# joypad_port

### Ports around the boundary, joypad_port

Pins as bars across the die edge, other pins in grey.
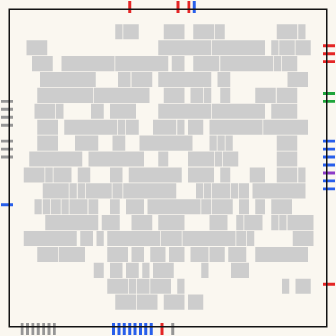

**src/rtl/joypad_pkg.sv**
```systemverilog
// Shared constants, FSM state type and counter sizing for the NES controller port block.
package joypad_pkg;

  localparam logic [15:0] ADDR_PAD1   = 16'h4016;
  localparam logic [15:0] ADDR_PAD2   = 16'h4017;
  localparam logic [2:0]  OPEN_BUS_HI = 3'b010;

  typedef enum logic [1:0] {IDLE, ACK, PULSE, GAP} state_e;

  // Width needed to hold the largest of the three cycle counts.
  function automatic int cnt_width(input int a, input int b, input int c);
    int m;
    m = a;
    if (b > m) m = b;
    if (c > m) m = c;
    return $clog2(m + 1);
  endfunction

endpackage

```
**src/rtl/pulse_timer.sv**
```systemverilog
// Loadable down-counter that saturates at zero; done_o is high while the count is zero.
module pulse_timer #(
  parameter int W = 4
) (
  input  logic         clk,
  input  logic         rst,
  input  logic         load_i,
  input  logic [W-1:0] load_val_i,
  output logic         done_o
);

  logic [W-1:0] cnt_q, cnt_d;

  always_comb begin
    cnt_d = cnt_q;
    if (load_i)              cnt_d = load_val_i;
    else if (cnt_q != '0)    cnt_d = cnt_q - 1'b1;
  end

  // NOTE: state registers use non-blocking assignments so every flop samples pre-edge values.
  always_ff @(posedge clk or posedge rst) begin
    if (rst) cnt_q <= '0;
    else     cnt_q <= cnt_d;
  end

  assign done_o = (cnt_q == '0);

endmodule

```
**src/rtl/joypad_port.sv**
```systemverilog
// CPU-bus responder for the $4016/$4017 controller ports: strobe/latch, per-port shift clocks
// and serial read-back with fixed open-bus upper bits.
module joypad_port
  import joypad_pkg::*;
#(
  parameter int PULSE_CYC = 6,
  parameter int GAP_CYC   = 6,
  parameter int SETUP_CYC = 12
) (
  input  logic        clk,
  input  logic        rst,
  input  logic        req,
  input  logic        r_nw,
  input  logic [15:0] addr,
  input  logic [7:0]  wdata,
  output logic        ack,
  output logic [7:0]  rdata,
  output logic        pad_latch,
  output logic [1:0]  pad_clk,
  input  logic [1:0]  pad_data
);

  localparam int          CW       = cnt_width(PULSE_CYC, GAP_CYC, SETUP_CYC);
  localparam logic [CW-1:0] PULSE_LD = CW'(PULSE_CYC - 1);
  localparam logic [CW-1:0] GAP_LD   = CW'(GAP_CYC - 1);
  localparam logic [CW-1:0] HOLD_LD  = CW'(SETUP_CYC);

  state_e      state_q, state_d;
  logic        strobe_q, strobe_d;
  logic        port_q, port_d;
  logic        pulse_q, pulse_d;
  logic        ack_q, ack_d;
  logic [7:0]  rdata_q, rdata_d;
  logic [1:0]  pad_clk_q, pad_clk_d;
  logic [1:0]  sync1_q, sync2_q;

  logic          hit, accept;
  logic          phase_load, phase_done;
  logic [CW-1:0] phase_val;
  logic          hold_load, hold_done;
  logic          unused_wdata;

  assign unused_wdata = ^wdata[7:1];

  assign hit    = req & ((addr == ADDR_PAD1) | (addr == ADDR_PAD2));
  assign accept = hit & (state_q == IDLE) & hold_done;

  pulse_timer #(.W(CW)) u_phase (
    .clk        (clk),
    .rst        (rst),
    .load_i     (phase_load),
    .load_val_i (phase_val),
    .done_o     (phase_done)
  );

  pulse_timer #(.W(CW)) u_hold (
    .clk        (clk),
    .rst        (rst),
    .load_i     (hold_load),
    .load_val_i (HOLD_LD),
    .done_o     (hold_done)
  );

  always_comb begin
    // NOTE: every signal gets a default first so no path leaves it unassigned (no latches).
    state_d    = state_q;
    strobe_d   = strobe_q;
    port_d     = port_q;
    pulse_d    = pulse_q;
    ack_d      = 1'b0;
    rdata_d    = 8'h00;
    phase_load = 1'b0;
    phase_val  = PULSE_LD;
    hold_load  = 1'b0;

    case (state_q)
      IDLE: if (accept) begin
        state_d = ACK;
        ack_d   = 1'b1;
        port_d  = addr[0];
        pulse_d = 1'b0;
        if (r_nw) begin
          rdata_d = {OPEN_BUS_HI, 4'b0000, ~sync2_q[addr[0]]};
          pulse_d = ~strobe_q;
        end else if (!addr[0]) begin
          strobe_d  = wdata[0];
          hold_load = strobe_q & ~wdata[0];
        end
      end
      ACK: begin
        if (pulse_q) begin
          state_d    = PULSE;
          phase_load = 1'b1;
          phase_val  = PULSE_LD;
        end else begin
          state_d = IDLE;
        end
      end
      PULSE: if (phase_done) begin
        state_d    = GAP;
        phase_load = 1'b1;
        phase_val  = GAP_LD;
      end
      GAP: if (phase_done) state_d = IDLE;
      default: state_d = IDLE;
    endcase

    // Registered so the shift clock is glitch-free at the connector.
    pad_clk_d = (state_d == PULSE) ? (port_q ? 2'b10 : 2'b01) : 2'b00;
  end

  always_ff @(posedge clk or posedge rst) begin
    if (rst) begin
      state_q   <= IDLE;
      strobe_q  <= 1'b0;
      port_q    <= 1'b0;
      pulse_q   <= 1'b0;
      ack_q     <= 1'b0;
      rdata_q   <= 8'h00;
      pad_clk_q <= 2'b00;
      sync1_q   <= 2'b11;
      sync2_q   <= 2'b11;
    end else begin
      state_q   <= state_d;
      strobe_q  <= strobe_d;
      port_q    <= port_d;
      pulse_q   <= pulse_d;
      ack_q     <= ack_d;
      rdata_q   <= rdata_d;
      pad_clk_q <= pad_clk_d;
      sync1_q   <= pad_data;
      sync2_q   <= sync1_q;
    end
  end

  assign ack       = ack_q;
  assign rdata     = rdata_q;
  assign pad_latch = strobe_q;
  assign pad_clk   = pad_clk_q;

endmodule

```
**config.mk**
```make
export PLATFORM = sky130hd
export DESIGN_NAME = joypad_port
export DESIGN_NICKNAME = d
export VERILOG_FILES = /design/src/rtl/joypad_pkg.sv /design/src/rtl/pulse_timer.sv /design/src/rtl/joypad_port.sv
export SDC_FILE = /design/constraint.sdc
export NUM_CORES = 1
export LEC_CHECK = 0
export CORE_MARGIN = 2
export CORE_UTILIZATION = 47
export CTS_BUF_LIST = sky130_fd_sc_hd__clkbuf_16
export DETAILED_ROUTE_END_ITERATION = 7
export GPL_TIMING_DRIVEN = 0
export PLACE_DENSITY = 0.83
export SYNTH_ARGS = -nofsm -noshare
export SYNTH_HDL_FRONTEND = slang
export SYNTH_SLANG_ARGS = --single-unit
```
**constraint.sdc**
```tcl
create_clock -name clk -period 2.9 [get_ports clk]
set_input_delay 0.58 -clock clk [delete_from_list [all_inputs] [get_ports clk]]
set_output_delay 0.58 -clock clk [all_outputs]
set_load 0.01 [all_outputs]
```
# tof_pll_prog_arb_flat

`src/rtl/tof_pll_prog_arb_pkg.sv`:
```
// rtl/tof_pll_prog_arb_pkg.sv - shared types and constants for the PLL programming arbiter
package tof_pll_pkg;

    localparam int DEFAULT_WORD_BITS = 32;

    localparam logic GNT_INIT = 1'b0;
    localparam logic GNT_HOST = 1'b1;

    typedef enum logic [2:0] {
        ST_IDLE,
        ST_SHIFT_LO,
        ST_SHIFT_HI,
        ST_LOAD,
        ST_GAP
    } pll_state_t;

    typedef enum logic [1:0] {
        ARB_IDLE,
        ARB_FRAME,
        ARB_GAP
    } arb_state_t;

endpackage

```
`src/rtl/tof_pll_prog_arb_if.sv`:
```
// rtl/tof_pll_prog_arb_if.sv - word/ack/done handshake of the two PLL word requesters
interface tof_pll_prog_arb_if
    import tof_pll_pkg::*;
#(
    parameter int WORD_BITS = DEFAULT_WORD_BITS
);
    logic                 init_req_i;
    logic [WORD_BITS-1:0] init_word_i;
    logic                 init_ack_o;
    logic                 init_done_o;
    logic                 host_req_i;
    logic [WORD_BITS-1:0] host_word_i;
    logic                 host_ack_o;
    logic                 host_done_o;

    modport master (
        output init_req_i, init_word_i, host_req_i, host_word_i,
        input  init_ack_o, init_done_o, host_ack_o, host_done_o
    );

    modport slave (
        input  init_req_i, init_word_i, host_req_i, host_word_i,
        output init_ack_o, init_done_o, host_ack_o, host_done_o
    );
endinterface

```
`src/rtl/tof_pll_prog_arb_shifter.sv`:
```
// rtl/tof_pll_prog_arb_shifter.sv - SHIFT/LOAD timing engine driving the PLL serial pins
module tof_pll_shifter
    import tof_pll_pkg::*;
#(
    parameter int WORD_BITS   = DEFAULT_WORD_BITS,
    parameter int SCLK_DIV    = 4,
    parameter int LOAD_CYCLES = 8
) (
    input  logic                 clk200,
    input  logic                 rst200_n,
    input  logic                 start,
    input  logic [WORD_BITS-1:0] word,
    output logic                 done,
    output logic                 pll_sclk,
    output logic                 pll_sdin,
    output logic                 pll_load
);
    localparam int                CNT_W    = $clog2(WORD_BITS + 1);
    localparam logic [7:0]        DIV      = 8'(SCLK_DIV);
    localparam logic [7:0]        LDC      = 8'(LOAD_CYCLES);
    localparam logic [CNT_W-1:0]  LAST_BIT = CNT_W'(WORD_BITS - 1);

    pll_state_t           state, state_nxt;
    logic [7:0]           phase, phase_nxt;
    logic [CNT_W-1:0]     bit_cnt;
    logic [WORD_BITS-1:0] sreg;
    logic                 phase_end;
    logic                 capture;
    logic                 shift;

    assign phase_end = (phase == 8'd1);

    always_ff @(posedge clk200 or negedge rst200_n) begin
        if (!rst200_n) begin
            state <= ST_IDLE;
            phase <= 8'd0;
        end else begin
            state <= state_nxt;
            phase <= phase_nxt;
        end
    end

    always_ff @(posedge clk200 or negedge rst200_n) begin
        if (!rst200_n) begin
            sreg    <= '0;
            bit_cnt <= '0;
        end else if (capture) begin
            sreg    <= word;
            bit_cnt <= '0;
        end else if (shift) begin
            sreg    <= {sreg[WORD_BITS-2:0], 1'b0};
            bit_cnt <= bit_cnt + 1'b1;
        end
    end

    // Data advances only on the last high cycle, so sdin moves together with the sclk fall.
    always_comb begin
        state_nxt = state;
        phase_nxt = phase;
        capture   = 1'b0;
        shift     = 1'b0;
        done      = 1'b0;
        pll_sclk  = 1'b0;
        pll_sdin  = 1'b0;
        pll_load  = 1'b0;
        case (state)
            ST_IDLE: begin
                if (start) begin
                    capture   = 1'b1;
                    state_nxt = ST_SHIFT_LO;
                    phase_nxt = DIV;
                end
            end
            ST_SHIFT_LO: begin
                pll_sdin = sreg[WORD_BITS-1];
                if (phase_end) begin
                    state_nxt = ST_SHIFT_HI;
                    phase_nxt = DIV;
                end else begin
                    phase_nxt = phase - 8'd1;
                end
            end
            ST_SHIFT_HI: begin
                pll_sclk = 1'b1;
                pll_sdin = sreg[WORD_BITS-1];
                if (phase_end) begin
                    shift = 1'b1;
                    if (bit_cnt == LAST_BIT) begin
                        state_nxt = ST_LOAD;
                        phase_nxt = LDC;
                    end else begin
                        state_nxt = ST_SHIFT_LO;
                        phase_nxt = DIV;
                    end
                end else begin
                    phase_nxt = phase - 8'd1;
                end
            end
            ST_LOAD: begin
                pll_load = 1'b1;
                if (phase_end) begin
                    done      = 1'b1;
                    state_nxt = ST_IDLE;
                    phase_nxt = 8'd0;
                end else begin
                    phase_nxt = phase - 8'd1;
                end
            end
            default: begin
                state_nxt = ST_IDLE;
                phase_nxt = 8'd0;
            end
        endcase
    end
endmodule

```
`src/rtl/tof_pll_prog_arb.sv`:
```
// rtl/tof_pll_prog_arb.sv - round-robin arbiter sharing the PLL serial programming port
module tof_pll_prog_arb
    import tof_pll_pkg::*;
#(
    parameter int WORD_BITS   = DEFAULT_WORD_BITS,
    parameter int SCLK_DIV    = 4,
    parameter int LOAD_CYCLES = 8,
    parameter int GAP_CYCLES  = 2
) (
    input  logic               clk200_i,
    input  logic               rst200_n_i,
    tof_pll_prog_arb_if.slave  req_if,
    input  logic               hold_i,
    output logic               busy_o,
    output logic               pll_sclk_o,
    output logic               pll_sdin_o,
    output logic               pll_load_o
);
    localparam logic [7:0] GAPC = 8'(GAP_CYCLES);

    arb_state_t           state, state_nxt;
    logic [7:0]           gap_cnt, gap_nxt;
    logic                 gnt_id;
    logic                 pref_host;
    logic                 grant;
    logic                 grant_host;
    logic                 rr_update;
    logic                 eng_done;
    logic [WORD_BITS-1:0] gnt_word;

    always_ff @(posedge clk200_i or negedge rst200_n_i) begin
        if (!rst200_n_i) begin
            state     <= ARB_IDLE;
            gap_cnt   <= 8'd0;
            gnt_id    <= GNT_INIT;
            pref_host <= 1'b0;
        end else begin
            state   <= state_nxt;
            gap_cnt <= gap_nxt;
            if (grant) begin
                gnt_id <= grant_host;
            end
            if (rr_update) begin
                pref_host <= (gnt_id == GNT_INIT);
            end
        end
    end

    // Reset gates the grant so the combinational ack stays low while reset is held.
    always_comb begin
        state_nxt  = state;
        gap_nxt    = gap_cnt;
        grant      = 1'b0;
        grant_host = 1'b0;
        rr_update  = 1'b0;
        case (state)
            ARB_IDLE: begin
                if (rst200_n_i && !hold_i && (req_if.init_req_i || req_if.host_req_i)) begin
                    grant      = 1'b1;
                    grant_host = req_if.host_req_i && (!req_if.init_req_i || pref_host);
                    state_nxt  = ARB_FRAME;
                end
            end
            ARB_FRAME: begin
                if (eng_done) begin
                    state_nxt = ARB_GAP;
                    gap_nxt   = GAPC;
                end
            end
            ARB_GAP: begin
                if (gap_cnt == 8'd1) begin
                    state_nxt = ARB_IDLE;
                    gap_nxt   = 8'd0;
                    rr_update = 1'b1;
                end else begin
                    gap_nxt = gap_cnt - 8'd1;
                end
            end
            default: begin
                state_nxt = ARB_IDLE;
                gap_nxt   = 8'd0;
            end
        endcase
    end

    assign gnt_word = grant_host ? req_if.host_word_i : req_if.init_word_i;

    tof_pll_shifter #(
        .WORD_BITS   (WORD_BITS),
        .SCLK_DIV    (SCLK_DIV),
        .LOAD_CYCLES (LOAD_CYCLES)
    ) u_shifter (
        .clk200   (clk200_i),
        .rst200_n (rst200_n_i),
        .start    (grant),
        .word     (gnt_word),
        .done     (eng_done),
        .pll_sclk (pll_sclk_o),
        .pll_sdin (pll_sdin_o),
        .pll_load (pll_load_o)
    );

    assign req_if.init_ack_o  = grant && (grant_host == GNT_INIT);
    assign req_if.host_ack_o  = grant && (grant_host == GNT_HOST);
    assign req_if.init_done_o = eng_done && (gnt_id == GNT_INIT);
    assign req_if.host_done_o = eng_done && (gnt_id == GNT_HOST);
    assign busy_o             = (state != ARB_IDLE) || grant;
endmodule

```
`src/flat_wrapper.sv`:
```
// flat-port wrapper written by rule: the top's interface ports become plain ports
module tof_pll_prog_arb_flat import tof_pll_pkg::*;
#(
    parameter int WORD_BITS   = DEFAULT_WORD_BITS,
    parameter int SCLK_DIV    = 4,
    parameter int LOAD_CYCLES = 8,
    parameter int GAP_CYCLES  = 2
)
  (clk200_i, rst200_n_i, hold_i, busy_o, pll_sclk_o, pll_sdin_o, pll_load_o, req_if_init_req_i, req_if_init_word_i, req_if_host_req_i, req_if_host_word_i, req_if_init_ack_o, req_if_init_done_o, req_if_host_ack_o, req_if_host_done_o);
  tof_pll_prog_arb_if #(.WORD_BITS(WORD_BITS)) req_if_i ();
  input  logic clk200_i;
  input  logic rst200_n_i;
  input  logic hold_i;
  output logic busy_o;
  output logic pll_sclk_o;
  output logic pll_sdin_o;
  output logic pll_load_o;
  input wire logic [$bits(req_if_i.init_req_i)-1:0] req_if_init_req_i;
  input wire logic [$bits(req_if_i.init_word_i)-1:0] req_if_init_word_i;
  input wire logic [$bits(req_if_i.host_req_i)-1:0] req_if_host_req_i;
  input wire logic [$bits(req_if_i.host_word_i)-1:0] req_if_host_word_i;
  output wire logic [$bits(req_if_i.init_ack_o)-1:0] req_if_init_ack_o;
  output wire logic [$bits(req_if_i.init_done_o)-1:0] req_if_init_done_o;
  output wire logic [$bits(req_if_i.host_ack_o)-1:0] req_if_host_ack_o;
  output wire logic [$bits(req_if_i.host_done_o)-1:0] req_if_host_done_o;
  assign req_if_i.init_req_i = req_if_init_req_i;
  assign req_if_i.init_word_i = req_if_init_word_i;
  assign req_if_i.host_req_i = req_if_host_req_i;
  assign req_if_i.host_word_i = req_if_host_word_i;
  assign req_if_init_ack_o = req_if_i.init_ack_o;
  assign req_if_init_done_o = req_if_i.init_done_o;
  assign req_if_host_ack_o = req_if_i.host_ack_o;
  assign req_if_host_done_o = req_if_i.host_done_o;
  tof_pll_prog_arb #(.WORD_BITS(WORD_BITS), .SCLK_DIV(SCLK_DIV), .LOAD_CYCLES(LOAD_CYCLES), .GAP_CYCLES(GAP_CYCLES)) u_core (.clk200_i(clk200_i), .rst200_n_i(rst200_n_i), .req_if(req_if_i), .hold_i(hold_i), .busy_o(busy_o), .pll_sclk_o(pll_sclk_o), .pll_sdin_o(pll_sdin_o), .pll_load_o(pll_load_o));
endmodule
```
`config.mk`:
```
export PLATFORM = sky130hd
export DESIGN_NAME = tof_pll_prog_arb_flat
export DESIGN_NICKNAME = d
export VERILOG_FILES = /design/src/rtl/tof_pll_prog_arb_pkg.sv /design/src/rtl/tof_pll_prog_arb_if.sv /design/src/rtl/tof_pll_prog_arb_shifter.sv /design/src/rtl/tof_pll_prog_arb.sv /design/src/flat_wrapper.sv
export SDC_FILE = /design/constraint.sdc
export NUM_CORES = 1
export LEC_CHECK = 0
export CORE_MARGIN = 2
export CORE_UTILIZATION = 64
export DETAILED_ROUTE_END_ITERATION = 8
export DONT_BUFFER_PORTS = 1
export PLACE_DENSITY = 0.8
export SYNTH_ARGS = -nofsm -noshare
export SYNTH_HDL_FRONTEND = slang
export SYNTH_SLANG_ARGS = --single-unit
export TNS_END_PERCENT = 20
```
`constraint.sdc`:
```
create_clock -name clk200_i -period 2.4 [get_ports clk200_i]
set_clock_uncertainty 0.1 [all_clocks]
set_input_delay 0.36 -clock clk200_i [delete_from_list [all_inputs] [get_ports clk200_i]]
set_output_delay 0.36 -clock clk200_i [all_outputs]
set_load 0.005 [all_outputs]
```
# mult_share_sched

--- src/rtl/mult_sched_pkg.sv ---
// rtl/mult_sched_pkg.sv - shared types and width helpers for the multiplier scheduler
package mult_sched_pkg;

  typedef enum logic [1:0] {
    IDLE = 2'd0,
    BUSY = 2'd1,
    DONE = 2'd2
  } state_t;

  function automatic int id_wid(input int n);
    return (n <= 2) ? 1 : $clog2(n);
  endfunction

  // The settle counter is loaded with MUL_CYCLES-1 and counts down to zero.
  function automatic int cnt_wid(input int mul_cycles);
    return (mul_cycles <= 2) ? 1 : $clog2(mul_cycles);
  endfunction

endpackage

--- src/rtl/multiplier_cla.sv ---
// rtl/multiplier_cla.sv - unsigned array multiplier accumulating partial products with generate/propagate adders
module multiplier_cla #(
  parameter int MULTICAND_WID  = 32,
  parameter int MULTIPLIER_WID = 32
) (
  input  logic [MULTICAND_WID-1:0]                multicand,
  input  logic [MULTIPLIER_WID-1:0]               multiplier,
  output logic [MULTICAND_WID+MULTIPLIER_WID-1:0] product
);

  localparam int P_WID = MULTICAND_WID + MULTIPLIER_WID;

  function automatic logic [P_WID-1:0] cla_add(input logic [P_WID-1:0] x,
                                               input logic [P_WID-1:0] y);
    logic [P_WID-1:0] g;
    logic [P_WID-1:0] p;
    logic [P_WID-1:0] c;
    g    = x & y;
    p    = x ^ y;
    c    = '0;
    for (int i = 0; i < P_WID - 1; i++) begin
      c[i+1] = g[i] | (p[i] & c[i]);
    end
    return p ^ c;
  endfunction

  logic [P_WID-1:0] acc;
  logic [P_WID-1:0] pp;

  // Full-width accumulation; the final carry out can never be set, so it is not kept.
  always_comb begin
    acc = '0;
    pp  = '0;
    for (int j = 0; j < MULTIPLIER_WID; j++) begin
      pp  = multiplier[j] ? (P_WID'(multicand) << j) : '0;
      acc = cla_add(acc, pp);
    end
    product = acc;
  end

endmodule

--- src/rtl/rr_arbiter.sv ---
// rtl/rr_arbiter.sv - combinational round-robin arbiter, search starts just after ptr
module rr_arbiter #(
  parameter int N  = 2,
  parameter int PW = 1
) (
  input  logic [N-1:0]  req,
  input  logic [PW-1:0] ptr,
  output logic [N-1:0]  gnt
);

  int best;

  // Each requester's distance from ptr+1 is unique, so the minimum picks exactly one.
  always_comb begin
    gnt  = '0;
    best = N;
    for (int j = 0; j < N; j++) begin
      if (req[j] && (((j + N - 1 - int'(ptr)) % N) < best)) begin
        best = (j + N - 1 - int'(ptr)) % N;
      end
    end
    for (int j = 0; j < N; j++) begin
      if (req[j] && (((j + N - 1 - int'(ptr)) % N) == best)) begin
        gnt[j] = 1'b1;
      end
    end
  end

endmodule

--- src/rtl/mult_share_sched.sv ---
// rtl/mult_share_sched.sv - round-robin time-sharing of one multiplier among NUM_REQ requesters
module mult_share_sched
  import mult_sched_pkg::*;
#(
  parameter int NUM_REQ    = 2,
  parameter int A_WID      = 32,
  parameter int B_WID      = 32,
  parameter int MUL_CYCLES = 2
) (
  input  logic                         clk,
  input  logic                         rst,
  input  logic [NUM_REQ-1:0]           req_valid,
  output logic [NUM_REQ-1:0]           req_ready,
  input  logic [NUM_REQ*A_WID-1:0]     req_a,
  input  logic [NUM_REQ*B_WID-1:0]     req_b,
  output logic                         resp_valid,
  input  logic                         resp_ready,
  output logic [id_wid(NUM_REQ)-1:0]   resp_id,
  output logic [A_WID+B_WID-1:0]       resp_product,
  output logic                         busy
);

  localparam int ID_WID  = id_wid(NUM_REQ);
  localparam int CNT_WID = cnt_wid(MUL_CYCLES);
  localparam int P_WID   = A_WID + B_WID;
  localparam logic [CNT_WID-1:0] CNT_LOAD = CNT_WID'(MUL_CYCLES - 1);
  localparam logic [ID_WID-1:0]  PTR_RST  = ID_WID'(NUM_REQ - 1);

  state_t              state_q;
  logic [ID_WID-1:0]   rr_ptr_q;
  logic [ID_WID-1:0]   tag_q;
  logic [ID_WID-1:0]   tag_d;
  logic [A_WID-1:0]    op_a_q;
  logic [A_WID-1:0]    op_a_d;
  logic [B_WID-1:0]    op_b_q;
  logic [B_WID-1:0]    op_b_d;
  logic [CNT_WID-1:0]  cnt_q;
  logic                resp_valid_q;
  logic [ID_WID-1:0]   resp_id_q;
  logic [P_WID-1:0]    resp_product_q;
  logic [NUM_REQ-1:0]  gnt;
  logic [P_WID-1:0]    mul_p;
  logic                accept;

  rr_arbiter #(
    .N  (NUM_REQ),
    .PW (ID_WID)
  ) u_arb (
    .req (req_valid),
    .ptr (rr_ptr_q),
    .gnt (gnt)
  );

  // Grants are only offered while idle; the grant itself is the handshake.
  assign req_ready = (state_q == IDLE) ? gnt : '0;
  assign accept    = |req_ready;

  always_comb begin
    tag_d  = '0;
    op_a_d = '0;
    op_b_d = '0;
    for (int k = 0; k < NUM_REQ; k++) begin
      if (gnt[k]) begin
        tag_d  = ID_WID'(k);
        op_a_d = req_a[k*A_WID +: A_WID];
        op_b_d = req_b[k*B_WID +: B_WID];
      end
    end
  end

  // Operands stay registered for MUL_CYCLES cycles: the array is a multicycle path.
  multiplier_cla #(
    .MULTICAND_WID  (A_WID),
    .MULTIPLIER_WID (B_WID)
  ) u_mul (
    .multicand  (op_a_q),
    .multiplier (op_b_q),
    .product    (mul_p)
  );

  always_ff @(posedge clk) begin
    if (rst) begin
      state_q        <= IDLE;
      rr_ptr_q       <= PTR_RST;
      tag_q          <= '0;
      op_a_q         <= '0;
      op_b_q         <= '0;
      cnt_q          <= '0;
      resp_valid_q   <= 1'b0;
      resp_id_q      <= '0;
      resp_product_q <= '0;
    end else begin
      case (state_q)
        IDLE: begin
          if (accept) begin
            op_a_q   <= op_a_d;
            op_b_q   <= op_b_d;
            tag_q    <= tag_d;
            rr_ptr_q <= tag_d;
            cnt_q    <= CNT_LOAD;
            state_q  <= BUSY;
          end
        end
        BUSY: begin
          if (cnt_q != '0) begin
            cnt_q <= cnt_q - CNT_WID'(1);
          end else begin
            resp_product_q <= mul_p;
            resp_id_q      <= tag_q;
            resp_valid_q   <= 1'b1;
            state_q        <= DONE;
          end
        end
        DONE: begin
          if (resp_ready) begin
            resp_valid_q <= 1'b0;
            state_q      <= IDLE;
          end
        end
        default: state_q <= IDLE;
      endcase
    end
  end

  assign resp_valid   = resp_valid_q;
  assign resp_id      = resp_id_q;
  assign resp_product = resp_product_q;
  assign busy         = (state_q != IDLE);

endmodule

--- config.mk ---
export PLATFORM = sky130hd
export DESIGN_NAME = mult_share_sched
export DESIGN_NICKNAME = d
export VERILOG_FILES = /design/src/rtl/mult_sched_pkg.sv /design/src/rtl/multiplier_cla.sv /design/src/rtl/rr_arbiter.sv /design/src/rtl/mult_share_sched.sv
export SDC_FILE = /design/constraint.sdc
export NUM_CORES = 2
export LEC_CHECK = 0
export CAP_MARGIN = 25
export CORE_UTILIZATION = 45
export CTS_BUF_LIST = sky130_fd_sc_hd__clkbuf_4 sky130_fd_sc_hd__clkbuf_8 sky130_fd_sc_hd__clkbuf_16
export DETAILED_ROUTE_END_ITERATION = 12
export PLACE_DENSITY = 0.78
export SYNTH_ARGS = -nofsm -noshare
export SYNTH_HDL_FRONTEND = slang
export SYNTH_SLANG_ARGS = --single-unit
--- constraint.sdc ---
create_clock -name clk -period 40.1 [get_ports clk]
set_input_delay 12.03 -clock clk [delete_from_list [all_inputs] [get_ports clk]]
set_output_delay 12.03 -clock clk [all_outputs]
set_load 0.01 [all_outputs]

==> screenshots <==
Track usage over the die.
Plate I
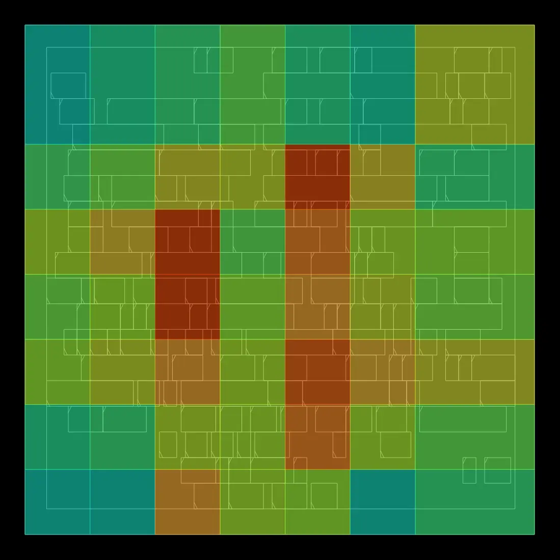
Plate II
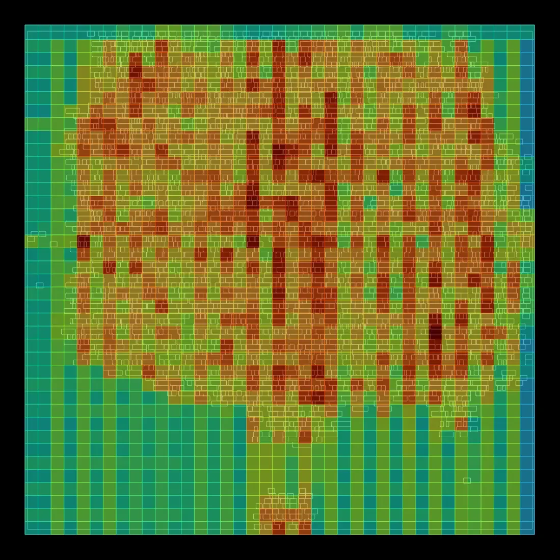
Plate III
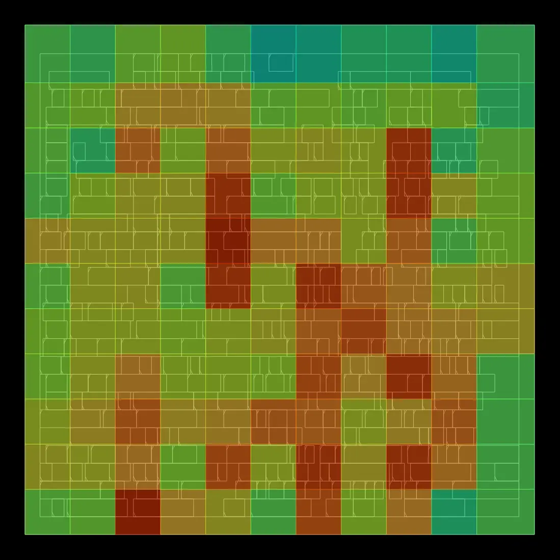
- lowest utilization: Plate II
- highest track usage: Plate III
mult_share_sched is Plate II.
joypad_port is Plate I.
tof_pll_prog_arb_flat is Plate III.

### Routed metal, one colour a layer, mult_share_sched

Two of the layers only.
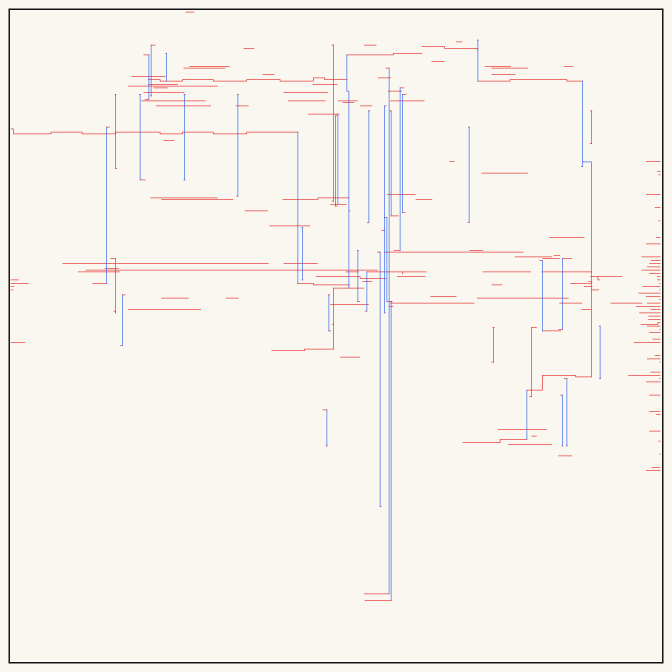
red -> met3  # wire length 1960 um
blue -> met4  # wire length 1880 um
Wirelength per Cell: 17.5 um
routed vias: 20600
Post-Route WL: 68200 um

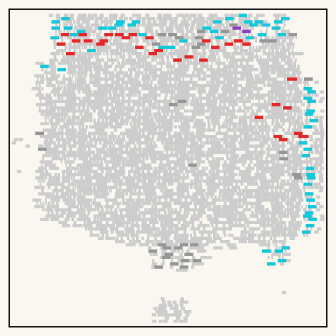
*Where the registers sit, mult_share_sched*
purple -> state_q  # flops 2
cyan -> resp_product  # flops 64, where spread over the die
red -> op_a_q  # flops 32
storage element area: 0.00271 sq mm
fraction of area in registers: 7.33%
Core Util, Final: 52.5%

==> summary.txt, mult_share_sched <==
impl run done, here's what came out: area fraction in and, or, nand and nor cells 20.9%, outcome finished with violations, worst setup margin -526 ps, flops out of synthesis around 140, grt total ovfl 0, failing checks negative setup slack, first-pass GRT wire length between 100000 and 150000 um, core footprint between 0.07 and 0.08 sq mm, Yosys Chip Area between 0.03 and 0.04 sq mm, final setup fails 3, Max Cap Viol 0, Nets between 4000 and 5000, Total GRT Usage 19.7%, logic area slightly below 0.03 sq mm, WP data required a little over 40000 ps, crit end category register, FP Core Util between 40 and 50%, Port Buffers 201, min Tclk post-route a little over 40000 ps, RSZ-0062 raised after global routing true, worst path bufs/invs 3, OpenROAD warnings 29, clock sink total between 100 and 150, cell type with the largest total area fa_1, Root Buffer clkbuf_16
## mult_share_sched: layout make-up
cell class | count | area share [%]
Sequential cell | 135 | 7.33
Timing Repair Buffer | 267 | 7.37
Inverter | 98 | 0.994
Tap cell | 940 | 3.18
Clock inverter | 10 | 0.392
Multi-Input combinational cell | 2424 | 79.5
Clock buffer | 21 | 1.25
## mult_share_sched: final timing paths
path / startpoint / to / depth (start not counted)
setup / recovery: op_a_q[1] / resp_product[62] / 97
hold / removal: resp_product[24] / resp_product[24] / 2
setup reg to reg: op_a_q[1] / resp_product[62] / 97
hold reg to reg: resp_product[24] / resp_product[24] / 2
## mult_share_sched: worst min-delay path, delay by kind of cell, from the launching register on
family             cells  cell delay (ps)
AOI/OAI and AO/OA      1               50
DFF                    1              310
and+or+nand+nor        1               50
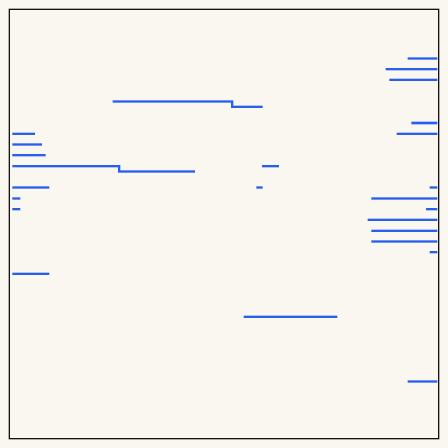
*Metal 3, joypad_port*
longest straight run = 14.9 um
wire length on this layer = 138 um
main direction = horizontal
share of all routed wire = 5.7%
Post-Route WL: 2420 um
routed vias: 937

Notes on 'Ports around the boundary' of joypad_port above:
red -> rdata  # pins 8, direction output, edge 4 east, 3 north, 1 south
purple -> req  # pins 1, direction input, edge east
blue -> addr  # pins 16, direction input, edge 8 south, 6 east, 1 north, 1 west
green -> pad_clk  # pins 2, direction output, edge east
Die Y: 54.1 um
DIE WIDTH: 54.1 um
Port Buffers: 28

==> summary.txt, joypad_port <==
impl run done, here's what came out: outcome completed, Total GRT Usage a little under a fifth, Synth Seq Share 47.2%, final setup fails 0, initial drt markers 6, yosys cell count 113, most numerous cell in the Yosys netlist dfrtp_1, P&R area growth vs syn 35.3%, Commonest Layout Cell clkdlybuf4s50_1, flops out of synthesis 22, RSZ-0062 raised after global routing false, critical path data arrival time approximately 2200 ps, adder share 7.44%, nonclk inv count 11, CP Max Fanout 8, # DRC 0, worst path bufs/invs 1
-- joypad_port: final timing paths --
path                                        end  slack (ps)       start  depth (start not counted)
worst max-delay path                  pad_latch         800  state_q[0]                          6
min in group asynchronous            state_q[1]         790         rst                          2
max in group asynchronous       u_hold.cnt_q[2]        1590         rst                          2
worst min register to register       sync2_q[0]         360  sync1_q[0]                          0
worst max register to register        pad_latch         800  state_q[0]                          6
worst min-delay path                 sync2_q[0]         360  sync1_q[0]                          0
-- joypad_port: layer usage --
| layer | global-route usage, % | share of wire [%] | routed length (um) |
|---|---|---|---|
| met5 | 0 | 0 | 0 |
| met4 | 4.17 | 0.41 | 10 |
| met3 | 5.28 | 5.7 | 138 |
| met2 | 37.8 | 53 | 1290 |
| met1 | 19.7 | 40 | 978 |
-- joypad_port: through the flow --
| stage | cell area [sq um] | hold WS, ps |
|---|---|---|
| 2_1_floorplan | 1200 | 345 |
| 3_3_place_gp | 1510 | 348 |
| 3_5_place_dp | 1510 | 348 |
| 4_1_cts | 1590 | 356 |
| 5_1_grt | 1590 | 363 |
| 6_report | 1590 | 356 |
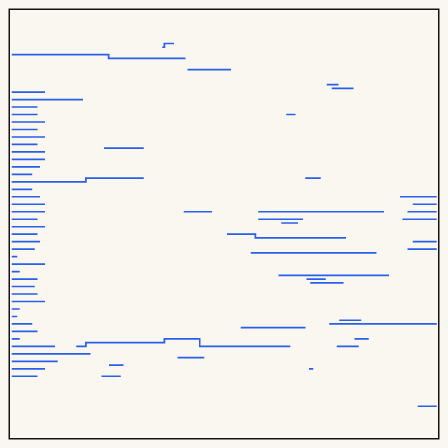
*Metal 3, tof_pll_prog_arb_flat*
share of all routed wire = 6.6%
wire length on this layer = 506 um
Post-Route WL: 7660 um
routed vias: 2827
GR met3 Demand/Resource: 8.14%

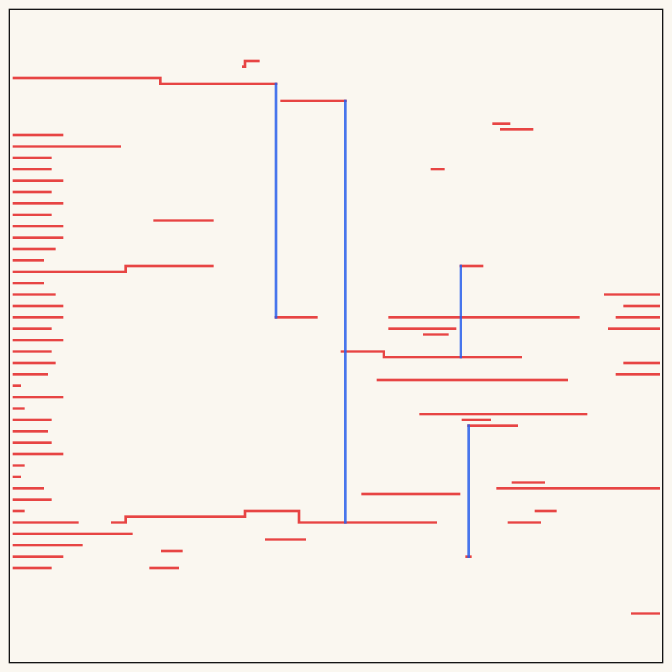
*Routed metal, one colour a layer, tof_pll_prog_arb_flat*
Two of the layers only.
red -> met3  # wire length 506 um
blue -> met4  # wire length 105 um
Total GRT Usage: 26.3%
Wirelength per Cell: 17.9 um

==> summary.txt, tof_pll_prog_arb_flat <==
impl run done, here's what came out: initial drt markers around 190, slack of the worst reg-to-reg path 170 ps, met3 wire length 505 um, Clock transition at path regs about 70 ps, Hold Path Class in2reg, top routing layer in use met4, OpenROAD warnings 34, Die Y 77.8 um, grt total ovfl 0, Worst path depth 5, wl on met1 3230 um, Peak Freq 439 MHz, Commonest Layout Cell dfrtp_1, period utilization a little over nine tenths, syn_nets ~430, die area a little over 0.006 sq mm, measured slew at the worst slew-check pin 836 ps, wire length on met2 3820 um, max-slew violations 0, worst r2r dst u_core.u_shifter.state[1], DRT antenna net count 0, Root Buffer clkbuf_8, gp weighted congestion approximately 0.9, Area leader share between 40% and 50%, CTS tree yes, total CTS buffers 9, initial antenna violation count 0, outcome completed, Cell Area, Placed 0.00357 sq mm, first-pass GRT wire length between 10000 and 15000 um, min Tclk post-route roughly 2300 ps, max_slew headroom around 44%, # DRC 0, Nets 434, critical path data arrival time 1820 ps, Core Util, Final between 70% and 80%, Slowest-stage cell, CP dfrtp_1, worst setup margin roughly 120 ps
[tof_pll_prog_arb_flat: flip-flops by register name, summed over array words and instances (netlist names)]
name,count
u_core.u_shifter.phase,8
u_core.gap_cnt,8
u_core.u_shifter.state,2
u_core.state,2
u_core.u_shifter.sreg,32
u_core.u_shifter.bit_cnt,6
u_core.pref_host,1
u_core.gnt_id,1
[tof_pll_prog_arb_flat: repair_timing]
| item | in CTS | in global routing |
|---|---|---|
| endpoints found under the setup margin | 0 | 2 |
| hold endpoints to repair | 60 | 0 |
| hold buffers | 2 | 0 |
| resized | 0 | 2 |
[tof_pll_prog_arb_flat: layout make-up]
class	count	area, sq um
Tap cell	70	87.6
Clock buffer	11	151
Fill cell	365	1320
Sequential cell	60	1500
Clock inverter	5	83.8
Multi-Input combinational cell	253	1840
Timing Repair Buffer	11	125
Inverter	17	63.8

# i2s_receiver

### Track usage over the die, i2s_receiver

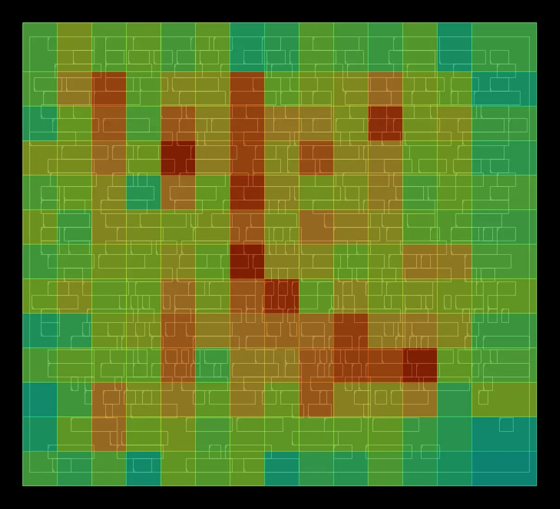

===== src/rtl/nitro_audio_pkg.sv =====
// -----------------------------------------------------------------------------
// nitro_audio_pkg
// Constants and types shared by the console I2S transmitter and receiver.
//   AUDIO_SAMPLE_BITS : data bits carried per channel, MSB first
//   AUDIO_SLOT_BITS   : BCLK periods per LRCLK half-frame
//   i2s_state_e       : 2-bit frame-alignment state (HUNT=0, LEFT=1, RIGHT=2)
// -----------------------------------------------------------------------------
package nitro_audio_pkg;

    localparam int AUDIO_SAMPLE_BITS = 16;
    localparam int AUDIO_SLOT_BITS   = 32;

    typedef enum logic [1:0] {
        ST_HUNT  = 2'd0,
        ST_LEFT  = 2'd1,
        ST_RIGHT = 2'd2
    } i2s_state_e;

endpackage : nitro_audio_pkg


===== src/rtl/i2s_sync_edge.sv =====
// -----------------------------------------------------------------------------
// i2s_sync_edge
// Multi-stage synchroniser for the I2S pins. One lane carries the bit clock and
// gets a registered rising-edge detect; the other lanes are plain synchronised
// levels, delayed by the same amount so they line up with the edge pulse.
//   clk          : system clock
//   reset_n      : asynchronous active-low reset
//   edge_pin_i   : asynchronous clock pin (BCLK)
//   level_pin_i  : asynchronous level pins (LRCLK, SDATA)
//   rise_o       : one-clk pulse per rising edge of edge_pin_i
//   level_o      : synchronised level pins, valid in the same cycle as rise_o
// -----------------------------------------------------------------------------
module i2s_sync_edge #(
    parameter int WIDTH       = 2,
    parameter int SYNC_STAGES = 2
) (
    input  logic             clk,
    input  logic             reset_n,
    input  logic             edge_pin_i,
    input  logic [WIDTH-1:0] level_pin_i,
    output logic             rise_o,
    output logic [WIDTH-1:0] level_o
);

    // Lane 0 of every stage is the clock pin, lanes WIDTH:1 are the level pins.
    logic [SYNC_STAGES-1:0][WIDTH:0] sync_q;
    logic                            clk_dly_q;
    logic                            rise_q;
    logic [WIDTH-1:0]                level_q;

    // Synchroniser chain plus one aligning register stage for edge and levels.
    always_ff @(posedge clk or negedge reset_n) begin
        if (!reset_n) begin
            sync_q    <= '0;
            clk_dly_q <= 1'b0;
            rise_q    <= 1'b0;
            level_q   <= '0;
        end else begin
            sync_q    <= {sync_q[SYNC_STAGES-2:0], {level_pin_i, edge_pin_i}};
            clk_dly_q <= sync_q[SYNC_STAGES-1][0];
            rise_q    <= sync_q[SYNC_STAGES-1][0] & ~clk_dly_q;
            // Levels taken from the same stage that produced the edge decision.
            level_q   <= sync_q[SYNC_STAGES-1][WIDTH:1];
        end
    end

    assign rise_o  = rise_q;
    assign level_o = level_q;

endmodule : i2s_sync_edge


===== src/rtl/i2s_receiver.sv =====
// -----------------------------------------------------------------------------
// i2s_receiver
// Philips-format I2S deserialiser. Oversamples BCLK/LRCLK/SDATA on the system
// clock, aligns to LEFT/RIGHT slots and presents 16-bit stereo pairs.
//   clk          : 50 MHz system clock (>= 8x BCLK)
//   reset_n      : asynchronous active-low reset
//   i2s_bclk     : serial bit clock (asynchronous)
//   i2s_lrclk    : word select, 0 = left, 1 = right
//   i2s_data     : serial data, MSB first
//   sample_l     : last complete left sample
//   sample_r     : last complete right sample
//   sample_valid : one-clk pulse when a new pair is presented
//   locked       : high while aligned to frames
//   frame_error  : one-clk pulse on slot-length violation or BCLK timeout
// -----------------------------------------------------------------------------
module i2s_receiver
    import nitro_audio_pkg::*;
#(
    parameter int SAMPLE_BITS    = AUDIO_SAMPLE_BITS,
    parameter int SLOT_BITS      = AUDIO_SLOT_BITS,
    parameter int SYNC_STAGES    = 2,
    parameter int TIMEOUT_CYCLES = 256
) (
    input  logic                   clk,
    input  logic                   reset_n,
    input  logic                   i2s_bclk,
    input  logic                   i2s_lrclk,
    input  logic                   i2s_data,
    output logic [SAMPLE_BITS-1:0] sample_l,
    output logic [SAMPLE_BITS-1:0] sample_r,
    output logic                   sample_valid,
    output logic                   locked,
    output logic                   frame_error
);

    localparam int BCW = $clog2(SAMPLE_BITS + 1);
    localparam int SCW = $clog2(SLOT_BITS + 2);
    localparam int ICW = $clog2(TIMEOUT_CYCLES + 1);

    logic       edge_s;
    logic [1:0] lvl_s;
    logic       lr_s;
    logic       data_s;

    i2s_sync_edge #(
        .WIDTH       (2),
        .SYNC_STAGES (SYNC_STAGES)
    ) u_sync (
        .clk         (clk),
        .reset_n     (reset_n),
        .edge_pin_i  (i2s_bclk),
        .level_pin_i ({i2s_data, i2s_lrclk}),
        .rise_o      (edge_s),
        .level_o     (lvl_s)
    );

    assign lr_s   = lvl_s[0];
    assign data_s = lvl_s[1];

    i2s_state_e             state_q,     state_d;
    logic                   lr_prev_q,   lr_prev_d;
    logic [SCW-1:0]         slot_cnt_q,  slot_cnt_d;
    logic [BCW-1:0]         bit_cnt_q,   bit_cnt_d;
    logic [ICW-1:0]         idle_cnt_q,  idle_cnt_d;
    logic [SAMPLE_BITS-1:0] shift_q,     shift_d;
    logic [SAMPLE_BITS-1:0] left_hold_q, left_hold_d;
    logic [SAMPLE_BITS-1:0] sample_l_q,  sample_l_d;
    logic [SAMPLE_BITS-1:0] sample_r_q,  sample_r_d;
    logic                   valid_q,     valid_d;
    logic                   error_q,     error_d;
    logic                   locked_q,    locked_d;

    logic                   transition_s;
    logic                   last_bit_s;
    logic                   slot_ok_s;
    logic                   timeout_s;
    logic [SAMPLE_BITS-1:0] shift_next_s;

    // Next-state logic: per-edge counters, capture and frame-alignment FSM.
    always_comb begin
        transition_s = edge_s && (lr_s != lr_prev_q);
        shift_next_s = {shift_q[SAMPLE_BITS-2:0], data_s};
        // The SAMPLE_BITS-th data edge after a transition completes the word.
        last_bit_s   = edge_s && !transition_s && (bit_cnt_q == BCW'(SAMPLE_BITS - 1));
        // slot_cnt includes the transition edge, so a full slot reads SLOT_BITS.
        slot_ok_s    = (slot_cnt_q == SCW'(SLOT_BITS));
        // An edge clears idle_cnt, so a timeout can never coincide with one.
        timeout_s    = !edge_s && (idle_cnt_q == ICW'(TIMEOUT_CYCLES - 1));

        state_d     = state_q;
        lr_prev_d   = lr_prev_q;
        slot_cnt_d  = slot_cnt_q;
        bit_cnt_d   = bit_cnt_q;
        idle_cnt_d  = idle_cnt_q;
        shift_d     = shift_q;
        left_hold_d = left_hold_q;
        sample_l_d  = sample_l_q;
        sample_r_d  = sample_r_q;
        valid_d     = 1'b0;
        error_d     = 1'b0;

        if (edge_s) begin
            idle_cnt_d = '0;
            lr_prev_d  = lr_s;
            if (transition_s) begin
                // Transition edge carries the previous word's trailing bit.
                slot_cnt_d = SCW'(1);
                bit_cnt_d  = '0;
            end else begin
                if (slot_cnt_q != SCW'(SLOT_BITS + 1)) begin
                    slot_cnt_d = slot_cnt_q + SCW'(1);
                end else begin
                    slot_cnt_d = slot_cnt_q;
                end
                if (bit_cnt_q < BCW'(SAMPLE_BITS)) begin
                    shift_d   = shift_next_s;
                    bit_cnt_d = bit_cnt_q + BCW'(1);
                end else begin
                    bit_cnt_d = bit_cnt_q;
                end
            end
        end else if (idle_cnt_q != ICW'(TIMEOUT_CYCLES)) begin
            idle_cnt_d = idle_cnt_q + ICW'(1);
        end else begin
            idle_cnt_d = idle_cnt_q;
        end

        case (state_q)
            ST_HUNT: begin
                if (transition_s && !lr_s) begin
                    state_d = ST_LEFT;
                end else begin
                    state_d = ST_HUNT;
                end
            end
            ST_LEFT: begin
                if (timeout_s) begin
                    error_d = 1'b1;
                    state_d = ST_HUNT;
                end else if (transition_s) begin
                    if (lr_s && slot_ok_s) begin
                        state_d = ST_RIGHT;
                    end else begin
                        error_d = 1'b1;
                        state_d = ST_HUNT;
                    end
                end else if (last_bit_s) begin
                    left_hold_d = shift_next_s;
                end else begin
                    state_d = ST_LEFT;
                end
            end
            ST_RIGHT: begin
                if (timeout_s) begin
                    error_d = 1'b1;
                    state_d = ST_HUNT;
                end else if (transition_s) begin
                    if (!lr_s && slot_ok_s) begin
                        state_d = ST_LEFT;
                    end else begin
                        error_d = 1'b1;
                        state_d = ST_HUNT;
                    end
                end else if (last_bit_s) begin
                    // Both channels update together so the pair is coherent.
                    sample_l_d = left_hold_q;
                    sample_r_d = shift_next_s;
                    valid_d    = 1'b1;
                end else begin
                    state_d = ST_RIGHT;
                end
            end
            default: begin
                state_d = ST_HUNT;
            end
        endcase

        locked_d = (state_d == ST_LEFT) || (state_d == ST_RIGHT);
    end

    // State and output registers.
    always_ff @(posedge clk or negedge reset_n) begin
        if (!reset_n) begin
            state_q     <= ST_HUNT;
            lr_prev_q   <= 1'b0;
            slot_cnt_q  <= '0;
            bit_cnt_q   <= '0;
            idle_cnt_q  <= '0;
            shift_q     <= '0;
            left_hold_q <= '0;
            sample_l_q  <= '0;
            sample_r_q  <= '0;
            valid_q     <= 1'b0;
            error_q     <= 1'b0;
            locked_q    <= 1'b0;
        end else begin
            state_q     <= state_d;
            lr_prev_q   <= lr_prev_d;
            slot_cnt_q  <= slot_cnt_d;
            bit_cnt_q   <= bit_cnt_d;
            idle_cnt_q  <= idle_cnt_d;
            shift_q     <= shift_d;
            left_hold_q <= left_hold_d;
            sample_l_q  <= sample_l_d;
            sample_r_q  <= sample_r_d;
            valid_q     <= valid_d;
            error_q     <= error_d;
            locked_q    <= locked_d;
        end
    end

    assign sample_l     = sample_l_q;
    assign sample_r     = sample_r_q;
    assign sample_valid = valid_q;
    assign locked       = locked_q;
    assign frame_error  = error_q;

endmodule : i2s_receiver


===== config.mk =====
export PLATFORM = sky130hd
export DESIGN_NAME = i2s_receiver
export DESIGN_NICKNAME = d
export VERILOG_FILES = /design/src/rtl/nitro_audio_pkg.sv /design/src/rtl/i2s_sync_edge.sv /design/src/rtl/i2s_receiver.sv
export SDC_FILE = /design/constraint.sdc
export NUM_CORES = 1
export LEC_CHECK = 0
export CELL_PAD_IN_SITES_DETAIL_PLACEMENT = 1
export CELL_PAD_IN_SITES_GLOBAL_PLACEMENT = 1
export CORE_ASPECT_RATIO = 0.9
export CORE_UTILIZATION = 47
export CTS_BUF_LIST = sky130_fd_sc_hd__clkbuf_16
export DETAILED_ROUTE_END_ITERATION = 10
export PLACE_DENSITY = 0.77
export SLEW_MARGIN = 20
export SYNTH_ARGS = -nofsm -noshare
export SYNTH_HDL_FRONTEND = slang
export SYNTH_SLANG_ARGS = --single-unit

===== constraint.sdc =====
create_clock -name clk -period 2.35 [get_ports clk]
set_input_delay 0.47 -clock clk [delete_from_list [all_inputs] [get_ports clk]]
set_output_delay 0.47 -clock clk [all_outputs]
set_load 0.05 [all_outputs]

# sd_ram_arb

`src/rtl/sd_ram_arb.sv`:
```
// sd_ram_arb: arbiter for the single-port block data RAM that is shared by the
// SD data-line engine and the OTP/cipher engine.
// SD has default priority because DAT timing is rigid. A starvation counter
// forces an OTP win after MAX_WAIT consecutive denied OTP cycles.
//
// Ports:
//   iclk, irst           clock, asynchronous active-high reset
//   isd_*   / osd_*      SD requester: req/we/addr/wdata in; gnt (comb), rvalid, rdata out
//   iotp_*  / ootp_*     OTP requester, same protocol as SD
//   oram_*               registered RAM command (en, we, addr, wdata)
//   iram_rdata           synchronous RAM read data, valid 1 cycle after the en edge
//   ocnt_conflict        contention statistics
//
// Build option: define SD_ARB_STATS_EN to count cycles in which both requesters
// are active (16-bit, saturating). Without it ocnt_conflict is tied to zero.
module sd_ram_arb #(
  parameter int unsigned RAM_BLOCKS = 8,
  parameter int unsigned ADDR_W     = 9 + $clog2(RAM_BLOCKS),
  parameter int unsigned MAX_WAIT   = 4
) (
  input  logic              iclk,
  input  logic              irst,
  input  logic              isd_req,
  input  logic              isd_we,
  input  logic [ADDR_W-1:0] isd_addr,
  input  logic [7:0]        isd_wdata,
  output logic              osd_gnt,
  output logic              osd_rvalid,
  output logic [7:0]        osd_rdata,
  input  logic              iotp_req,
  input  logic              iotp_we,
  input  logic [ADDR_W-1:0] iotp_addr,
  input  logic [7:0]        iotp_wdata,
  output logic              ootp_gnt,
  output logic              ootp_rvalid,
  output logic [7:0]        ootp_rdata,
  output logic              oram_en,
  output logic              oram_we,
  output logic [ADDR_W-1:0] oram_addr,
  output logic [7:0]        oram_wdata,
  input  logic [7:0]        iram_rdata,
  output logic [15:0]       ocnt_conflict
);

  localparam int unsigned CNT_W = 4;
  localparam logic [CNT_W-1:0] WAIT_LIM = CNT_W'(MAX_WAIT);

  logic              sd_act, otp_act, sd_win, otp_win;
  logic [CNT_W-1:0]  wait_q, wait_d;
  logic              ram_en_q, ram_en_d;
  logic              ram_we_q, ram_we_d;
  logic [ADDR_W-1:0] ram_addr_q, ram_addr_d;
  logic [7:0]        ram_wdata_q, ram_wdata_d;
  logic              tag1_sd_q, tag1_sd_d, tag1_otp_q, tag1_otp_d;
  logic              sd_rvalid_q, sd_rvalid_d, otp_rvalid_q, otp_rvalid_d;

  // Arbitration: no grants while reset is held, OTP wins when alone or starved.
  always_comb begin
    sd_act  = isd_req & ~irst;
    otp_act = iotp_req & ~irst;
    otp_win = otp_act & (~sd_act | (wait_q == WAIT_LIM));
    sd_win  = sd_act & ~otp_win;
  end

  assign osd_gnt  = sd_win;
  assign ootp_gnt = otp_win;

  // Next-state: issue register, starvation counter, two-stage read owner tag.
  always_comb begin
    ram_en_d     = 1'b0;
    ram_we_d     = 1'b0;
    ram_addr_d   = ram_addr_q;
    ram_wdata_d  = ram_wdata_q;
    wait_d       = '0;
    tag1_sd_d    = 1'b0;
    tag1_otp_d   = 1'b0;
    sd_rvalid_d  = tag1_sd_q;
    otp_rvalid_d = tag1_otp_q;

    if (otp_win) begin
      ram_en_d    = 1'b1;
      ram_we_d    = iotp_we;
      ram_addr_d  = iotp_addr;
      ram_wdata_d = iotp_wdata;
      tag1_otp_d  = ~iotp_we;
    end else if (sd_win) begin
      ram_en_d    = 1'b1;
      ram_we_d    = isd_we;
      ram_addr_d  = isd_addr;
      ram_wdata_d = isd_wdata;
      tag1_sd_d   = ~isd_we;
    end

    // Denied OTP cycles accumulate; saturate defensively at the limit.
    if (otp_act && !otp_win) begin
      wait_d = (wait_q == WAIT_LIM) ? wait_q : wait_q + CNT_W'(1);
    end
  end

  always_ff @(posedge iclk or posedge irst) begin
    if (irst) begin
      ram_en_q     <= 1'b0;
      ram_we_q     <= 1'b0;
      ram_addr_q   <= '0;
      ram_wdata_q  <= '0;
      wait_q       <= '0;
      tag1_sd_q    <= 1'b0;
      tag1_otp_q   <= 1'b0;
      sd_rvalid_q  <= 1'b0;
      otp_rvalid_q <= 1'b0;
    end else begin
      ram_en_q     <= ram_en_d;
      ram_we_q     <= ram_we_d;
      ram_addr_q   <= ram_addr_d;
      ram_wdata_q  <= ram_wdata_d;
      wait_q       <= wait_d;
      tag1_sd_q    <= tag1_sd_d;
      tag1_otp_q   <= tag1_otp_d;
      sd_rvalid_q  <= sd_rvalid_d;
      otp_rvalid_q <= otp_rvalid_d;
    end
  end

  assign oram_en     = ram_en_q;
  assign oram_we     = ram_we_q;
  assign oram_addr   = ram_addr_q;
  assign oram_wdata  = ram_wdata_q;
  assign osd_rvalid  = sd_rvalid_q;
  assign ootp_rvalid = otp_rvalid_q;
  // Read data is shared; rvalid alone tells each requester when it is theirs.
  assign osd_rdata   = iram_rdata;
  assign ootp_rdata  = iram_rdata;

`ifdef SD_ARB_STATS_EN
  logic [15:0] conflict_q, conflict_d;

  // Saturating count of cycles with both requesters active.
  always_comb begin
    conflict_d = conflict_q;
    if (isd_req && iotp_req && conflict_q != 16'hFFFF) begin
      conflict_d = conflict_q + 16'd1;
    end
  end

  always_ff @(posedge iclk or posedge irst) begin
    if (irst) conflict_q <= '0;
    else      conflict_q <= conflict_d;
  end

  assign ocnt_conflict = conflict_q;
`else
  assign ocnt_conflict = 16'd0;
`endif

endmodule

```
`config.mk`:
```
export PLATFORM = sky130hd
export DESIGN_NAME = sd_ram_arb
export DESIGN_NICKNAME = d
export VERILOG_FILES = /design/src/rtl/sd_ram_arb.sv
export SDC_FILE = /design/constraint.sdc
export NUM_CORES = 1
export LEC_CHECK = 0
export ABC_AREA = 1
export CAP_MARGIN = 20
export CORE_MARGIN = 2
export CORE_UTILIZATION = 33
export DETAILED_ROUTE_END_ITERATION = 7
export GPL_TIMING_DRIVEN = 1
export PLACE_DENSITY = 0.73
export SLEW_MARGIN = 30
export SYNTH_ARGS = -nofsm -noshare
export SYNTH_HDL_FRONTEND = slang
export SYNTH_SLANG_ARGS = --single-unit
export TNS_END_PERCENT = 5
```
`constraint.sdc`:
```
create_clock -name iclk -period 1.4 [get_ports iclk]
set_input_delay 0.28 -clock iclk [delete_from_list [all_inputs] [get_ports iclk]]
set_output_delay 0.28 -clock iclk [all_outputs]
set_load 0.01 [all_outputs]
```
### Track usage over the die, sd_ram_arb

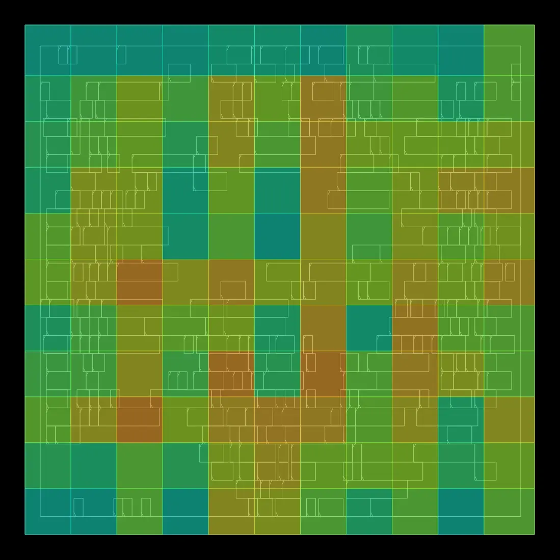
met2 Track Usage GR: 23.3%
GR met3 Demand/Resource: 4.38%
met1 Use GR: 16.5%
Wirelength per Cell: 10.9 um
Total GRT Usage: 14.0%

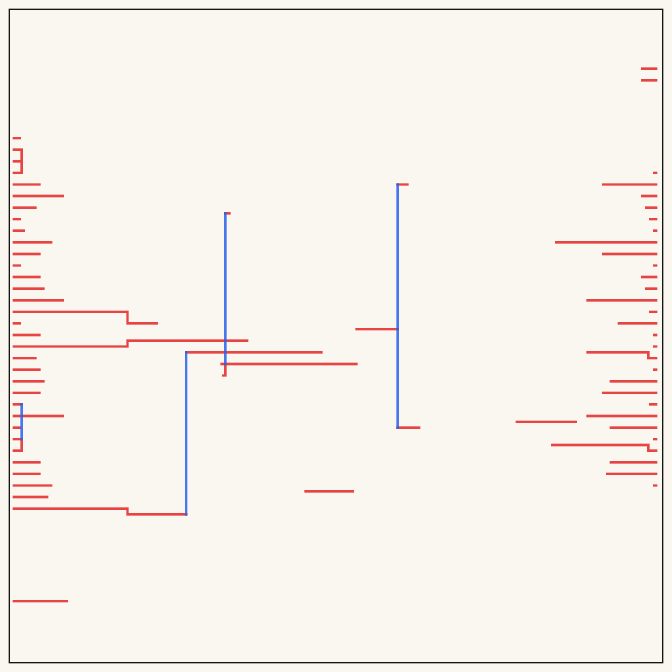
*Routed metal, one colour a layer, sd_ram_arb*
Two of the layers only.
red -> met3  # wire length 314 um
blue -> met4  # wire length 69.4 um
Post-Route WL: 4000 um
routed vias: 1528

==> summary.txt, sd_ram_arb <==
impl run done, here's what came out: total power about 0.0024 W, grt total ovfl 0, AND-OR/OR-AND Cells, Area Fraction less than 1%, Post-synth EDFFs 0, Pwr per Cell Area roughly 950 mW/mm^2, Placed Instances ~350, ratio of cells with drive above 1 in the final layout 14.2%, RSZ-0062 raised after global routing true, outcome finished with violations, adder share 1.44%, Non-Filler Instances 366, DIE WIDTH about 77 um, design area between 0.002 and 0.003 sq mm, synth warn 0, final setup fails 23, initial antenna violation count 0, Core Util, Final approximately 50%, failing checks negative setup slack, wire length on met2 roughly 1900 um, Synth Seq Share ~43%, wl on met1 approximately 1700 um, DRT Pass-1 Iters 4, top routing layer in use met4, Peak Freq approximately 610 MHz, Yosys Chip Area 0.00174 sq mm, worst setup margin -239 ps
==> sd_ram_arb: final cells by class <==
type / count / share of cell area [%]
multi-input cells: 138 / 25.8
repair buffers: 87 / 32.5
clock buffers: 5 / 2.68
inverters: 33 / 4.91
well taps: 70 / 3.40
flip-flops and latches: 30 / 29.2
clock inverters: 3 / 1.56
==> sd_ram_arb: path summary, 6_finish.rpt <==
check | endpoint | slack, ps | start
setup reg to reg | oram_wdata[4] | -110 | wait_q[1]
min in group iclk | ootp_rvalid | 350 | otp_rvalid_d
hold reg to reg | ootp_rvalid | 350 | otp_rvalid_d
hold / removal | sd_rvalid_d | 230 | irst
max in group asynchronous | oram_addr[1] | 970 | irst
setup / recovery | osd_gnt | -240 | wait_q[1]
==> sd_ram_arb: worst reg2reg max path: stages, from the launching register on <==
cell and delay (ps):
dfrtp_1 370, inv_1 60, ha_2 170, nand3_2 80
nand2_2 110, nand2_4 70, buf_4 130, buf_4 130
buf_12 150, nand2_1 70, nand3_2 60
==> sd_ram_arb: cell families after synthesis <==
family / Yosys count
XOR/XNOR: 2
other: 1
buffers and inverters: 75
AND/OR/NAND/NOR: 117
adder cells (fa/ha/maj): 2
AND-OR/OR-AND: 1
flip-flops: 30
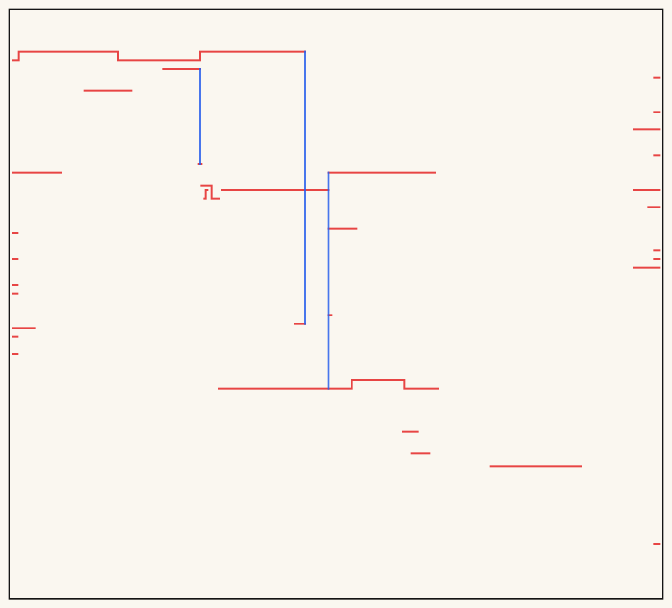
*Routed metal, one colour a layer, i2s_receiver*
Two of the layers only.
blue -> met4  # wire length 91.8 um
red -> met3  # wire length 200 um
Total GRT Usage: 20.0%
Wirelength per Cell: 17.5 um
Post-Route WL: 8210 um
routed vias: 2437

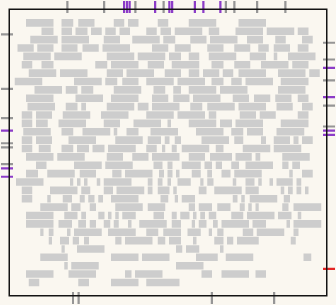
*Ports around the boundary, i2s_receiver*
Pins as bars across the die edge, other pins in grey.
red -> reset_n  # pins 1, direction input, edge east
purple -> sample_r  # pins 16, direction output, edge 9 north, 4 east, 3 west
all pins by edge = 17 north, 10 east, 9 west, 4 south
Die Y: 92.6 um
Port Buffers: 39

About 'Track usage over the die' of i2s_receiver:
grt peak-use layer: met2
GR met3 Demand/Resource: 4.68%

==> summary.txt, i2s_receiver <==
impl run done, here's what came out: Worst path depth 7, cell type with the largest total area dfrtp_1, area fraction in and, or, nand and nor cells ~8%, Int Pwr about 0.0029 W, Placed Instances ~450, clock sink total ~99, Syn Area/Cell between 10 and 15 sq um, initial antenna violation count 0, Fin Clk Skew around 8.6 ps, gp weighted congestion 0.744, outcome completed, CP Max Fanout 16, final setup fails 0, critical path's top delay family simple AND/OR/NAND/NOR gates, Root Buffer clkbuf_16, buffering overhead under 10%, vias in the first global route between 2000 and 3000, critical path data arrival time 2370 ps, crit-path cells ha_1 -> and3_1 -> ha_1 -> and3_1 -> and2_1 -> buf_4 -> mux2_2, crit-path max cell delay 390 ps, ANT cells 0, WP data required around 2600 ps, Commonest Layout Cell dfrtp_1, Post-synth EDFFs 0, vias per cell ~5.2, measured slew at the worst slew-check pin 535 ps, pre-CTS WS 195 ps
i2s_receiver: path summary, 6_finish.rpt:
| kind | startpoint | to | slack, ps |
|---|---|---|---|
| max | bit_cnt_q[1] | left_hold_q[4] | 200 |
| min | reset_n | slot_cnt_q[3] | 80 |
| max reg2reg | bit_cnt_q[1] | left_hold_q[4] | 200 |
| min reg2reg | u_sync.sync_q[4] | u_sync.level_o[0] | 350 |
| max in group asynchronous | reset_n | left_hold_q[6] | 1660 |
| min in group clk | u_sync.sync_q[4] | u_sync.level_o[0] | 350 |
i2s_receiver: state kept, by name (all words and copies together) (netlist names):
| register | count |
|---|---|
| shift_q | 15 |
| sample_l | 16 |
| bit_cnt_q | 5 |
| u_sync.rise_o | 1 |
| sample_valid | 1 |
| idle_cnt_q | 9 |
| lr_prev_q | 1 |
| locked | 1 |
| state_q | 2 |
| u_sync.sync_q | 6 |
| left_hold_q | 16 |
| slot_cnt_q | 6 |
| sample_r | 16 |
| u_sync.clk_dly_q | 1 |
| u_sync.level_o | 2 |
| frame_error | 1 |

# pll_postdiv_bank

--- src/rtl/pll_postdiv_bank.sv ---
// pll_postdiv_bank: NCH independently programmable 50%-duty post-dividers
// running on the PLL output clock. Each channel's half-period is updated
// through its own four-phase req/ack handshake. A running channel changes
// only on the boundary into its high phase, so no runt pulse is ever produced.
// Power-down and a lock-delay counter hold every output low until the source
// has been stable for LOCK_CYCLES edges.
module pll_postdiv_bank #(
  parameter int NCH         = 3,
  parameter int DIV_W       = 8,
  parameter int LOCK_CYCLES = 16,
  parameter int DEFAULT_DIV = 4
) (
  input  logic               clkin,
  input  logic               rst,
  input  logic               pd,
  input  logic [NCH-1:0]     req,
  input  logic [NCH*DIV_W-1:0] dec,
  output logic [NCH-1:0]     ack,
  output logic [NCH-1:0]     clkout,
  output logic               lock
);

  localparam int               LW       = $clog2(LOCK_CYCLES + 1);
  localparam logic [LW-1:0]    LOCK_MAX = LW'(LOCK_CYCLES);
  localparam logic [DIV_W-1:0] DIV_RST  = DIV_W'(DEFAULT_DIV);

  typedef enum logic [1:0] {IDLE, PEND, ACKD} hs_t;

  logic [LW-1:0]    lcnt;
  hs_t              st       [NCH];
  hs_t              st_nx    [NCH];
  logic [DIV_W-1:0] cur_d    [NCH];
  logic [DIV_W-1:0] cur_d_nx [NCH];
  logic [DIV_W-1:0] cnt      [NCH];
  logic [DIV_W-1:0] cnt_nx   [NCH];
  logic [DIV_W-1:0] dsel     [NCH];
  logic [NCH-1:0]   clk_nx;
  logic [NCH-1:0]   ack_nx;
  logic [NCH-1:0]   run;
  logic [NCH-1:0]   bnd;

  // Lock counter increment that sticks at the lock threshold.
  function automatic logic [LW-1:0] sat_inc(input logic [LW-1:0] v);
    return (v == LOCK_MAX) ? v : v + LW'(1);
  endfunction

  // True on the last count of a half-period.
  function automatic logic at_last(input logic [DIV_W-1:0] c,
                                   input logic [DIV_W-1:0] d);
    return c == (d - DIV_W'(1));
  endfunction

  // Lock delay: cleared by reset or power-down, otherwise counts up and saturates.
  always_ff @(posedge clkin) begin
    if (rst || pd) lcnt <= '0;
    else           lcnt <= sat_inc(lcnt);
  end

  assign lock = (lcnt == LOCK_MAX);

  // Per-channel status: running, and whether this edge is the low->high boundary.
  for (genvar g = 0; g < NCH; g++) begin : g_ch
    assign dsel[g] = dec[g*DIV_W +: DIV_W];
    assign run[g]  = lock && !pd && (cur_d[g] != '0);
    assign bnd[g]  = run[g] && at_last(cnt[g], cur_d[g]) && !clkout[g];
  end

  // Next-state for divider datapath and handshake FSM of every channel.
  always_comb begin
    for (int i = 0; i < NCH; i++) begin
      st_nx[i]    = st[i];
      cur_d_nx[i] = cur_d[i];
      cnt_nx[i]   = cnt[i];
      clk_nx[i]   = clkout[i];
      ack_nx[i]   = ack[i];

      if (!run[i]) begin
        cnt_nx[i] = '0;
        clk_nx[i] = 1'b0;
      end else if (at_last(cnt[i], cur_d[i])) begin
        cnt_nx[i] = '0;
        clk_nx[i] = ~clkout[i];
      end else begin
        cnt_nx[i] = cnt[i] + DIV_W'(1);
      end

      unique case (st[i])
        IDLE: begin
          if (req[i] && !ack[i]) st_nx[i] = PEND;
        end
        PEND: begin
          if (!run[i]) begin
            // Stopped channel: load immediately, output stays low.
            cur_d_nx[i] = dsel[i];
            cnt_nx[i]   = '0;
            clk_nx[i]   = 1'b0;
            ack_nx[i]   = 1'b1;
            st_nx[i]    = ACKD;
          end else if (bnd[i]) begin
            // Running channel: new period begins with its high phase;
            // a zero ratio stops the channel after the finished low phase.
            cur_d_nx[i] = dsel[i];
            cnt_nx[i]   = '0;
            clk_nx[i]   = (dsel[i] != '0);
            ack_nx[i]   = 1'b1;
            st_nx[i]    = ACKD;
          end
        end
        ACKD: begin
          if (!req[i]) begin
            ack_nx[i] = 1'b0;
            st_nx[i]  = IDLE;
          end
        end
        default: st_nx[i] = IDLE;
      endcase
    end
  end

  // Channel state registers; reset drops any handshake in flight.
  always_ff @(posedge clkin) begin
    for (int i = 0; i < NCH; i++) begin
      if (rst) begin
        st[i]     <= IDLE;
        cur_d[i]  <= DIV_RST;
        cnt[i]    <= '0;
        clkout[i] <= 1'b0;
        ack[i]    <= 1'b0;
      end else begin
        st[i]     <= st_nx[i];
        cur_d[i]  <= cur_d_nx[i];
        cnt[i]    <= cnt_nx[i];
        clkout[i] <= clk_nx[i];
        ack[i]    <= ack_nx[i];
      end
    end
  end

endmodule
--- config.mk ---
export PLATFORM = sky130hd
export DESIGN_NAME = pll_postdiv_bank
export DESIGN_NICKNAME = d
export VERILOG_FILES = /design/src/rtl/pll_postdiv_bank.sv
export SDC_FILE = /design/constraint.sdc
export NUM_CORES = 1
export LEC_CHECK = 0
export CORE_MARGIN = 2
export CORE_UTILIZATION = 45
export CTS_CLUSTER_DIAMETER = 60
export DETAILED_ROUTE_END_ITERATION = 8
export PLACE_DENSITY = 0.73
export SYNTH_ARGS = -nofsm -noshare
export SYNTH_HDL_FRONTEND = slang
export SYNTH_SLANG_ARGS = --single-unit
--- constraint.sdc ---
create_clock -name clkin -period 3.25 [get_ports clkin]
set_input_delay 0.4875 -clock clkin [delete_from_list [all_inputs] [get_ports clkin]]
set_output_delay 0.4875 -clock clkin [all_outputs]
set_load 0.02 [all_outputs]
# stopwatch_ctrl

<file path="src/rtl/stopwatch_pkg.sv">
// Shared types and constants for the stopwatch controller.
package stopwatch_pkg;

    typedef enum logic [1:0] {
        ST_IDLE   = 2'd0,
        ST_RUN    = 2'd1,
        ST_PAUSE  = 2'd2,
        ST_ADJUST = 2'd3
    } sw_state_e;

    localparam int unsigned CLK_HZ_DEFAULT = 100_000_000;
    localparam int unsigned TICK4_DIV      = 4;   // tick4 fires CLK_HZ / TICK4_DIV cycles apart
    localparam int unsigned TICK2_PER_T4   = 2;
    localparam int unsigned TICK1_PER_T4   = 4;

    function automatic int unsigned pre_len(input int unsigned clk_hz);
        return clk_hz / TICK4_DIV;
    endfunction

endpackage

</file>
<file path="src/rtl/btn_debounce.sv">
// Raw input conditioning: 2-flop synchronizer, stability debouncer and
// optional single-cycle rising-edge pulse.
module btn_debounce #(
    parameter int unsigned DEB_CYCLES = 1_000_000,
    parameter bit          EDGE_EN    = 1'b1
) (
    input  logic clk,
    input  logic rst_n,
    input  logic sig_i,
    output logic level_o,
    output logic rise_c
);

    localparam int unsigned     CNT_W    = (DEB_CYCLES > 1) ? $clog2(DEB_CYCLES) : 1;
    localparam logic [CNT_W-1:0] CNT_LAST = CNT_W'(DEB_CYCLES - 1);

    logic [1:0]       sync_q;
    logic             stable_q, stable_d;
    logic [CNT_W-1:0] cnt_q, cnt_d;
    logic             accept_c;

    // A new level is taken once it has been seen for DEB_CYCLES consecutive cycles
    always_comb begin
        stable_d = stable_q;
        cnt_d    = '0;
        accept_c = (sync_q[1] != stable_q) && (cnt_q == CNT_LAST);
        if (accept_c) begin
            stable_d = sync_q[1];
        end else if (sync_q[1] != stable_q) begin
            cnt_d = cnt_q + CNT_W'(1);
        end
    end

    always_ff @(posedge clk or negedge rst_n) begin
        if (!rst_n) begin
            sync_q   <= '0;
            stable_q <= 1'b0;
            cnt_q    <= '0;
        end else begin
            sync_q   <= {sync_q[0], sig_i};
            stable_q <= stable_d;
            cnt_q    <= cnt_d;
        end
    end

    assign level_o = stable_q;
    assign rise_c  = EDGE_EN && accept_c && sync_q[1];

endmodule

</file>
<file path="src/rtl/stopwatch_ctrl.sv">
// Stopwatch control: input conditioning, tick prescaler and IDLE/RUN/PAUSE/ADJUST FSM.
// Define STOPWATCH_LAP_EN to build the lap-hold feature driven by btn_lap.
module stopwatch_ctrl
    import stopwatch_pkg::*;
#(
    parameter int unsigned CLK_HZ     = CLK_HZ_DEFAULT,
    parameter int unsigned DEB_CYCLES = 1_000_000
) (
    input  logic       clk,
    input  logic       rst_n,
    input  logic       btn_pause,
    input  logic       btn_rst,
    input  logic       sw_adj,
    input  logic       sw_sel,
    input  logic       btn_lap,
    output logic       cnt_inc,
    output logic       min_inc,
    output logic       cnt_clr,
    output logic       blink,
    output logic       lap_hold,
    output logic [1:0] state
);

    localparam int unsigned      PRE_LEN  = pre_len(CLK_HZ);
    localparam int unsigned      PRE_W    = (PRE_LEN > 1) ? $clog2(PRE_LEN) : 1;
    localparam logic [PRE_W-1:0] PRE_LAST = PRE_W'(PRE_LEN - 1);
    localparam int unsigned      SUB_W    = $clog2(TICK1_PER_T4);
    localparam logic [SUB_W-1:0] T2_MASK  = SUB_W'(TICK2_PER_T4 - 1);
    localparam logic [SUB_W-1:0] T1_LAST  = SUB_W'(TICK1_PER_T4 - 1);

    // Asynchronous assertion, synchronous release
    logic [1:0] rst_sync_q;
    logic       rst_int_n;

    always_ff @(posedge clk or negedge rst_n) begin
        if (!rst_n) rst_sync_q <= '0;
        else        rst_sync_q <= {rst_sync_q[0], 1'b1};
    end
    assign rst_int_n = rst_sync_q[1];

    logic pause_rise, clr_rise, adj_lvl, sel_lvl;
    logic pause_lvl_unused, clr_lvl_unused, adj_rise_unused, sel_rise_unused;

    btn_debounce #(.DEB_CYCLES(DEB_CYCLES), .EDGE_EN(1'b1)) u_deb_pause (
        .clk(clk), .rst_n(rst_int_n), .sig_i(btn_pause), .level_o(pause_lvl_unused), .rise_c(pause_rise));
    btn_debounce #(.DEB_CYCLES(DEB_CYCLES), .EDGE_EN(1'b1)) u_deb_clr (
        .clk(clk), .rst_n(rst_int_n), .sig_i(btn_rst), .level_o(clr_lvl_unused), .rise_c(clr_rise));
    btn_debounce #(.DEB_CYCLES(DEB_CYCLES), .EDGE_EN(1'b0)) u_deb_adj (
        .clk(clk), .rst_n(rst_int_n), .sig_i(sw_adj), .level_o(adj_lvl), .rise_c(adj_rise_unused));
    btn_debounce #(.DEB_CYCLES(DEB_CYCLES), .EDGE_EN(1'b0)) u_deb_sel (
        .clk(clk), .rst_n(rst_int_n), .sig_i(sw_sel), .level_o(sel_lvl), .rise_c(sel_rise_unused));

    sw_state_e        state_q, state_d;
    logic [PRE_W-1:0] pre_q, pre_d;
    logic [SUB_W-1:0] sub_q, sub_d;
    logic             cnt_inc_q, cnt_inc_d, min_inc_q, min_inc_d;
    logic             cnt_clr_q, cnt_clr_d, blink_q, blink_d;
    logic             run_pre_c, tick4_c, tick2_c, tick1_c;

`ifdef STOPWATCH_LAP_EN
    logic lap_rise, lap_lvl_unused, lap_q, lap_d;

    btn_debounce #(.DEB_CYCLES(DEB_CYCLES), .EDGE_EN(1'b1)) u_deb_lap (
        .clk(clk), .rst_n(rst_int_n), .sig_i(btn_lap), .level_o(lap_lvl_unused), .rise_c(lap_rise));
`else
    logic unused_lap;
    assign unused_lap = btn_lap;
`endif

    always_comb begin
        state_d   = state_q;
        pre_d     = pre_q;
        sub_d     = sub_q;
        cnt_inc_d = 1'b0;
        min_inc_d = 1'b0;
        cnt_clr_d = 1'b0;
        blink_d   = 1'b0;

        // Prescaler only advances while RUN or ADJUST, so PAUSE keeps its phase
        run_pre_c = (state_q == ST_RUN) || (state_q == ST_ADJUST);
        tick4_c   = run_pre_c && (pre_q == PRE_LAST);
        tick2_c   = tick4_c && ((sub_q & T2_MASK) == T2_MASK);
        tick1_c   = tick4_c && (sub_q == T1_LAST);
        if (run_pre_c) begin
            pre_d = tick4_c ? '0 : pre_q + PRE_W'(1);
            if (tick4_c) sub_d = sub_q + SUB_W'(1);
        end

        if (state_q == ST_RUN) begin
            cnt_inc_d = tick1_c;
        end else if ((state_q == ST_ADJUST) && tick2_c) begin
            if (sel_lvl) min_inc_d = 1'b1;
            else         cnt_inc_d = 1'b1;
        end

        // Priority: clear, then adjust switch, then pause
        if (clr_rise) begin
            cnt_clr_d = 1'b1;
            cnt_inc_d = 1'b0;
            min_inc_d = 1'b0;
            pre_d     = '0;
            sub_d     = '0;
            state_d   = adj_lvl ? ST_ADJUST : ST_IDLE;
        end else if (adj_lvl && (state_q != ST_ADJUST)) begin
            state_d = ST_ADJUST;
        end else if (!adj_lvl && (state_q == ST_ADJUST)) begin
            state_d = ST_PAUSE;
        end else if (pause_rise) begin
            case (state_q)
                ST_IDLE, ST_PAUSE: state_d = ST_RUN;
                ST_RUN:            state_d = ST_PAUSE;
                default:           state_d = state_q;
            endcase
        end

        if ((state_q == ST_ADJUST) && (state_d == ST_ADJUST) && !clr_rise) begin
            blink_d = blink_q ^ tick4_c;
        end

`ifdef STOPWATCH_LAP_EN
        lap_d = lap_q;
        if (clr_rise || (state_d != ST_RUN)) lap_d = 1'b0;
        else if (lap_rise && (state_q == ST_RUN)) lap_d = ~lap_q;
`endif
    end

    always_ff @(posedge clk or negedge rst_int_n) begin
        if (!rst_int_n) begin
            state_q   <= ST_IDLE;
            pre_q     <= '0;
            sub_q     <= '0;
            cnt_inc_q <= 1'b0;
            min_inc_q <= 1'b0;
            cnt_clr_q <= 1'b0;
            blink_q   <= 1'b0;
        end else begin
            state_q   <= state_d;
            pre_q     <= pre_d;
            sub_q     <= sub_d;
            cnt_inc_q <= cnt_inc_d;
            min_inc_q <= min_inc_d;
            cnt_clr_q <= cnt_clr_d;
            blink_q   <= blink_d;
        end
    end

`ifdef STOPWATCH_LAP_EN
    always_ff @(posedge clk or negedge rst_int_n) begin
        if (!rst_int_n) lap_q <= 1'b0;
        else            lap_q <= lap_d;
    end
    assign lap_hold = lap_q;
`else
    assign lap_hold = 1'b0;
`endif

    assign cnt_inc = cnt_inc_q;
    assign min_inc = min_inc_q;
    assign cnt_clr = cnt_clr_q;
    assign blink   = blink_q;
    assign state   = state_q;

endmodule

</file>
<file path="config.mk">
export PLATFORM = sky130hd
export DESIGN_NAME = stopwatch_ctrl
export DESIGN_NICKNAME = d
export VERILOG_FILES = /design/src/rtl/stopwatch_pkg.sv /design/src/rtl/btn_debounce.sv /design/src/rtl/stopwatch_ctrl.sv
export SDC_FILE = /design/constraint.sdc
export NUM_CORES = 1
export LEC_CHECK = 0
export CAP_MARGIN = 10
export CORE_MARGIN = 2
export CORE_UTILIZATION = 58
export CTS_BUF_LIST = sky130_fd_sc_hd__clkbuf_8
export DETAILED_ROUTE_END_ITERATION = 16
export HOLD_SLACK_MARGIN = 0.06
export PLACE_DENSITY = 0.79
export SYNTH_ARGS = -nofsm -noshare
export SYNTH_HDL_FRONTEND = slang
export SYNTH_SLANG_ARGS = --single-unit
</file>
<file path="constraint.sdc">
create_clock -name clk -period 4.3 [get_ports clk]
set_input_delay 0.86 -clock clk [delete_from_list [all_inputs] [get_ports clk]]
set_output_delay 0.86 -clock clk [all_outputs]
set_load 0.02 [all_outputs]
</file>
# move_cmd_sequencer_flat

<file path="src/rtl/move_cmd_sequencer_if.sv">
// Handshake and status bundle between the move sequencer and its neighbours
// (button debounce inputs, external direction decoder, 2048 game core).
interface move_cmd_sequencer_if;
    logic [3:0] btn_dir;
    logic [3:0] ext_dir;
    logic       ext_valid;
    logic       ext_ready;
    logic [1:0] game_state;
    logic [3:0] cmd_dir;
    logic       cmd_valid;
    logic       cmd_ack;
    logic       drop_pulse;

    // Side that supplies directions and acknowledges commands.
    modport master (
        output btn_dir, ext_dir, ext_valid, game_state, cmd_ack,
        input  ext_ready, cmd_dir, cmd_valid, drop_pulse
    );

    // The sequencer itself.
    modport slave (
        input  btn_dir, ext_dir, ext_valid, game_state, cmd_ack,
        output ext_ready, cmd_dir, cmd_valid, drop_pulse
    );
endinterface

</file>
<file path="src/rtl/move_cmd_sequencer.sv">
// Merges debounced button presses and a queued external direction stream into
// one-hot move commands, held under valid/ack until the game core accepts them.
module move_cmd_sequencer #(
    parameter int DEBOUNCE_CYCLES = 16,
    parameter int FIFO_DEPTH      = 2,
    parameter int HOLDOFF_CYCLES  = 4
) (
    input  logic                 clk,
    input  logic                 rst,
    move_cmd_sequencer_if.slave  bus
);
    localparam int DB_W  = (DEBOUNCE_CYCLES > 1) ? $clog2(DEBOUNCE_CYCLES) : 1;
    localparam int PTR_W = (FIFO_DEPTH > 1) ? $clog2(FIFO_DEPTH) : 1;
    localparam int CNT_W = $clog2(FIFO_DEPTH + 1);
    localparam int GAP_W = (HOLDOFF_CYCLES > 1) ? $clog2(HOLDOFF_CYCLES) : 1;

    typedef enum logic [1:0] {IDLE, ISSUE, GAP} state_t;

    function automatic logic is_onehot(input logic [3:0] v);
        return (v != 4'b0000) && ((v & (v - 4'd1)) == 4'b0000);
    endfunction

    function automatic logic [PTR_W-1:0] ptr_inc(input logic [PTR_W-1:0] p);
        return (p == PTR_W'(FIFO_DEPTH - 1)) ? '0 : p + 1'b1;
    endfunction

    logic playing;
    assign playing = (bus.game_state == 2'b01);

    // ---------------- debounce and press detect ----------------
    logic [3:0]      btn_prev;
    logic [3:0]      btn_stable;
    logic [DB_W-1:0] db_cnt;
    logic            stable_load;
    logic            press;

    assign stable_load = (bus.btn_dir == btn_prev) && (db_cnt == DB_W'(DEBOUNCE_CYCLES - 1));
    // A press must start from a released (0000) stable level, which also
    // provides the lockout: nothing fires again until the button is let go.
    assign press = stable_load && (btn_stable == 4'b0000) && is_onehot(bus.btn_dir);

    // Count identical consecutive samples; adopt the level once it has held long enough.
    always_ff @(posedge clk) begin
        if (rst) begin
            btn_prev   <= '0;
            btn_stable <= '0;
            db_cnt     <= '0;
        end else begin
            // NOTE: clocked state uses <= so every register samples pre-edge values.
            btn_prev <= bus.btn_dir;
            if (bus.btn_dir != btn_prev) begin
                db_cnt <= '0;
            end else if (stable_load) begin
                btn_stable <= bus.btn_dir;
            end else begin
                db_cnt <= db_cnt + 1'b1;
            end
        end
    end

    // ---------------- external queue ----------------
    logic [3:0]       fifo_mem [FIFO_DEPTH];
    logic [PTR_W-1:0] wr_ptr;
    logic [PTR_W-1:0] rd_ptr;
    logic [CNT_W-1:0] q_count;
    logic             full;
    logic             xfer;
    logic             push;
    logic             ext_drop;
    logic             take_pending;
    logic             take_queue;

    assign full          = (q_count == CNT_W'(FIFO_DEPTH));
    assign bus.ext_ready = ~full & ~rst;
    assign xfer          = bus.ext_valid & ~full;
    assign push          = xfer & playing & is_onehot(bus.ext_dir);
    assign ext_drop      = xfer & playing & ~is_onehot(bus.ext_dir);

    // Queue storage: written on push only.
    always_ff @(posedge clk) begin
        // NOTE: storage is left unreset; occupancy is tracked by q_count, so stale entries are never read.
        if (push) fifo_mem[wr_ptr] <= bus.ext_dir;
    end

    // Queue pointers and occupancy; leaving play flushes the queue.
    always_ff @(posedge clk) begin
        if (rst || !playing) begin
            wr_ptr  <= '0;
            rd_ptr  <= '0;
            q_count <= '0;
        end else begin
            if (push)       wr_ptr <= ptr_inc(wr_ptr);
            if (take_queue) rd_ptr <= ptr_inc(rd_ptr);
            q_count <= q_count + CNT_W'(push) - CNT_W'(take_queue);
        end
    end

    // ---------------- pending button slot ----------------
    logic       pending_q;
    logic [3:0] pending_dir;
    logic       btn_drop;

    assign btn_drop = press & pending_q & playing;

    // One-deep holding slot for a button press; a press into a full slot is dropped.
    always_ff @(posedge clk) begin
        if (rst) begin
            pending_q   <= 1'b0;
            pending_dir <= '0;
        end else if (!playing || take_pending) begin
            pending_q <= 1'b0;
        end else if (press && !pending_q) begin
            pending_q   <= 1'b1;
            pending_dir <= bus.btn_dir;
        end
    end

    // ---------------- command FSM ----------------
    state_t           state_q;
    state_t           state_d;
    logic [3:0]       cmd_dir_q;
    logic [GAP_W-1:0] gap_cnt;
    logic             drop_q;

    // Next state and source selection; buttons win over the queue head.
    always_comb begin
        // NOTE: defaults first so every path assigns every signal and no latch is inferred.
        state_d      = state_q;
        take_pending = 1'b0;
        take_queue   = 1'b0;
        case (state_q)
            IDLE: begin
                if (playing && pending_q) begin
                    state_d      = ISSUE;
                    take_pending = 1'b1;
                end else if (playing && (q_count != '0)) begin
                    state_d    = ISSUE;
                    take_queue = 1'b1;
                end
            end
            ISSUE: begin
                if (bus.cmd_ack) state_d = (HOLDOFF_CYCLES > 0) ? GAP : IDLE;
            end
            GAP: begin
                if (gap_cnt == GAP_W'(HOLDOFF_CYCLES - 1)) state_d = IDLE;
            end
            default: state_d = IDLE;
        endcase
        if (!playing) state_d = IDLE;
    end

    // State register, latched command and hold-off counter.
    always_ff @(posedge clk) begin
        if (rst) begin
            state_q   <= IDLE;
            cmd_dir_q <= '0;
            gap_cnt   <= '0;
            drop_q    <= 1'b0;
        end else begin
            state_q <= state_d;
            if (take_pending)    cmd_dir_q <= pending_dir;
            else if (take_queue) cmd_dir_q <= fifo_mem[rd_ptr];
            gap_cnt <= (state_q == GAP && state_d == GAP) ? gap_cnt + 1'b1 : '0;
            drop_q  <= btn_drop | ext_drop;
        end
    end

    assign bus.cmd_valid  = (state_q == ISSUE);
    assign bus.cmd_dir    = bus.cmd_valid ? cmd_dir_q : 4'b0000;
    assign bus.drop_pulse = drop_q;
endmodule

</file>
<file path="src/flat_wrapper.sv">
// flat-port wrapper written by rule: the top's interface ports become plain ports
module move_cmd_sequencer_flat 
#(
    parameter int DEBOUNCE_CYCLES = 16,
    parameter int FIFO_DEPTH      = 2,
    parameter int HOLDOFF_CYCLES  = 4
)
  (clk, rst, bus_btn_dir, bus_ext_dir, bus_ext_valid, bus_game_state, bus_cmd_ack, bus_ext_ready, bus_cmd_dir, bus_cmd_valid, bus_drop_pulse);
  move_cmd_sequencer_if bus_i ();
  input  logic clk;
  input  logic rst;
  input wire logic [$bits(bus_i.btn_dir)-1:0] bus_btn_dir;
  input wire logic [$bits(bus_i.ext_dir)-1:0] bus_ext_dir;
  input wire logic [$bits(bus_i.ext_valid)-1:0] bus_ext_valid;
  input wire logic [$bits(bus_i.game_state)-1:0] bus_game_state;
  input wire logic [$bits(bus_i.cmd_ack)-1:0] bus_cmd_ack;
  output wire logic [$bits(bus_i.ext_ready)-1:0] bus_ext_ready;
  output wire logic [$bits(bus_i.cmd_dir)-1:0] bus_cmd_dir;
  output wire logic [$bits(bus_i.cmd_valid)-1:0] bus_cmd_valid;
  output wire logic [$bits(bus_i.drop_pulse)-1:0] bus_drop_pulse;
  assign bus_i.btn_dir = bus_btn_dir;
  assign bus_i.ext_dir = bus_ext_dir;
  assign bus_i.ext_valid = bus_ext_valid;
  assign bus_i.game_state = bus_game_state;
  assign bus_i.cmd_ack = bus_cmd_ack;
  assign bus_ext_ready = bus_i.ext_ready;
  assign bus_cmd_dir = bus_i.cmd_dir;
  assign bus_cmd_valid = bus_i.cmd_valid;
  assign bus_drop_pulse = bus_i.drop_pulse;
  move_cmd_sequencer #(.DEBOUNCE_CYCLES(DEBOUNCE_CYCLES), .FIFO_DEPTH(FIFO_DEPTH), .HOLDOFF_CYCLES(HOLDOFF_CYCLES)) u_core (.clk(clk), .rst(rst), .bus(bus_i));
endmodule
</file>
<file path="config.mk">
export PLATFORM = sky130hd
export DESIGN_NAME = move_cmd_sequencer_flat
export DESIGN_NICKNAME = d
export VERILOG_FILES = /design/src/rtl/move_cmd_sequencer_if.sv /design/src/rtl/move_cmd_sequencer.sv /design/src/flat_wrapper.sv
export SDC_FILE = /design/constraint.sdc
export NUM_CORES = 1
export LEC_CHECK = 0
export CAP_MARGIN = 0
export CORE_MARGIN = 10
export CORE_UTILIZATION = 25
export DETAILED_ROUTE_END_ITERATION = 8
export SYNTH_ARGS = -nofsm -noshare
export SYNTH_HDL_FRONTEND = slang
export SYNTH_SLANG_ARGS = --single-unit
export TNS_END_PERCENT = 5
</file>
<file path="constraint.sdc">
create_clock -name clk -period 5.2 [get_ports clk]
set_clock_uncertainty 0.05 [all_clocks]
set_input_delay 1.04 -clock clk [delete_from_list [all_inputs] [get_ports clk]]
set_output_delay 1.04 -clock clk [all_outputs]
set_load 0.01 [all_outputs]
</file>
### Ports around the boundary, stopwatch_ctrl

Pins as bars across the die edge, other pins in grey.
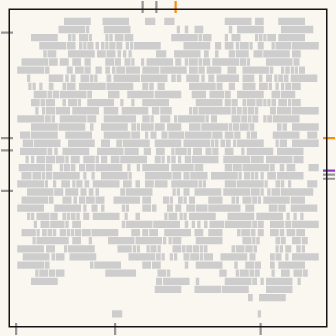
orange -> state  # pins 2, direction output, edge 1 east, 1 north
purple -> cnt_inc  # pins 1, direction output, edge east
all pins by edge = 4 east, 4 west, 3 north, 3 south
Port Buffers: 11
DIE WIDTH: 106 um
Die Y: 106 um

==> summary.txt, stopwatch_ctrl <==
impl run done, here's what came out: most instantiated logic cells after routing dfrtp_1 (126), nor2_1 (120), xor2_1 (59), Setup TNS Final 0 ps, Mux cell area share around 1.4%, ys async rst share 100%, Synth Seq Share between 50% and 60%, outcome completed, Dominant flop cell dfrtp_1, Syn Area/Cell a little over 10 sq um, Total GRT Usage around 22%, Hold Path End u_deb_sel.sync_q[1], max-slew violations 0, wire length on met2 between 5000 and 6000 um, max_slew headroom a little under 40%, yosys xor share between 10% and 20%, measured slew at the worst slew-check pin around 900 ps, CP Max Fanout 22, Rows 37, crit end category primary output, ratio of cells with drive above 1 in the final layout under 10%, OpenROAD warnings 27, met1 Use GR 27.8%
## stopwatch_ctrl: power by group
part / switching, W / internal, W
Combinational: 0.0000331 / 0.0000157
Sequential: 0.0000229 / 0.00121
Clock: 0.000444 / 0.000772
## stopwatch_ctrl: logic make-up (layout without fill, tap and decap cells)
group / after synthesis / count (layout)
adders and majority gates: 6 / 6
other: 2 / 2
DFF: 127 / 127
AOI/OAI and AO/OA: 21 / 21
muxes: 8 / 8
buffers and inverters: 20 / 51
xor gates and xnor gates: 91 / 91
and+or+nand+nor: 320 / 320
## stopwatch_ctrl: per-stage QoR
stage	utilization (%)	instance area, sq um	setup WS, ps	hold slack [ps]	total power (W)
5_1_grt	65.9	6710	1340	368	0.00259
3_3_place_gp	61.2	6230	1970	335	0.00130
2_1_floorplan	-	6010	500	331	0.00128
3_5_place_dp	61.2	6230	1920	335	0.00130
4_1_cts	65.9	6710	1470	354	0.00253
6_report	65.9	6710	1500	352	0.00250
## stopwatch_ctrl: cell type report
type | instances | area (sq um)
well taps | 136 | 170
flip-flops and latches | 127 | 3180
inverters | 6 | 22.5
clock inverters | 13 | 218
multi-input cells | 448 | 2730
clock buffers | 19 | 262
repair buffers | 13 | 125
fillers | 796 | 3480
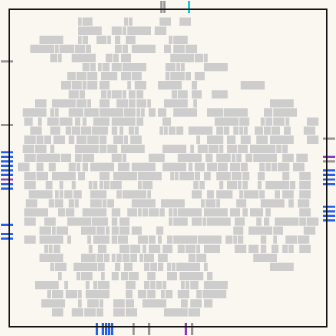
*Ports around the boundary, pll_postdiv_bank*
Pins as bars across the die edge, other pins in grey.
cyan -> lock  # pins 1, direction output, edge north
purple -> req  # pins 3, direction input, edge 1 south, 1 west, 1 east
blue -> dec  # pins 24, direction input, edge 11 west, 8 east, 5 south
Die Y: 94.6 um
DIE WIDTH: 94.6 um
Port Buffers: 36

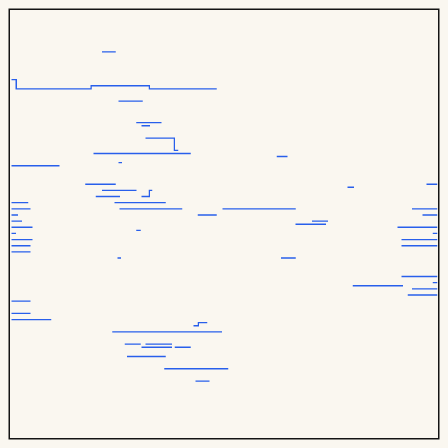
*Metal 3, pll_postdiv_bank*
longest straight run = 23.9 um
nets with wire on the layer = 48
main direction = horizontal
Post-Route WL: 8230 um
routed vias: 3259
GR met3 Demand/Resource: 2.95%

==> summary.txt, pll_postdiv_bank <==
impl run done, here's what came out: outcome completed, Pwr per Cell Area roughly 400 mW/mm^2, first-pass GRT wire length around 14000 um, Net Sw Power ~0.00045 W, Int Pwr approximately 0.0013 W, design area between 0.004 and 0.005 sq mm, flops out of synthesis around 65, worst r2r dst cur_d[1][6], Wirelength per Cell approximately 14 um, synth unique cells slightly above 60, AND-OR/OR-AND Cells, Area Fraction about 15%, critical path data arrival time about 3000 ps, OpenROAD warnings 30, FP Core Util roughly 46%, slack of the worst reg-to-reg path roughly 530 ps, Comb pwr share about 14%, ys async rst share 0%, most instantiated logic cells after routing dfxtp_1 (65), nor2_1 (46), clkdlybuf4s50_1 (36), Layout fillers slightly below 800, Area contributors post-synth dfxtp_1 (35%), xnor2_1 (7.3%), nor2_1 (4.7%), peak supply drop 0.228 mV, Bufs on Longest Clock Path 2, grt total ovfl 0, gp weighted congestion about 0.85, Fin Clk Skew between 5 and 6 ps, measured slew at the worst slew-check pin approximately 640 ps, R2R depth 7, most numerous cell in the Yosys netlist dfxtp_1, Top logic family simple AND/OR/NAND/NOR gates, buffering overhead about 9.2%
## pll_postdiv_bank: metrics by stage
stage	setup slack, ps	utilization [%]
after global placement	675	51.3
after detailed placement	564	51.3
after CTS	544	53.4
after global routing	301	53.4
final	527	53.4
after floorplan	938	-
## pll_postdiv_bank: power by group through the flow
stage               Combinational, W  Sequential, W  Clock (W)
floorplan                   0.000164       0.000870          0
finish                      0.000250       0.000859   0.000622
global route                0.000275       0.000863   0.000665
detailed placement          0.000247       0.000875          0
CTS                         0.000249       0.000858   0.000634
global placement            0.000241       0.000874          0
## pll_postdiv_bank: worst max-delay path, delay by kind of cell, from the launching register on
kind	cells	cell delay [ps]
compound gates	3	850
buf+inv	1	200
simple gates	3	1240
flops	1	380
## pll_postdiv_bank: flip-flops by register name, indices dropped and copies added (netlist names)
name and flops:
cnt 24, cur_d 24, ack 3, lcnt 5, st 6, clkout 3
## pll_postdiv_bank: layer usage
| layer | up-vias | wire (um) | GRT usage (%) |
|---|---|---|---|
| met3 | 14 | 367 | 2.95 |
| met1 | 1527 | 3940 | 25.5 |
| met4 | 0 | 133 | 7.49 |
| met5 | - | 0 | 0 |
| li1 | 1640 | - | - |
| met2 | 78 | 3790 | 31.5 |
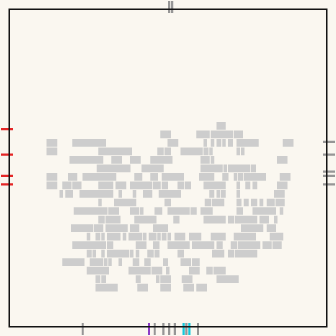
*Ports around the boundary, move_cmd_sequencer_flat*
Pins as bars across the die edge, other pins in grey.
purple -> bus_ext_ready  # pins 1, direction output, edge south
cyan -> bus_game_state  # pins 2, direction input, edge south
red -> bus_ext_dir  # pins 4, direction input, edge west
all pins by edge = 10 south, 5 east, 4 west, 2 north
DIE WIDTH: 101 um
Port Buffers: 20

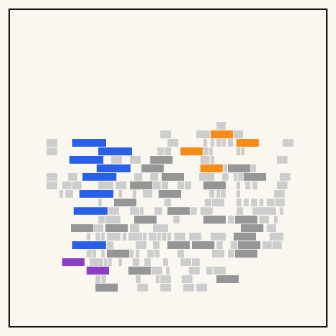
*Where the registers sit, move_cmd_sequencer_flat*
orange -> u_core.db_cnt  # flops 4
purple -> u_core.gap_cnt  # flops 2
blue -> u_core.fifo_mem  # flops 8, where west
not coloured = 25
storage element area: 861 sq um
fraction of area in registers: 43.2%
P_seq: 0.000312 W

==> summary.txt, move_cmd_sequencer_flat <==
impl run done, here's what came out: gp weighted congestion 0.684, Yosys Chip Area ~0.0016 sq mm, R2R depth 5, Post-Route WL about 3200 um, Hold Path End u_core.gap_cnt[0], clock sink total 39, FP Core Util 25.8%, clock network power about 0.00018 W, Dominant flop cell dfxtp_1, outcome completed, startpoint types input port, yosys cell count 159, DRT Pass-1 Iters 4, Bufs on Longest Clock Path 2, final tally of hold violations 0, CTS tree yes, Pwr per Cell Area 265 mW/mm^2, Cell Area, Placed ~0.0019 sq mm, Area contributors post-synth dfxtp_1 (38%), edfxtp_1 (15%), xnor2_1 (5.4%), Setup Crit Path Kind in2out, worst reg2reg startpoint u_core.db_cnt[0], hold-critical path depth 1, P&R area growth vs syn 21.9%, Clock transition at path regs 60 ps, yosys xor share about 7%
-- move_cmd_sequencer_flat: area by class of cell --
type	instances	share of cell area (%)
clock buffers	7	3.83
inverters	4	0.753
multi-input cells	112	37.4
flip-flops and latches	39	43.2
well taps	77	4.83
repair buffers	20	10.0
-- move_cmd_sequencer_flat: worst max-delay path: stages --
cell,delay (ps)
clkdlybuf4s50_1,760
a21oi_1,260
clkdlybuf4s50_1,560
-- move_cmd_sequencer_flat: flip-flops by register name (all words and copies together) (netlist names), named ones only --
register / cells
u_core.fifo_mem: 8
u_core.pending_dir: 4
u_core.pending_q: 1
u_core.btn_prev: 4
u_core.btn_stable: 4
u_core.cmd_dir_q: 4
u_core.state_q: 2
u_core.gap_cnt: 2
u_core.db_cnt: 4
u_core.q_count: 2
u_core.bus.drop_pulse: 1
u_core.wr_ptr: 1
u_core.rd_ptr: 1
-- move_cmd_sequencer_flat: kinds of logic (layout without fill, tap and decap cells) --
group           after synthesis  after routing
flops                        39             39
fa+ha+maj                     4              4
compound gates               24             24
mux                           8              8
simple gates                 63             63
buf+inv                       8             31
xor+xnor                     13             13

# mem_stage

### Ports around the boundary, mem_stage

Pins as bars across the die edge, other pins in grey.
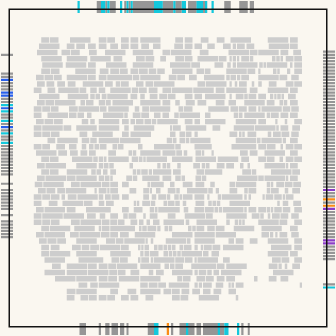

### config.mk
export PLATFORM = sky130hd
export DESIGN_NAME = mem_stage
export DESIGN_NICKNAME = d
export VERILOG_FILES = /design/src/rtl/mem_stage.sv
export SDC_FILE = /design/constraint.sdc
export NUM_CORES = 1
export LEC_CHECK = 0
export CORE_MARGIN = 10
export CORE_UTILIZATION = 50
export CTS_CLUSTER_DIAMETER = 60
export DETAILED_ROUTE_END_ITERATION = 10
export PLACE_DENSITY_LB_ADDON = 0.2
export RECOVER_POWER = 25
export SYNTH_ARGS = -nofsm -noshare
export SYNTH_HDL_FRONTEND = slang
export SYNTH_SLANG_ARGS = --single-unit
### constraint.sdc
create_clock -name clk -period 7.22 [get_ports clk]
set_input_delay 1.444 -clock clk [delete_from_list [all_inputs] [get_ports clk]]
set_output_delay 1.444 -clock clk [all_outputs]
set_load 0.05 [all_outputs]
### src/rtl/mem_stage.sv
// MEM pipeline stage: issues a data-memory handshake for loads/stores,
// aligns load data, and registers the MEM/WB results.
module mem_stage (
  input  logic        clk,
  input  logic        reset,
  input  logic [31:0] alu_result_in,
  input  logic [31:0] store_data_in,
  input  logic [4:0]  Rd_in,
  input  logic        mem_read_in,
  input  logic        mem_write_in,
  input  logic        reg_write_in,
  input  logic [2:0]  funct3_in,
  output logic        mem_req,
  output logic        mem_we,
  output logic [31:0] mem_addr,
  output logic [31:0] mem_wdata,
  output logic [3:0]  mem_wstrb,
  input  logic [31:0] mem_rdata,
  input  logic        mem_ack,
  output logic        stall,
  output logic [31:0] wb_data_out,
  output logic [4:0]  Rd_out,
  output logic        reg_write_out,
  output logic        misalign_out
);

  typedef enum logic [1:0] {IDLE, ACCESS, DONE} state_t;

  state_t      state, state_next;
  logic [1:0]  off;
  logic        is_byte, is_half, is_unsigned;
  logic        aligned, mem_op, access_valid, misalign, is_store;
  logic [3:0]  wstrb_fmt;
  logic [31:0] wdata_fmt;
  logic [31:0] rdata_q;
  logic [31:0] shifted;
  logic [31:0] load_data;

  // Access size decode; unlisted funct3 encodings fall through to word.
  always_comb begin
    off          = alu_result_in[1:0];
    is_byte      = (funct3_in == 3'b000) || (funct3_in == 3'b100);
    is_half      = (funct3_in == 3'b001) || (funct3_in == 3'b101);
    is_unsigned  = (funct3_in == 3'b100) || (funct3_in == 3'b101);
    aligned      = is_byte || (is_half && !off[0]) ||
                   (!is_byte && !is_half && (off == 2'b00));
    mem_op       = mem_read_in | mem_write_in;
    access_valid = mem_op & aligned;
    misalign     = mem_op & ~aligned;
    is_store     = mem_write_in & ~mem_read_in;
  end

  always_comb begin
    wstrb_fmt = 4'b0000;
    wdata_fmt = store_data_in;
    if (is_byte) begin
      wdata_fmt = {4{store_data_in[7:0]}};
      if (is_store) wstrb_fmt = 4'b0001 << off;
    end else if (is_half) begin
      wdata_fmt = {2{store_data_in[15:0]}};
      if (is_store) wstrb_fmt = 4'b0011 << off;
    end else begin
      if (is_store) wstrb_fmt = 4'b1111;
    end
  end

  always_comb begin
    state_next = state;
    stall      = 1'b0;
    case (state)
      IDLE: begin
        if (access_valid) begin
          state_next = ACCESS;
          stall      = 1'b1;
        end
      end
      ACCESS: begin
        stall = 1'b1;
        if (mem_ack) state_next = DONE;
      end
      DONE:    state_next = IDLE;
      default: state_next = IDLE;
    endcase
  end

  always_ff @(posedge clk or posedge reset) begin
    if (reset) state <= IDLE;
    else       state <= state_next;
  end

  // Bus signals are captured once at request time and held until the ack.
  always_ff @(posedge clk or posedge reset) begin
    if (reset) begin
      mem_req   <= 1'b0;
      mem_we    <= 1'b0;
      mem_addr  <= 32'd0;
      mem_wdata <= 32'd0;
      mem_wstrb <= 4'b0000;
    end else if (state == IDLE && access_valid) begin
      mem_req   <= 1'b1;
      mem_we    <= is_store;
      mem_addr  <= {alu_result_in[31:2], 2'b00};
      mem_wdata <= wdata_fmt;
      mem_wstrb <= wstrb_fmt;
    end else if (state == ACCESS && mem_ack) begin
      mem_req <= 1'b0;
    end
  end

  always_ff @(posedge clk or posedge reset) begin
    if (reset)                        rdata_q <= 32'd0;
    else if (state == ACCESS && mem_ack) rdata_q <= mem_rdata;
  end

  // An aligned word access always has off == 0, so the shifted word is the raw word.
  always_comb begin
    shifted = rdata_q >> {off, 3'b000};
    if (is_byte)
      load_data = is_unsigned ? {24'd0, shifted[7:0]}
                              : {{24{shifted[7]}}, shifted[7:0]};
    else if (is_half)
      load_data = is_unsigned ? {16'd0, shifted[15:0]}
                              : {{16{shifted[15]}}, shifted[15:0]};
    else
      load_data = shifted;
  end

  always_ff @(posedge clk or posedge reset) begin
    if (reset) begin
      wb_data_out   <= 32'd0;
      Rd_out        <= 5'd0;
      reg_write_out <= 1'b0;
      misalign_out  <= 1'b0;
    end else begin
      misalign_out <= (state == IDLE) & misalign;
      if (!stall) begin
        Rd_out        <= Rd_in;
        reg_write_out <= reg_write_in & ~misalign;
        wb_data_out   <= mem_read_in ? load_data : alu_result_in;
      end
    end
  end

endmodule

# instruction_fetch

**src/rtl/fetch_pkg.sv**
```systemverilog
// Shared types and constants for the instruction fetch unit.
package fetch_pkg;
  localparam int FETCH_ADDR_W  = 8;
  localparam int FETCH_INSTR_W = 9;
  localparam int OPC_HI = 8;
  localparam int OPC_LO = 5;
  localparam logic [3:0] DEF_HALT_OPCODE = 4'b1111;

  typedef enum logic [1:0] {IDLE, FETCH, HALT} state_t;
endpackage

```
**src/rtl/pc_counter.sv**
```systemverilog
// PC register: load beats increment beats hold; increment wraps at 2^ADDR_W.
module pc_counter #(
  parameter int ADDR_W = 8,
  parameter logic [ADDR_W-1:0] RESET_PC = '0
) (
  input  logic              clk,
  input  logic              rst_n,
  input  logic              load,
  input  logic [ADDR_W-1:0] load_value,
  input  logic              inc,
  output logic [ADDR_W-1:0] pc
);
  always_ff @(posedge clk or negedge rst_n) begin
    if (!rst_n)    pc <= RESET_PC;
    else if (load) pc <= load_value;
    else if (inc)  pc <= pc + ADDR_W'(1);
  end
endmodule

```
**src/rtl/instruction_fetch.sv**
```systemverilog
// Fetch unit: PC -> combinational ROM -> IR, with stall, branch squash and halt.
// Optional perf counters enabled by defining FETCH_PERF_CNT_EN.
module instruction_fetch import fetch_pkg::*; #(
  parameter int ADDR_W = FETCH_ADDR_W,
  parameter int INSTR_W = FETCH_INSTR_W,
  parameter logic [3:0] HALT_OPCODE = DEF_HALT_OPCODE,
  parameter logic [ADDR_W-1:0] RESET_PC = '0
) (
  input  logic               clk,
  input  logic               rst_n,
  input  logic               start,
  output logic [ADDR_W-1:0]  rom_address,
  input  logic [INSTR_W-1:0] rom_instruction,
  input  logic               stall,
  input  logic               branch_taken,
  input  logic [ADDR_W-1:0]  branch_target,
  output logic               ir_valid,
  output logic [INSTR_W-1:0] ir_instr,
  output logic [ADDR_W-1:0]  ir_pc,
  output logic               halted,
  output logic [15:0]        perf_fetched,
  output logic [15:0]        perf_squashed
);
  state_t            state;
  logic [ADDR_W-1:0] pc;
  logic              pc_load, pc_inc;
  logic [ADDR_W-1:0] pc_load_value;
  logic              halt_word;

  assign halt_word   = rom_instruction[OPC_HI:OPC_LO] == HALT_OPCODE;
  assign rom_address = pc;

  // start wins everywhere; branch only redirects while fetching; halt word freezes PC
  always_comb begin
    pc_load       = 1'b0;
    pc_load_value = RESET_PC;
    pc_inc        = 1'b0;
    if (start) begin
      pc_load = 1'b1;
    end else if (state == FETCH) begin
      if (branch_taken) begin
        pc_load       = 1'b1;
        pc_load_value = branch_target;
      end else if (!stall && !halt_word) begin
        pc_inc = 1'b1;
      end
    end
  end

  pc_counter #(.ADDR_W(ADDR_W), .RESET_PC(RESET_PC)) u_pc (
    .clk        (clk),
    .rst_n      (rst_n),
    .load       (pc_load),
    .load_value (pc_load_value),
    .inc        (pc_inc),
    .pc         (pc)
  );

  always_ff @(posedge clk or negedge rst_n) begin
    if (!rst_n) begin
      state    <= IDLE;
      ir_valid <= 1'b0;
      ir_instr <= '0;
      ir_pc    <= '0;
      halted   <= 1'b0;
    end else begin
      case (state)
        IDLE: begin
          ir_valid <= 1'b0;
          if (start) state <= FETCH;
        end
        FETCH: begin
          if (start || branch_taken) begin
            ir_valid <= 1'b0;
          end else if (!stall) begin
            ir_instr <= rom_instruction;
            ir_pc    <= pc;
            ir_valid <= 1'b1;
            if (halt_word) begin
              state  <= HALT;
              halted <= 1'b1;
            end
          end
        end
        HALT: begin
          if (start) begin
            state    <= FETCH;
            halted   <= 1'b0;
            ir_valid <= 1'b0;
          end else if (!stall) begin
            ir_valid <= 1'b0;
          end
        end
        default: state <= IDLE;
      endcase
    end
  end

`ifdef FETCH_PERF_CNT_EN
  logic fetch_evt, squash_evt;
  assign fetch_evt  = (state == FETCH) && !start && !branch_taken && !stall;
  assign squash_evt = (state == FETCH) && !start && branch_taken;

  always_ff @(posedge clk or negedge rst_n) begin
    if (!rst_n) begin
      perf_fetched  <= '0;
      perf_squashed <= '0;
    end else if (start) begin
      perf_fetched  <= '0;
      perf_squashed <= '0;
    end else begin
      if (fetch_evt && perf_fetched != 16'hFFFF)   perf_fetched  <= perf_fetched + 16'd1;
      if (squash_evt && perf_squashed != 16'hFFFF) perf_squashed <= perf_squashed + 16'd1;
    end
  end
`else
  assign perf_fetched  = '0;
  assign perf_squashed = '0;
`endif
endmodule

```
**config.mk**
```make
export PLATFORM = sky130hd
export DESIGN_NAME = instruction_fetch
export DESIGN_NICKNAME = d
export VERILOG_FILES = /design/src/rtl/fetch_pkg.sv /design/src/rtl/pc_counter.sv /design/src/rtl/instruction_fetch.sv
export SDC_FILE = /design/constraint.sdc
export NUM_CORES = 1
export LEC_CHECK = 0
export ABC_AREA = 1
export CAP_MARGIN = 25
export CORE_MARGIN = 8
export CORE_UTILIZATION = 36
export CTS_CLUSTER_SIZE = 28
export DETAILED_ROUTE_END_ITERATION = 10
export MAX_ROUTING_LAYER = met4
export PLACE_DENSITY = 0.81
export RECOVER_POWER = 25
export SLEW_MARGIN = 20
export SYNTH_ARGS = -nofsm -noshare
export SYNTH_HDL_FRONTEND = slang
export SYNTH_SLANG_ARGS = --single-unit
```
**constraint.sdc**
```tcl
create_clock -name clk -period 1.3 [get_ports clk]
set_input_delay 0.13 -clock clk [delete_from_list [all_inputs] [get_ports clk]]
set_output_delay 0.13 -clock clk [all_outputs]
set_load 0.03 [all_outputs]
```
### Routed metal, one colour a layer, instruction_fetch

Two of the layers only.
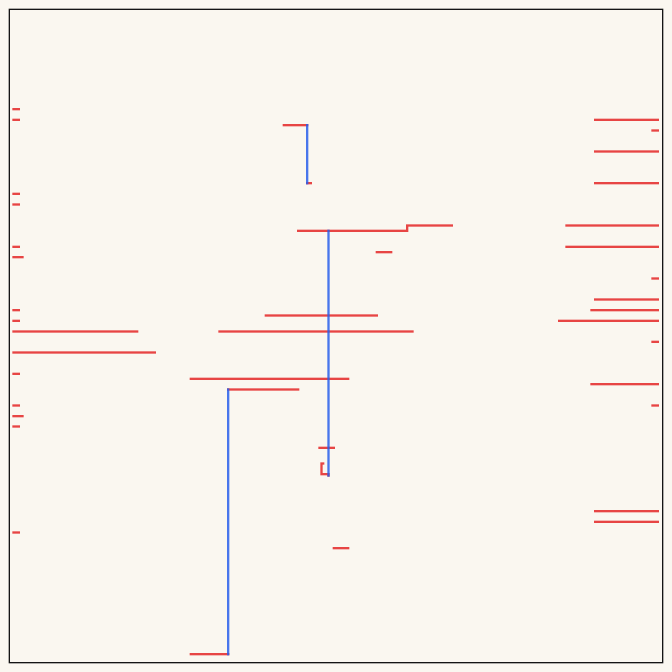
red -> met3  # wire length 253 um
blue -> met4  # wire length 72.9 um
routed vias: 1447
Post-Route WL: 4290 um
Total GRT Usage: 12.4%
Wirelength per Cell: 12.7 um

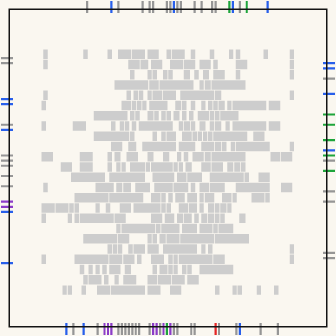
*Ports around the boundary, instruction_fetch*
Pins as bars across the die edge, other pins in grey.
green -> ir_pc  # pins 8, direction output, edge 5 east, 2 north, 1 south
blue -> perf_squashed  # pins 16, direction output, edge 5 west, 4 east, 4 north, 3 south
purple -> rom_instruction  # pins 9, direction input, edge 7 south, 2 west
red -> ir_valid  # pins 1, direction output, edge south
all pins by edge = 31 south, 20 north, 15 west, 15 east
Die Y: 83.8 um
Port Buffers: 48
DIE WIDTH: 83.8 um

==> summary.txt, instruction_fetch <==
impl run done, here's what came out: cell count after synthesis roughly 210, worst setup margin -5.81 ps, outcome finished with violations, Bufs on Longest Clock Path 2, Mux cell area share 0%, top flop regs ir_instr: 9 flops, ir_pc: 8 flops, u_pc.pc: 8 flops, crit-path cells inv_2 -> nand2_4 -> nor2_4 -> nand2_4 -> o21ai_4 -> buf_6 -> nand2_1 -> o21ai_0, Area leader share 43.8%, grt total ovfl 0, Cell Area, Synth between 0.0015 and 0.002 sq mm, initial antenna violation count 0, failing checks negative setup slack, Hold Path Class in2reg, met1 Use GR a little over an eighth, final setup fails 1, flip-flop count of the largest register after layout 9, cell type with the largest total area dfrtp_1, flops out of synthesis 29, Area contributors post-synth dfrtp_1 (44%), nand2_1 (19%), buf_4 (15%), Nets 307, ANT cells 0, critical path's top delay family flip-flops, Root Buffer clkbuf_8
==> instruction_fetch: report_power, final <==
| group | total, W | switching, W | internal (W) |
|---|---|---|---|
| combinational | 0.00174 | 0.00116 | 0.000582 |
| clock | 0.000697 | 0.000328 | 0.000369 |
| sequential | 0.00134 | 0.000173 | 0.00117 |
==> instruction_fetch: layer usage <==
layer / share of wire [%] / vias to the layer above
li1: - / 737
met1: 41 / 653
met2: 52 / 50
met3: 5.9 / 7
met4: 1.7 / 0
met5: 0 / -
==> instruction_fetch: tightest hold or removal path, stage by stage <==
cell and delay (ps):
clkdlybuf4s50_1 400, nand2_1 60, nand2_1 40
==> instruction_fetch: layout make-up <==
| class | instances | area, sq um | share of cell area [%] |
|---|---|---|---|
| clock buffers | 6 | 72.6 | 3.14 |
| clock inverters | 2 | 10.0 | 0.433 |
| repair buffers | 69 | 624 | 27.0 |
| well taps | 52 | 65.1 | 2.81 |
| inverters | 17 | 63.8 | 2.76 |
| multi-input cells | 162 | 749 | 32.4 |
| flip-flops and latches | 29 | 728 | 31.5 |
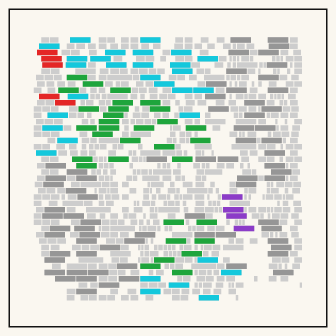
*Where the registers sit, mem_stage*
red -> Rd_out  # flops 5, where north-west
green -> wb_data_out  # flops 32
cyan -> mem_addr  # flops 30
purple -> mem_wstrb  # flops 4
not coloured = 70
fraction of area in registers: 36.5%
storage element area: 0.00353 sq mm

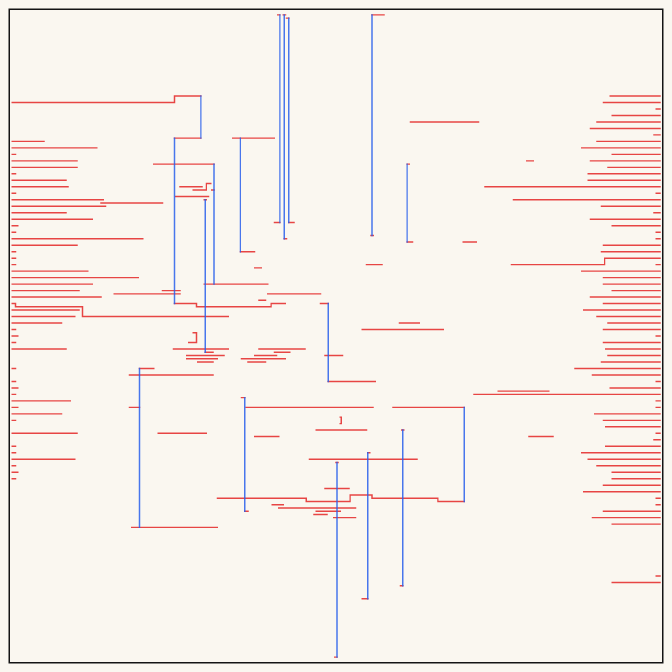
*Routed metal, one colour a layer, mem_stage*
Two of the layers only.
blue -> met4  # wire length 518 um
red -> met3  # wire length 1760 um
Wirelength per Cell: 21.2 um
routed vias: 5448
Post-Route WL: 20500 um

About 'Ports around the boundary' of mem_stage:
blue -> Rd_in  # pins 5, direction input, edge west
cyan -> mem_addr  # pins 32, direction output, edge 19 north, 7 south, 5 west, 1 east
orange -> funct3_in  # pins 3, direction input, edge 2 east, 1 south
purple -> mem_wstrb  # pins 4, direction output, edge east
Port Buffers: 217
DIE WIDTH: 137 um
Die Y: 137 um

==> summary.txt, mem_stage <==
impl run done, here's what came out: WP data required around 5800 ps, Commonest Layout Cell clkdlybuf4s50_1, Setup Crit Path Kind in2out, grt total ovfl 0, vias per cell between 5 and 6, cell mode on critical path buf_4, worst path bufs/invs 5, I/O Pins 220, max-slew violations ~120, flops out of synthesis about 140, area fraction in and, or, nand and nor cells under 10%, Area leader share about half, Slowest-stage cell, CP a31oi_4, clock sink total approximately 140, Area contributors post-synth dfrtp_1 (52%), mux2_2 (13%), mux2i_1 (6.8%), Max Cap Viol 2, P_comb ~0.0026 W, failing checks max-capacitance violations, max-slew violations, ys async rst share 100%, Syn Area/Cell between 10 and 15 sq um, clk latency late pin about 430 ps, synth warn 0, cell type with the largest total area dfrtp_1, H-tree depth 4, WHS roughly 480 ps, yosys cell count approximately 600, core footprint approximately 0.013 sq mm, crit-path cells clkdlybuf4s50_1 -> buf_4 -> inv_1 -> ha_1 -> nand2b_1 -> a31oi_4 -> nor2_2 -> buf_4 -> buf_4, most numerous cell in the Yosys netlist dfrtp_1, Non-Filler Instances 970, Layout fillers a little over 900, leakage power 4.01 nW, Rows 42, final setup fails 0, Switching Fraction about 45%, Synth Seq Share 51.8%, most instantiated logic cells after routing clkdlybuf4s50_1 (214), dfrtp_1 (141), mux2_2 (80), Pwr per Cell Area approximately 520 mW/mm^2, Post-CTS Resized 0, Yosys Chip Area approximately 0.007 sq mm, outcome finished with violations
mem_stage: per-layer routing:
metal,vias to the layer above,wire length (um),global-route usage (%)
met4,0,517,8.28
met2,242,10100,36.4
met1,2636,8100,26.0
met3,36,1760,6.34
met5,-,0,0
li1,2534,-,-
mem_stage: worst min-delay path, cell delays in order (launching register included):
cell and delay, ps:
dfrtp_1 340, nand2_1 50, o21ai_0 60
mem_stage: area by class of cell:
type	count	area, sq um	share of cell area, %
Multi-Input combinational cell	391	3000	31.1
Inverter	5	20.0	0.207
Timing Repair Buffer	225	2220	23.0
Clock inverter	15	244	2.53
Tap cell	176	220	2.28
Clock buffer	17	425	4.40
Sequential cell	141	3530	36.5
mem_stage: worst paths after layout:
path / startpoint / to / slack, ps / cells after the start
setup / recovery: alu_result_in[1] / stall / 1580 / 9
hold / removal: mem_wdata[13] / mem_wdata[13] / 480 / 2
setup reg to reg: state[1] / rdata_q[18] / 3480 / 4
hold reg to reg: mem_wdata[13] / mem_wdata[13] / 480 / 2
max in group asynchronous: reset / mem_addr[25] / 2720 / 3
min in group asynchronous: reset / mem_addr[6] / 2590 / 2

==> layout pictures side by side <==
Track usage over the die.
image #1
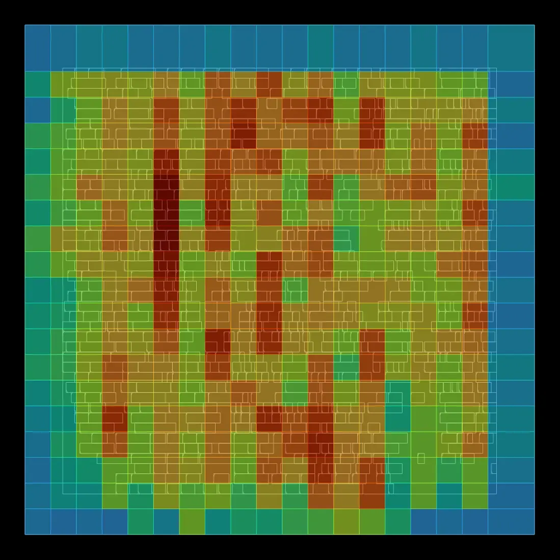
image #2
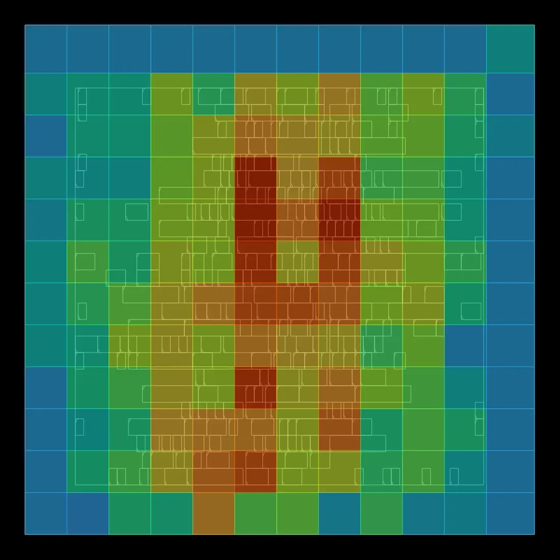
mem_stage -> image #1
instruction_fetch -> image #2
Of these, most wire per cell: image #1
Of these, highest utilization: image #1



==> screenshots <==
Ports around the boundary.
Pins as bars across the die edge, other pins in grey.
panel A
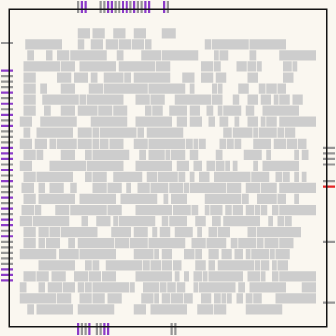
panel B
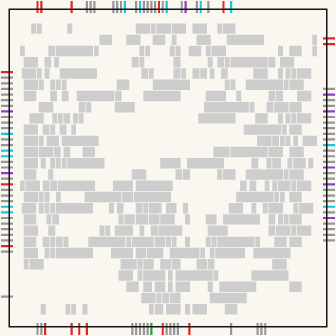
panel C
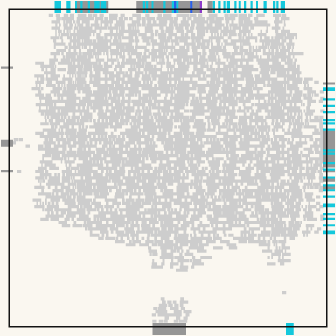
- tof_pll_prog_arb_flat = panel A
- sd_ram_arb = panel B
- mult_share_sched = panel C
The one with the most pins is panel C.
The one with the fewest pins is panel A.


==> screenshots <==
Track usage over the die.
picture 1
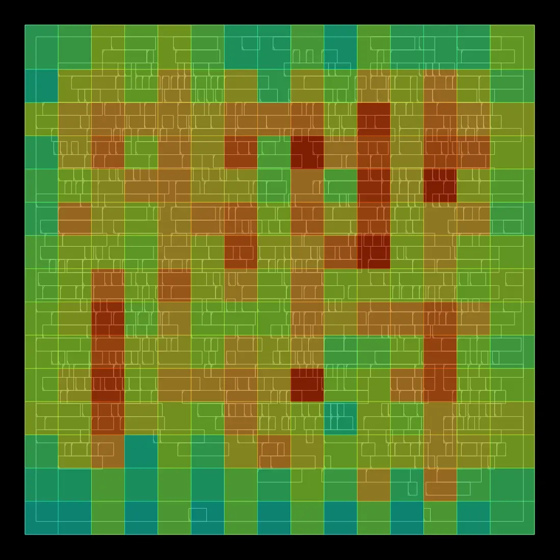
picture 2
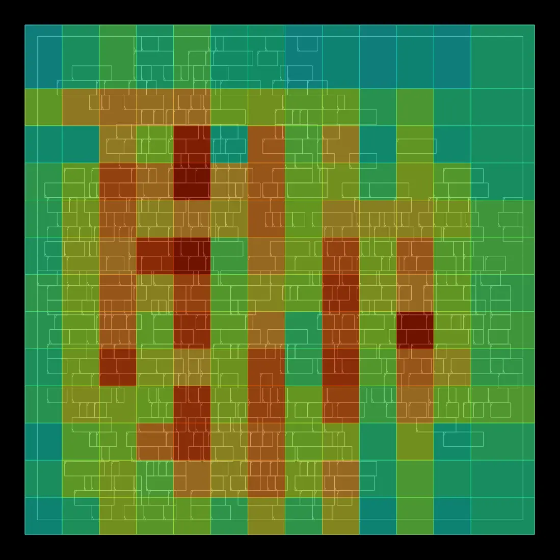
picture 3
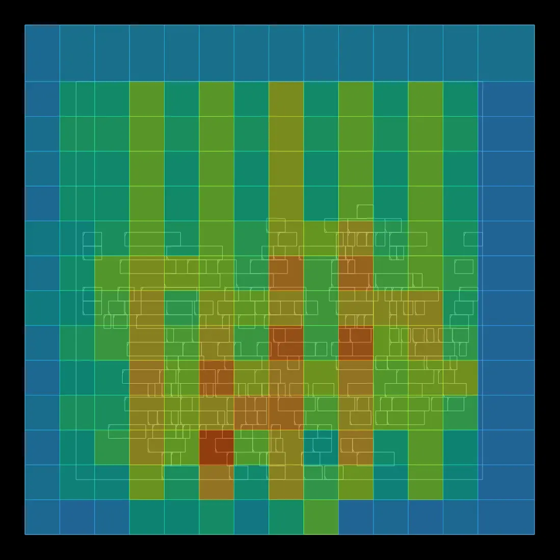
Of these, lowest track usage: picture 3
Of these, highest utilization: picture 1
- stopwatch_ctrl = picture 1
- pll_postdiv_bank = picture 2
- move_cmd_sequencer_flat = picture 3

No activity file was given, so power comes from the tool's default toggle rates.
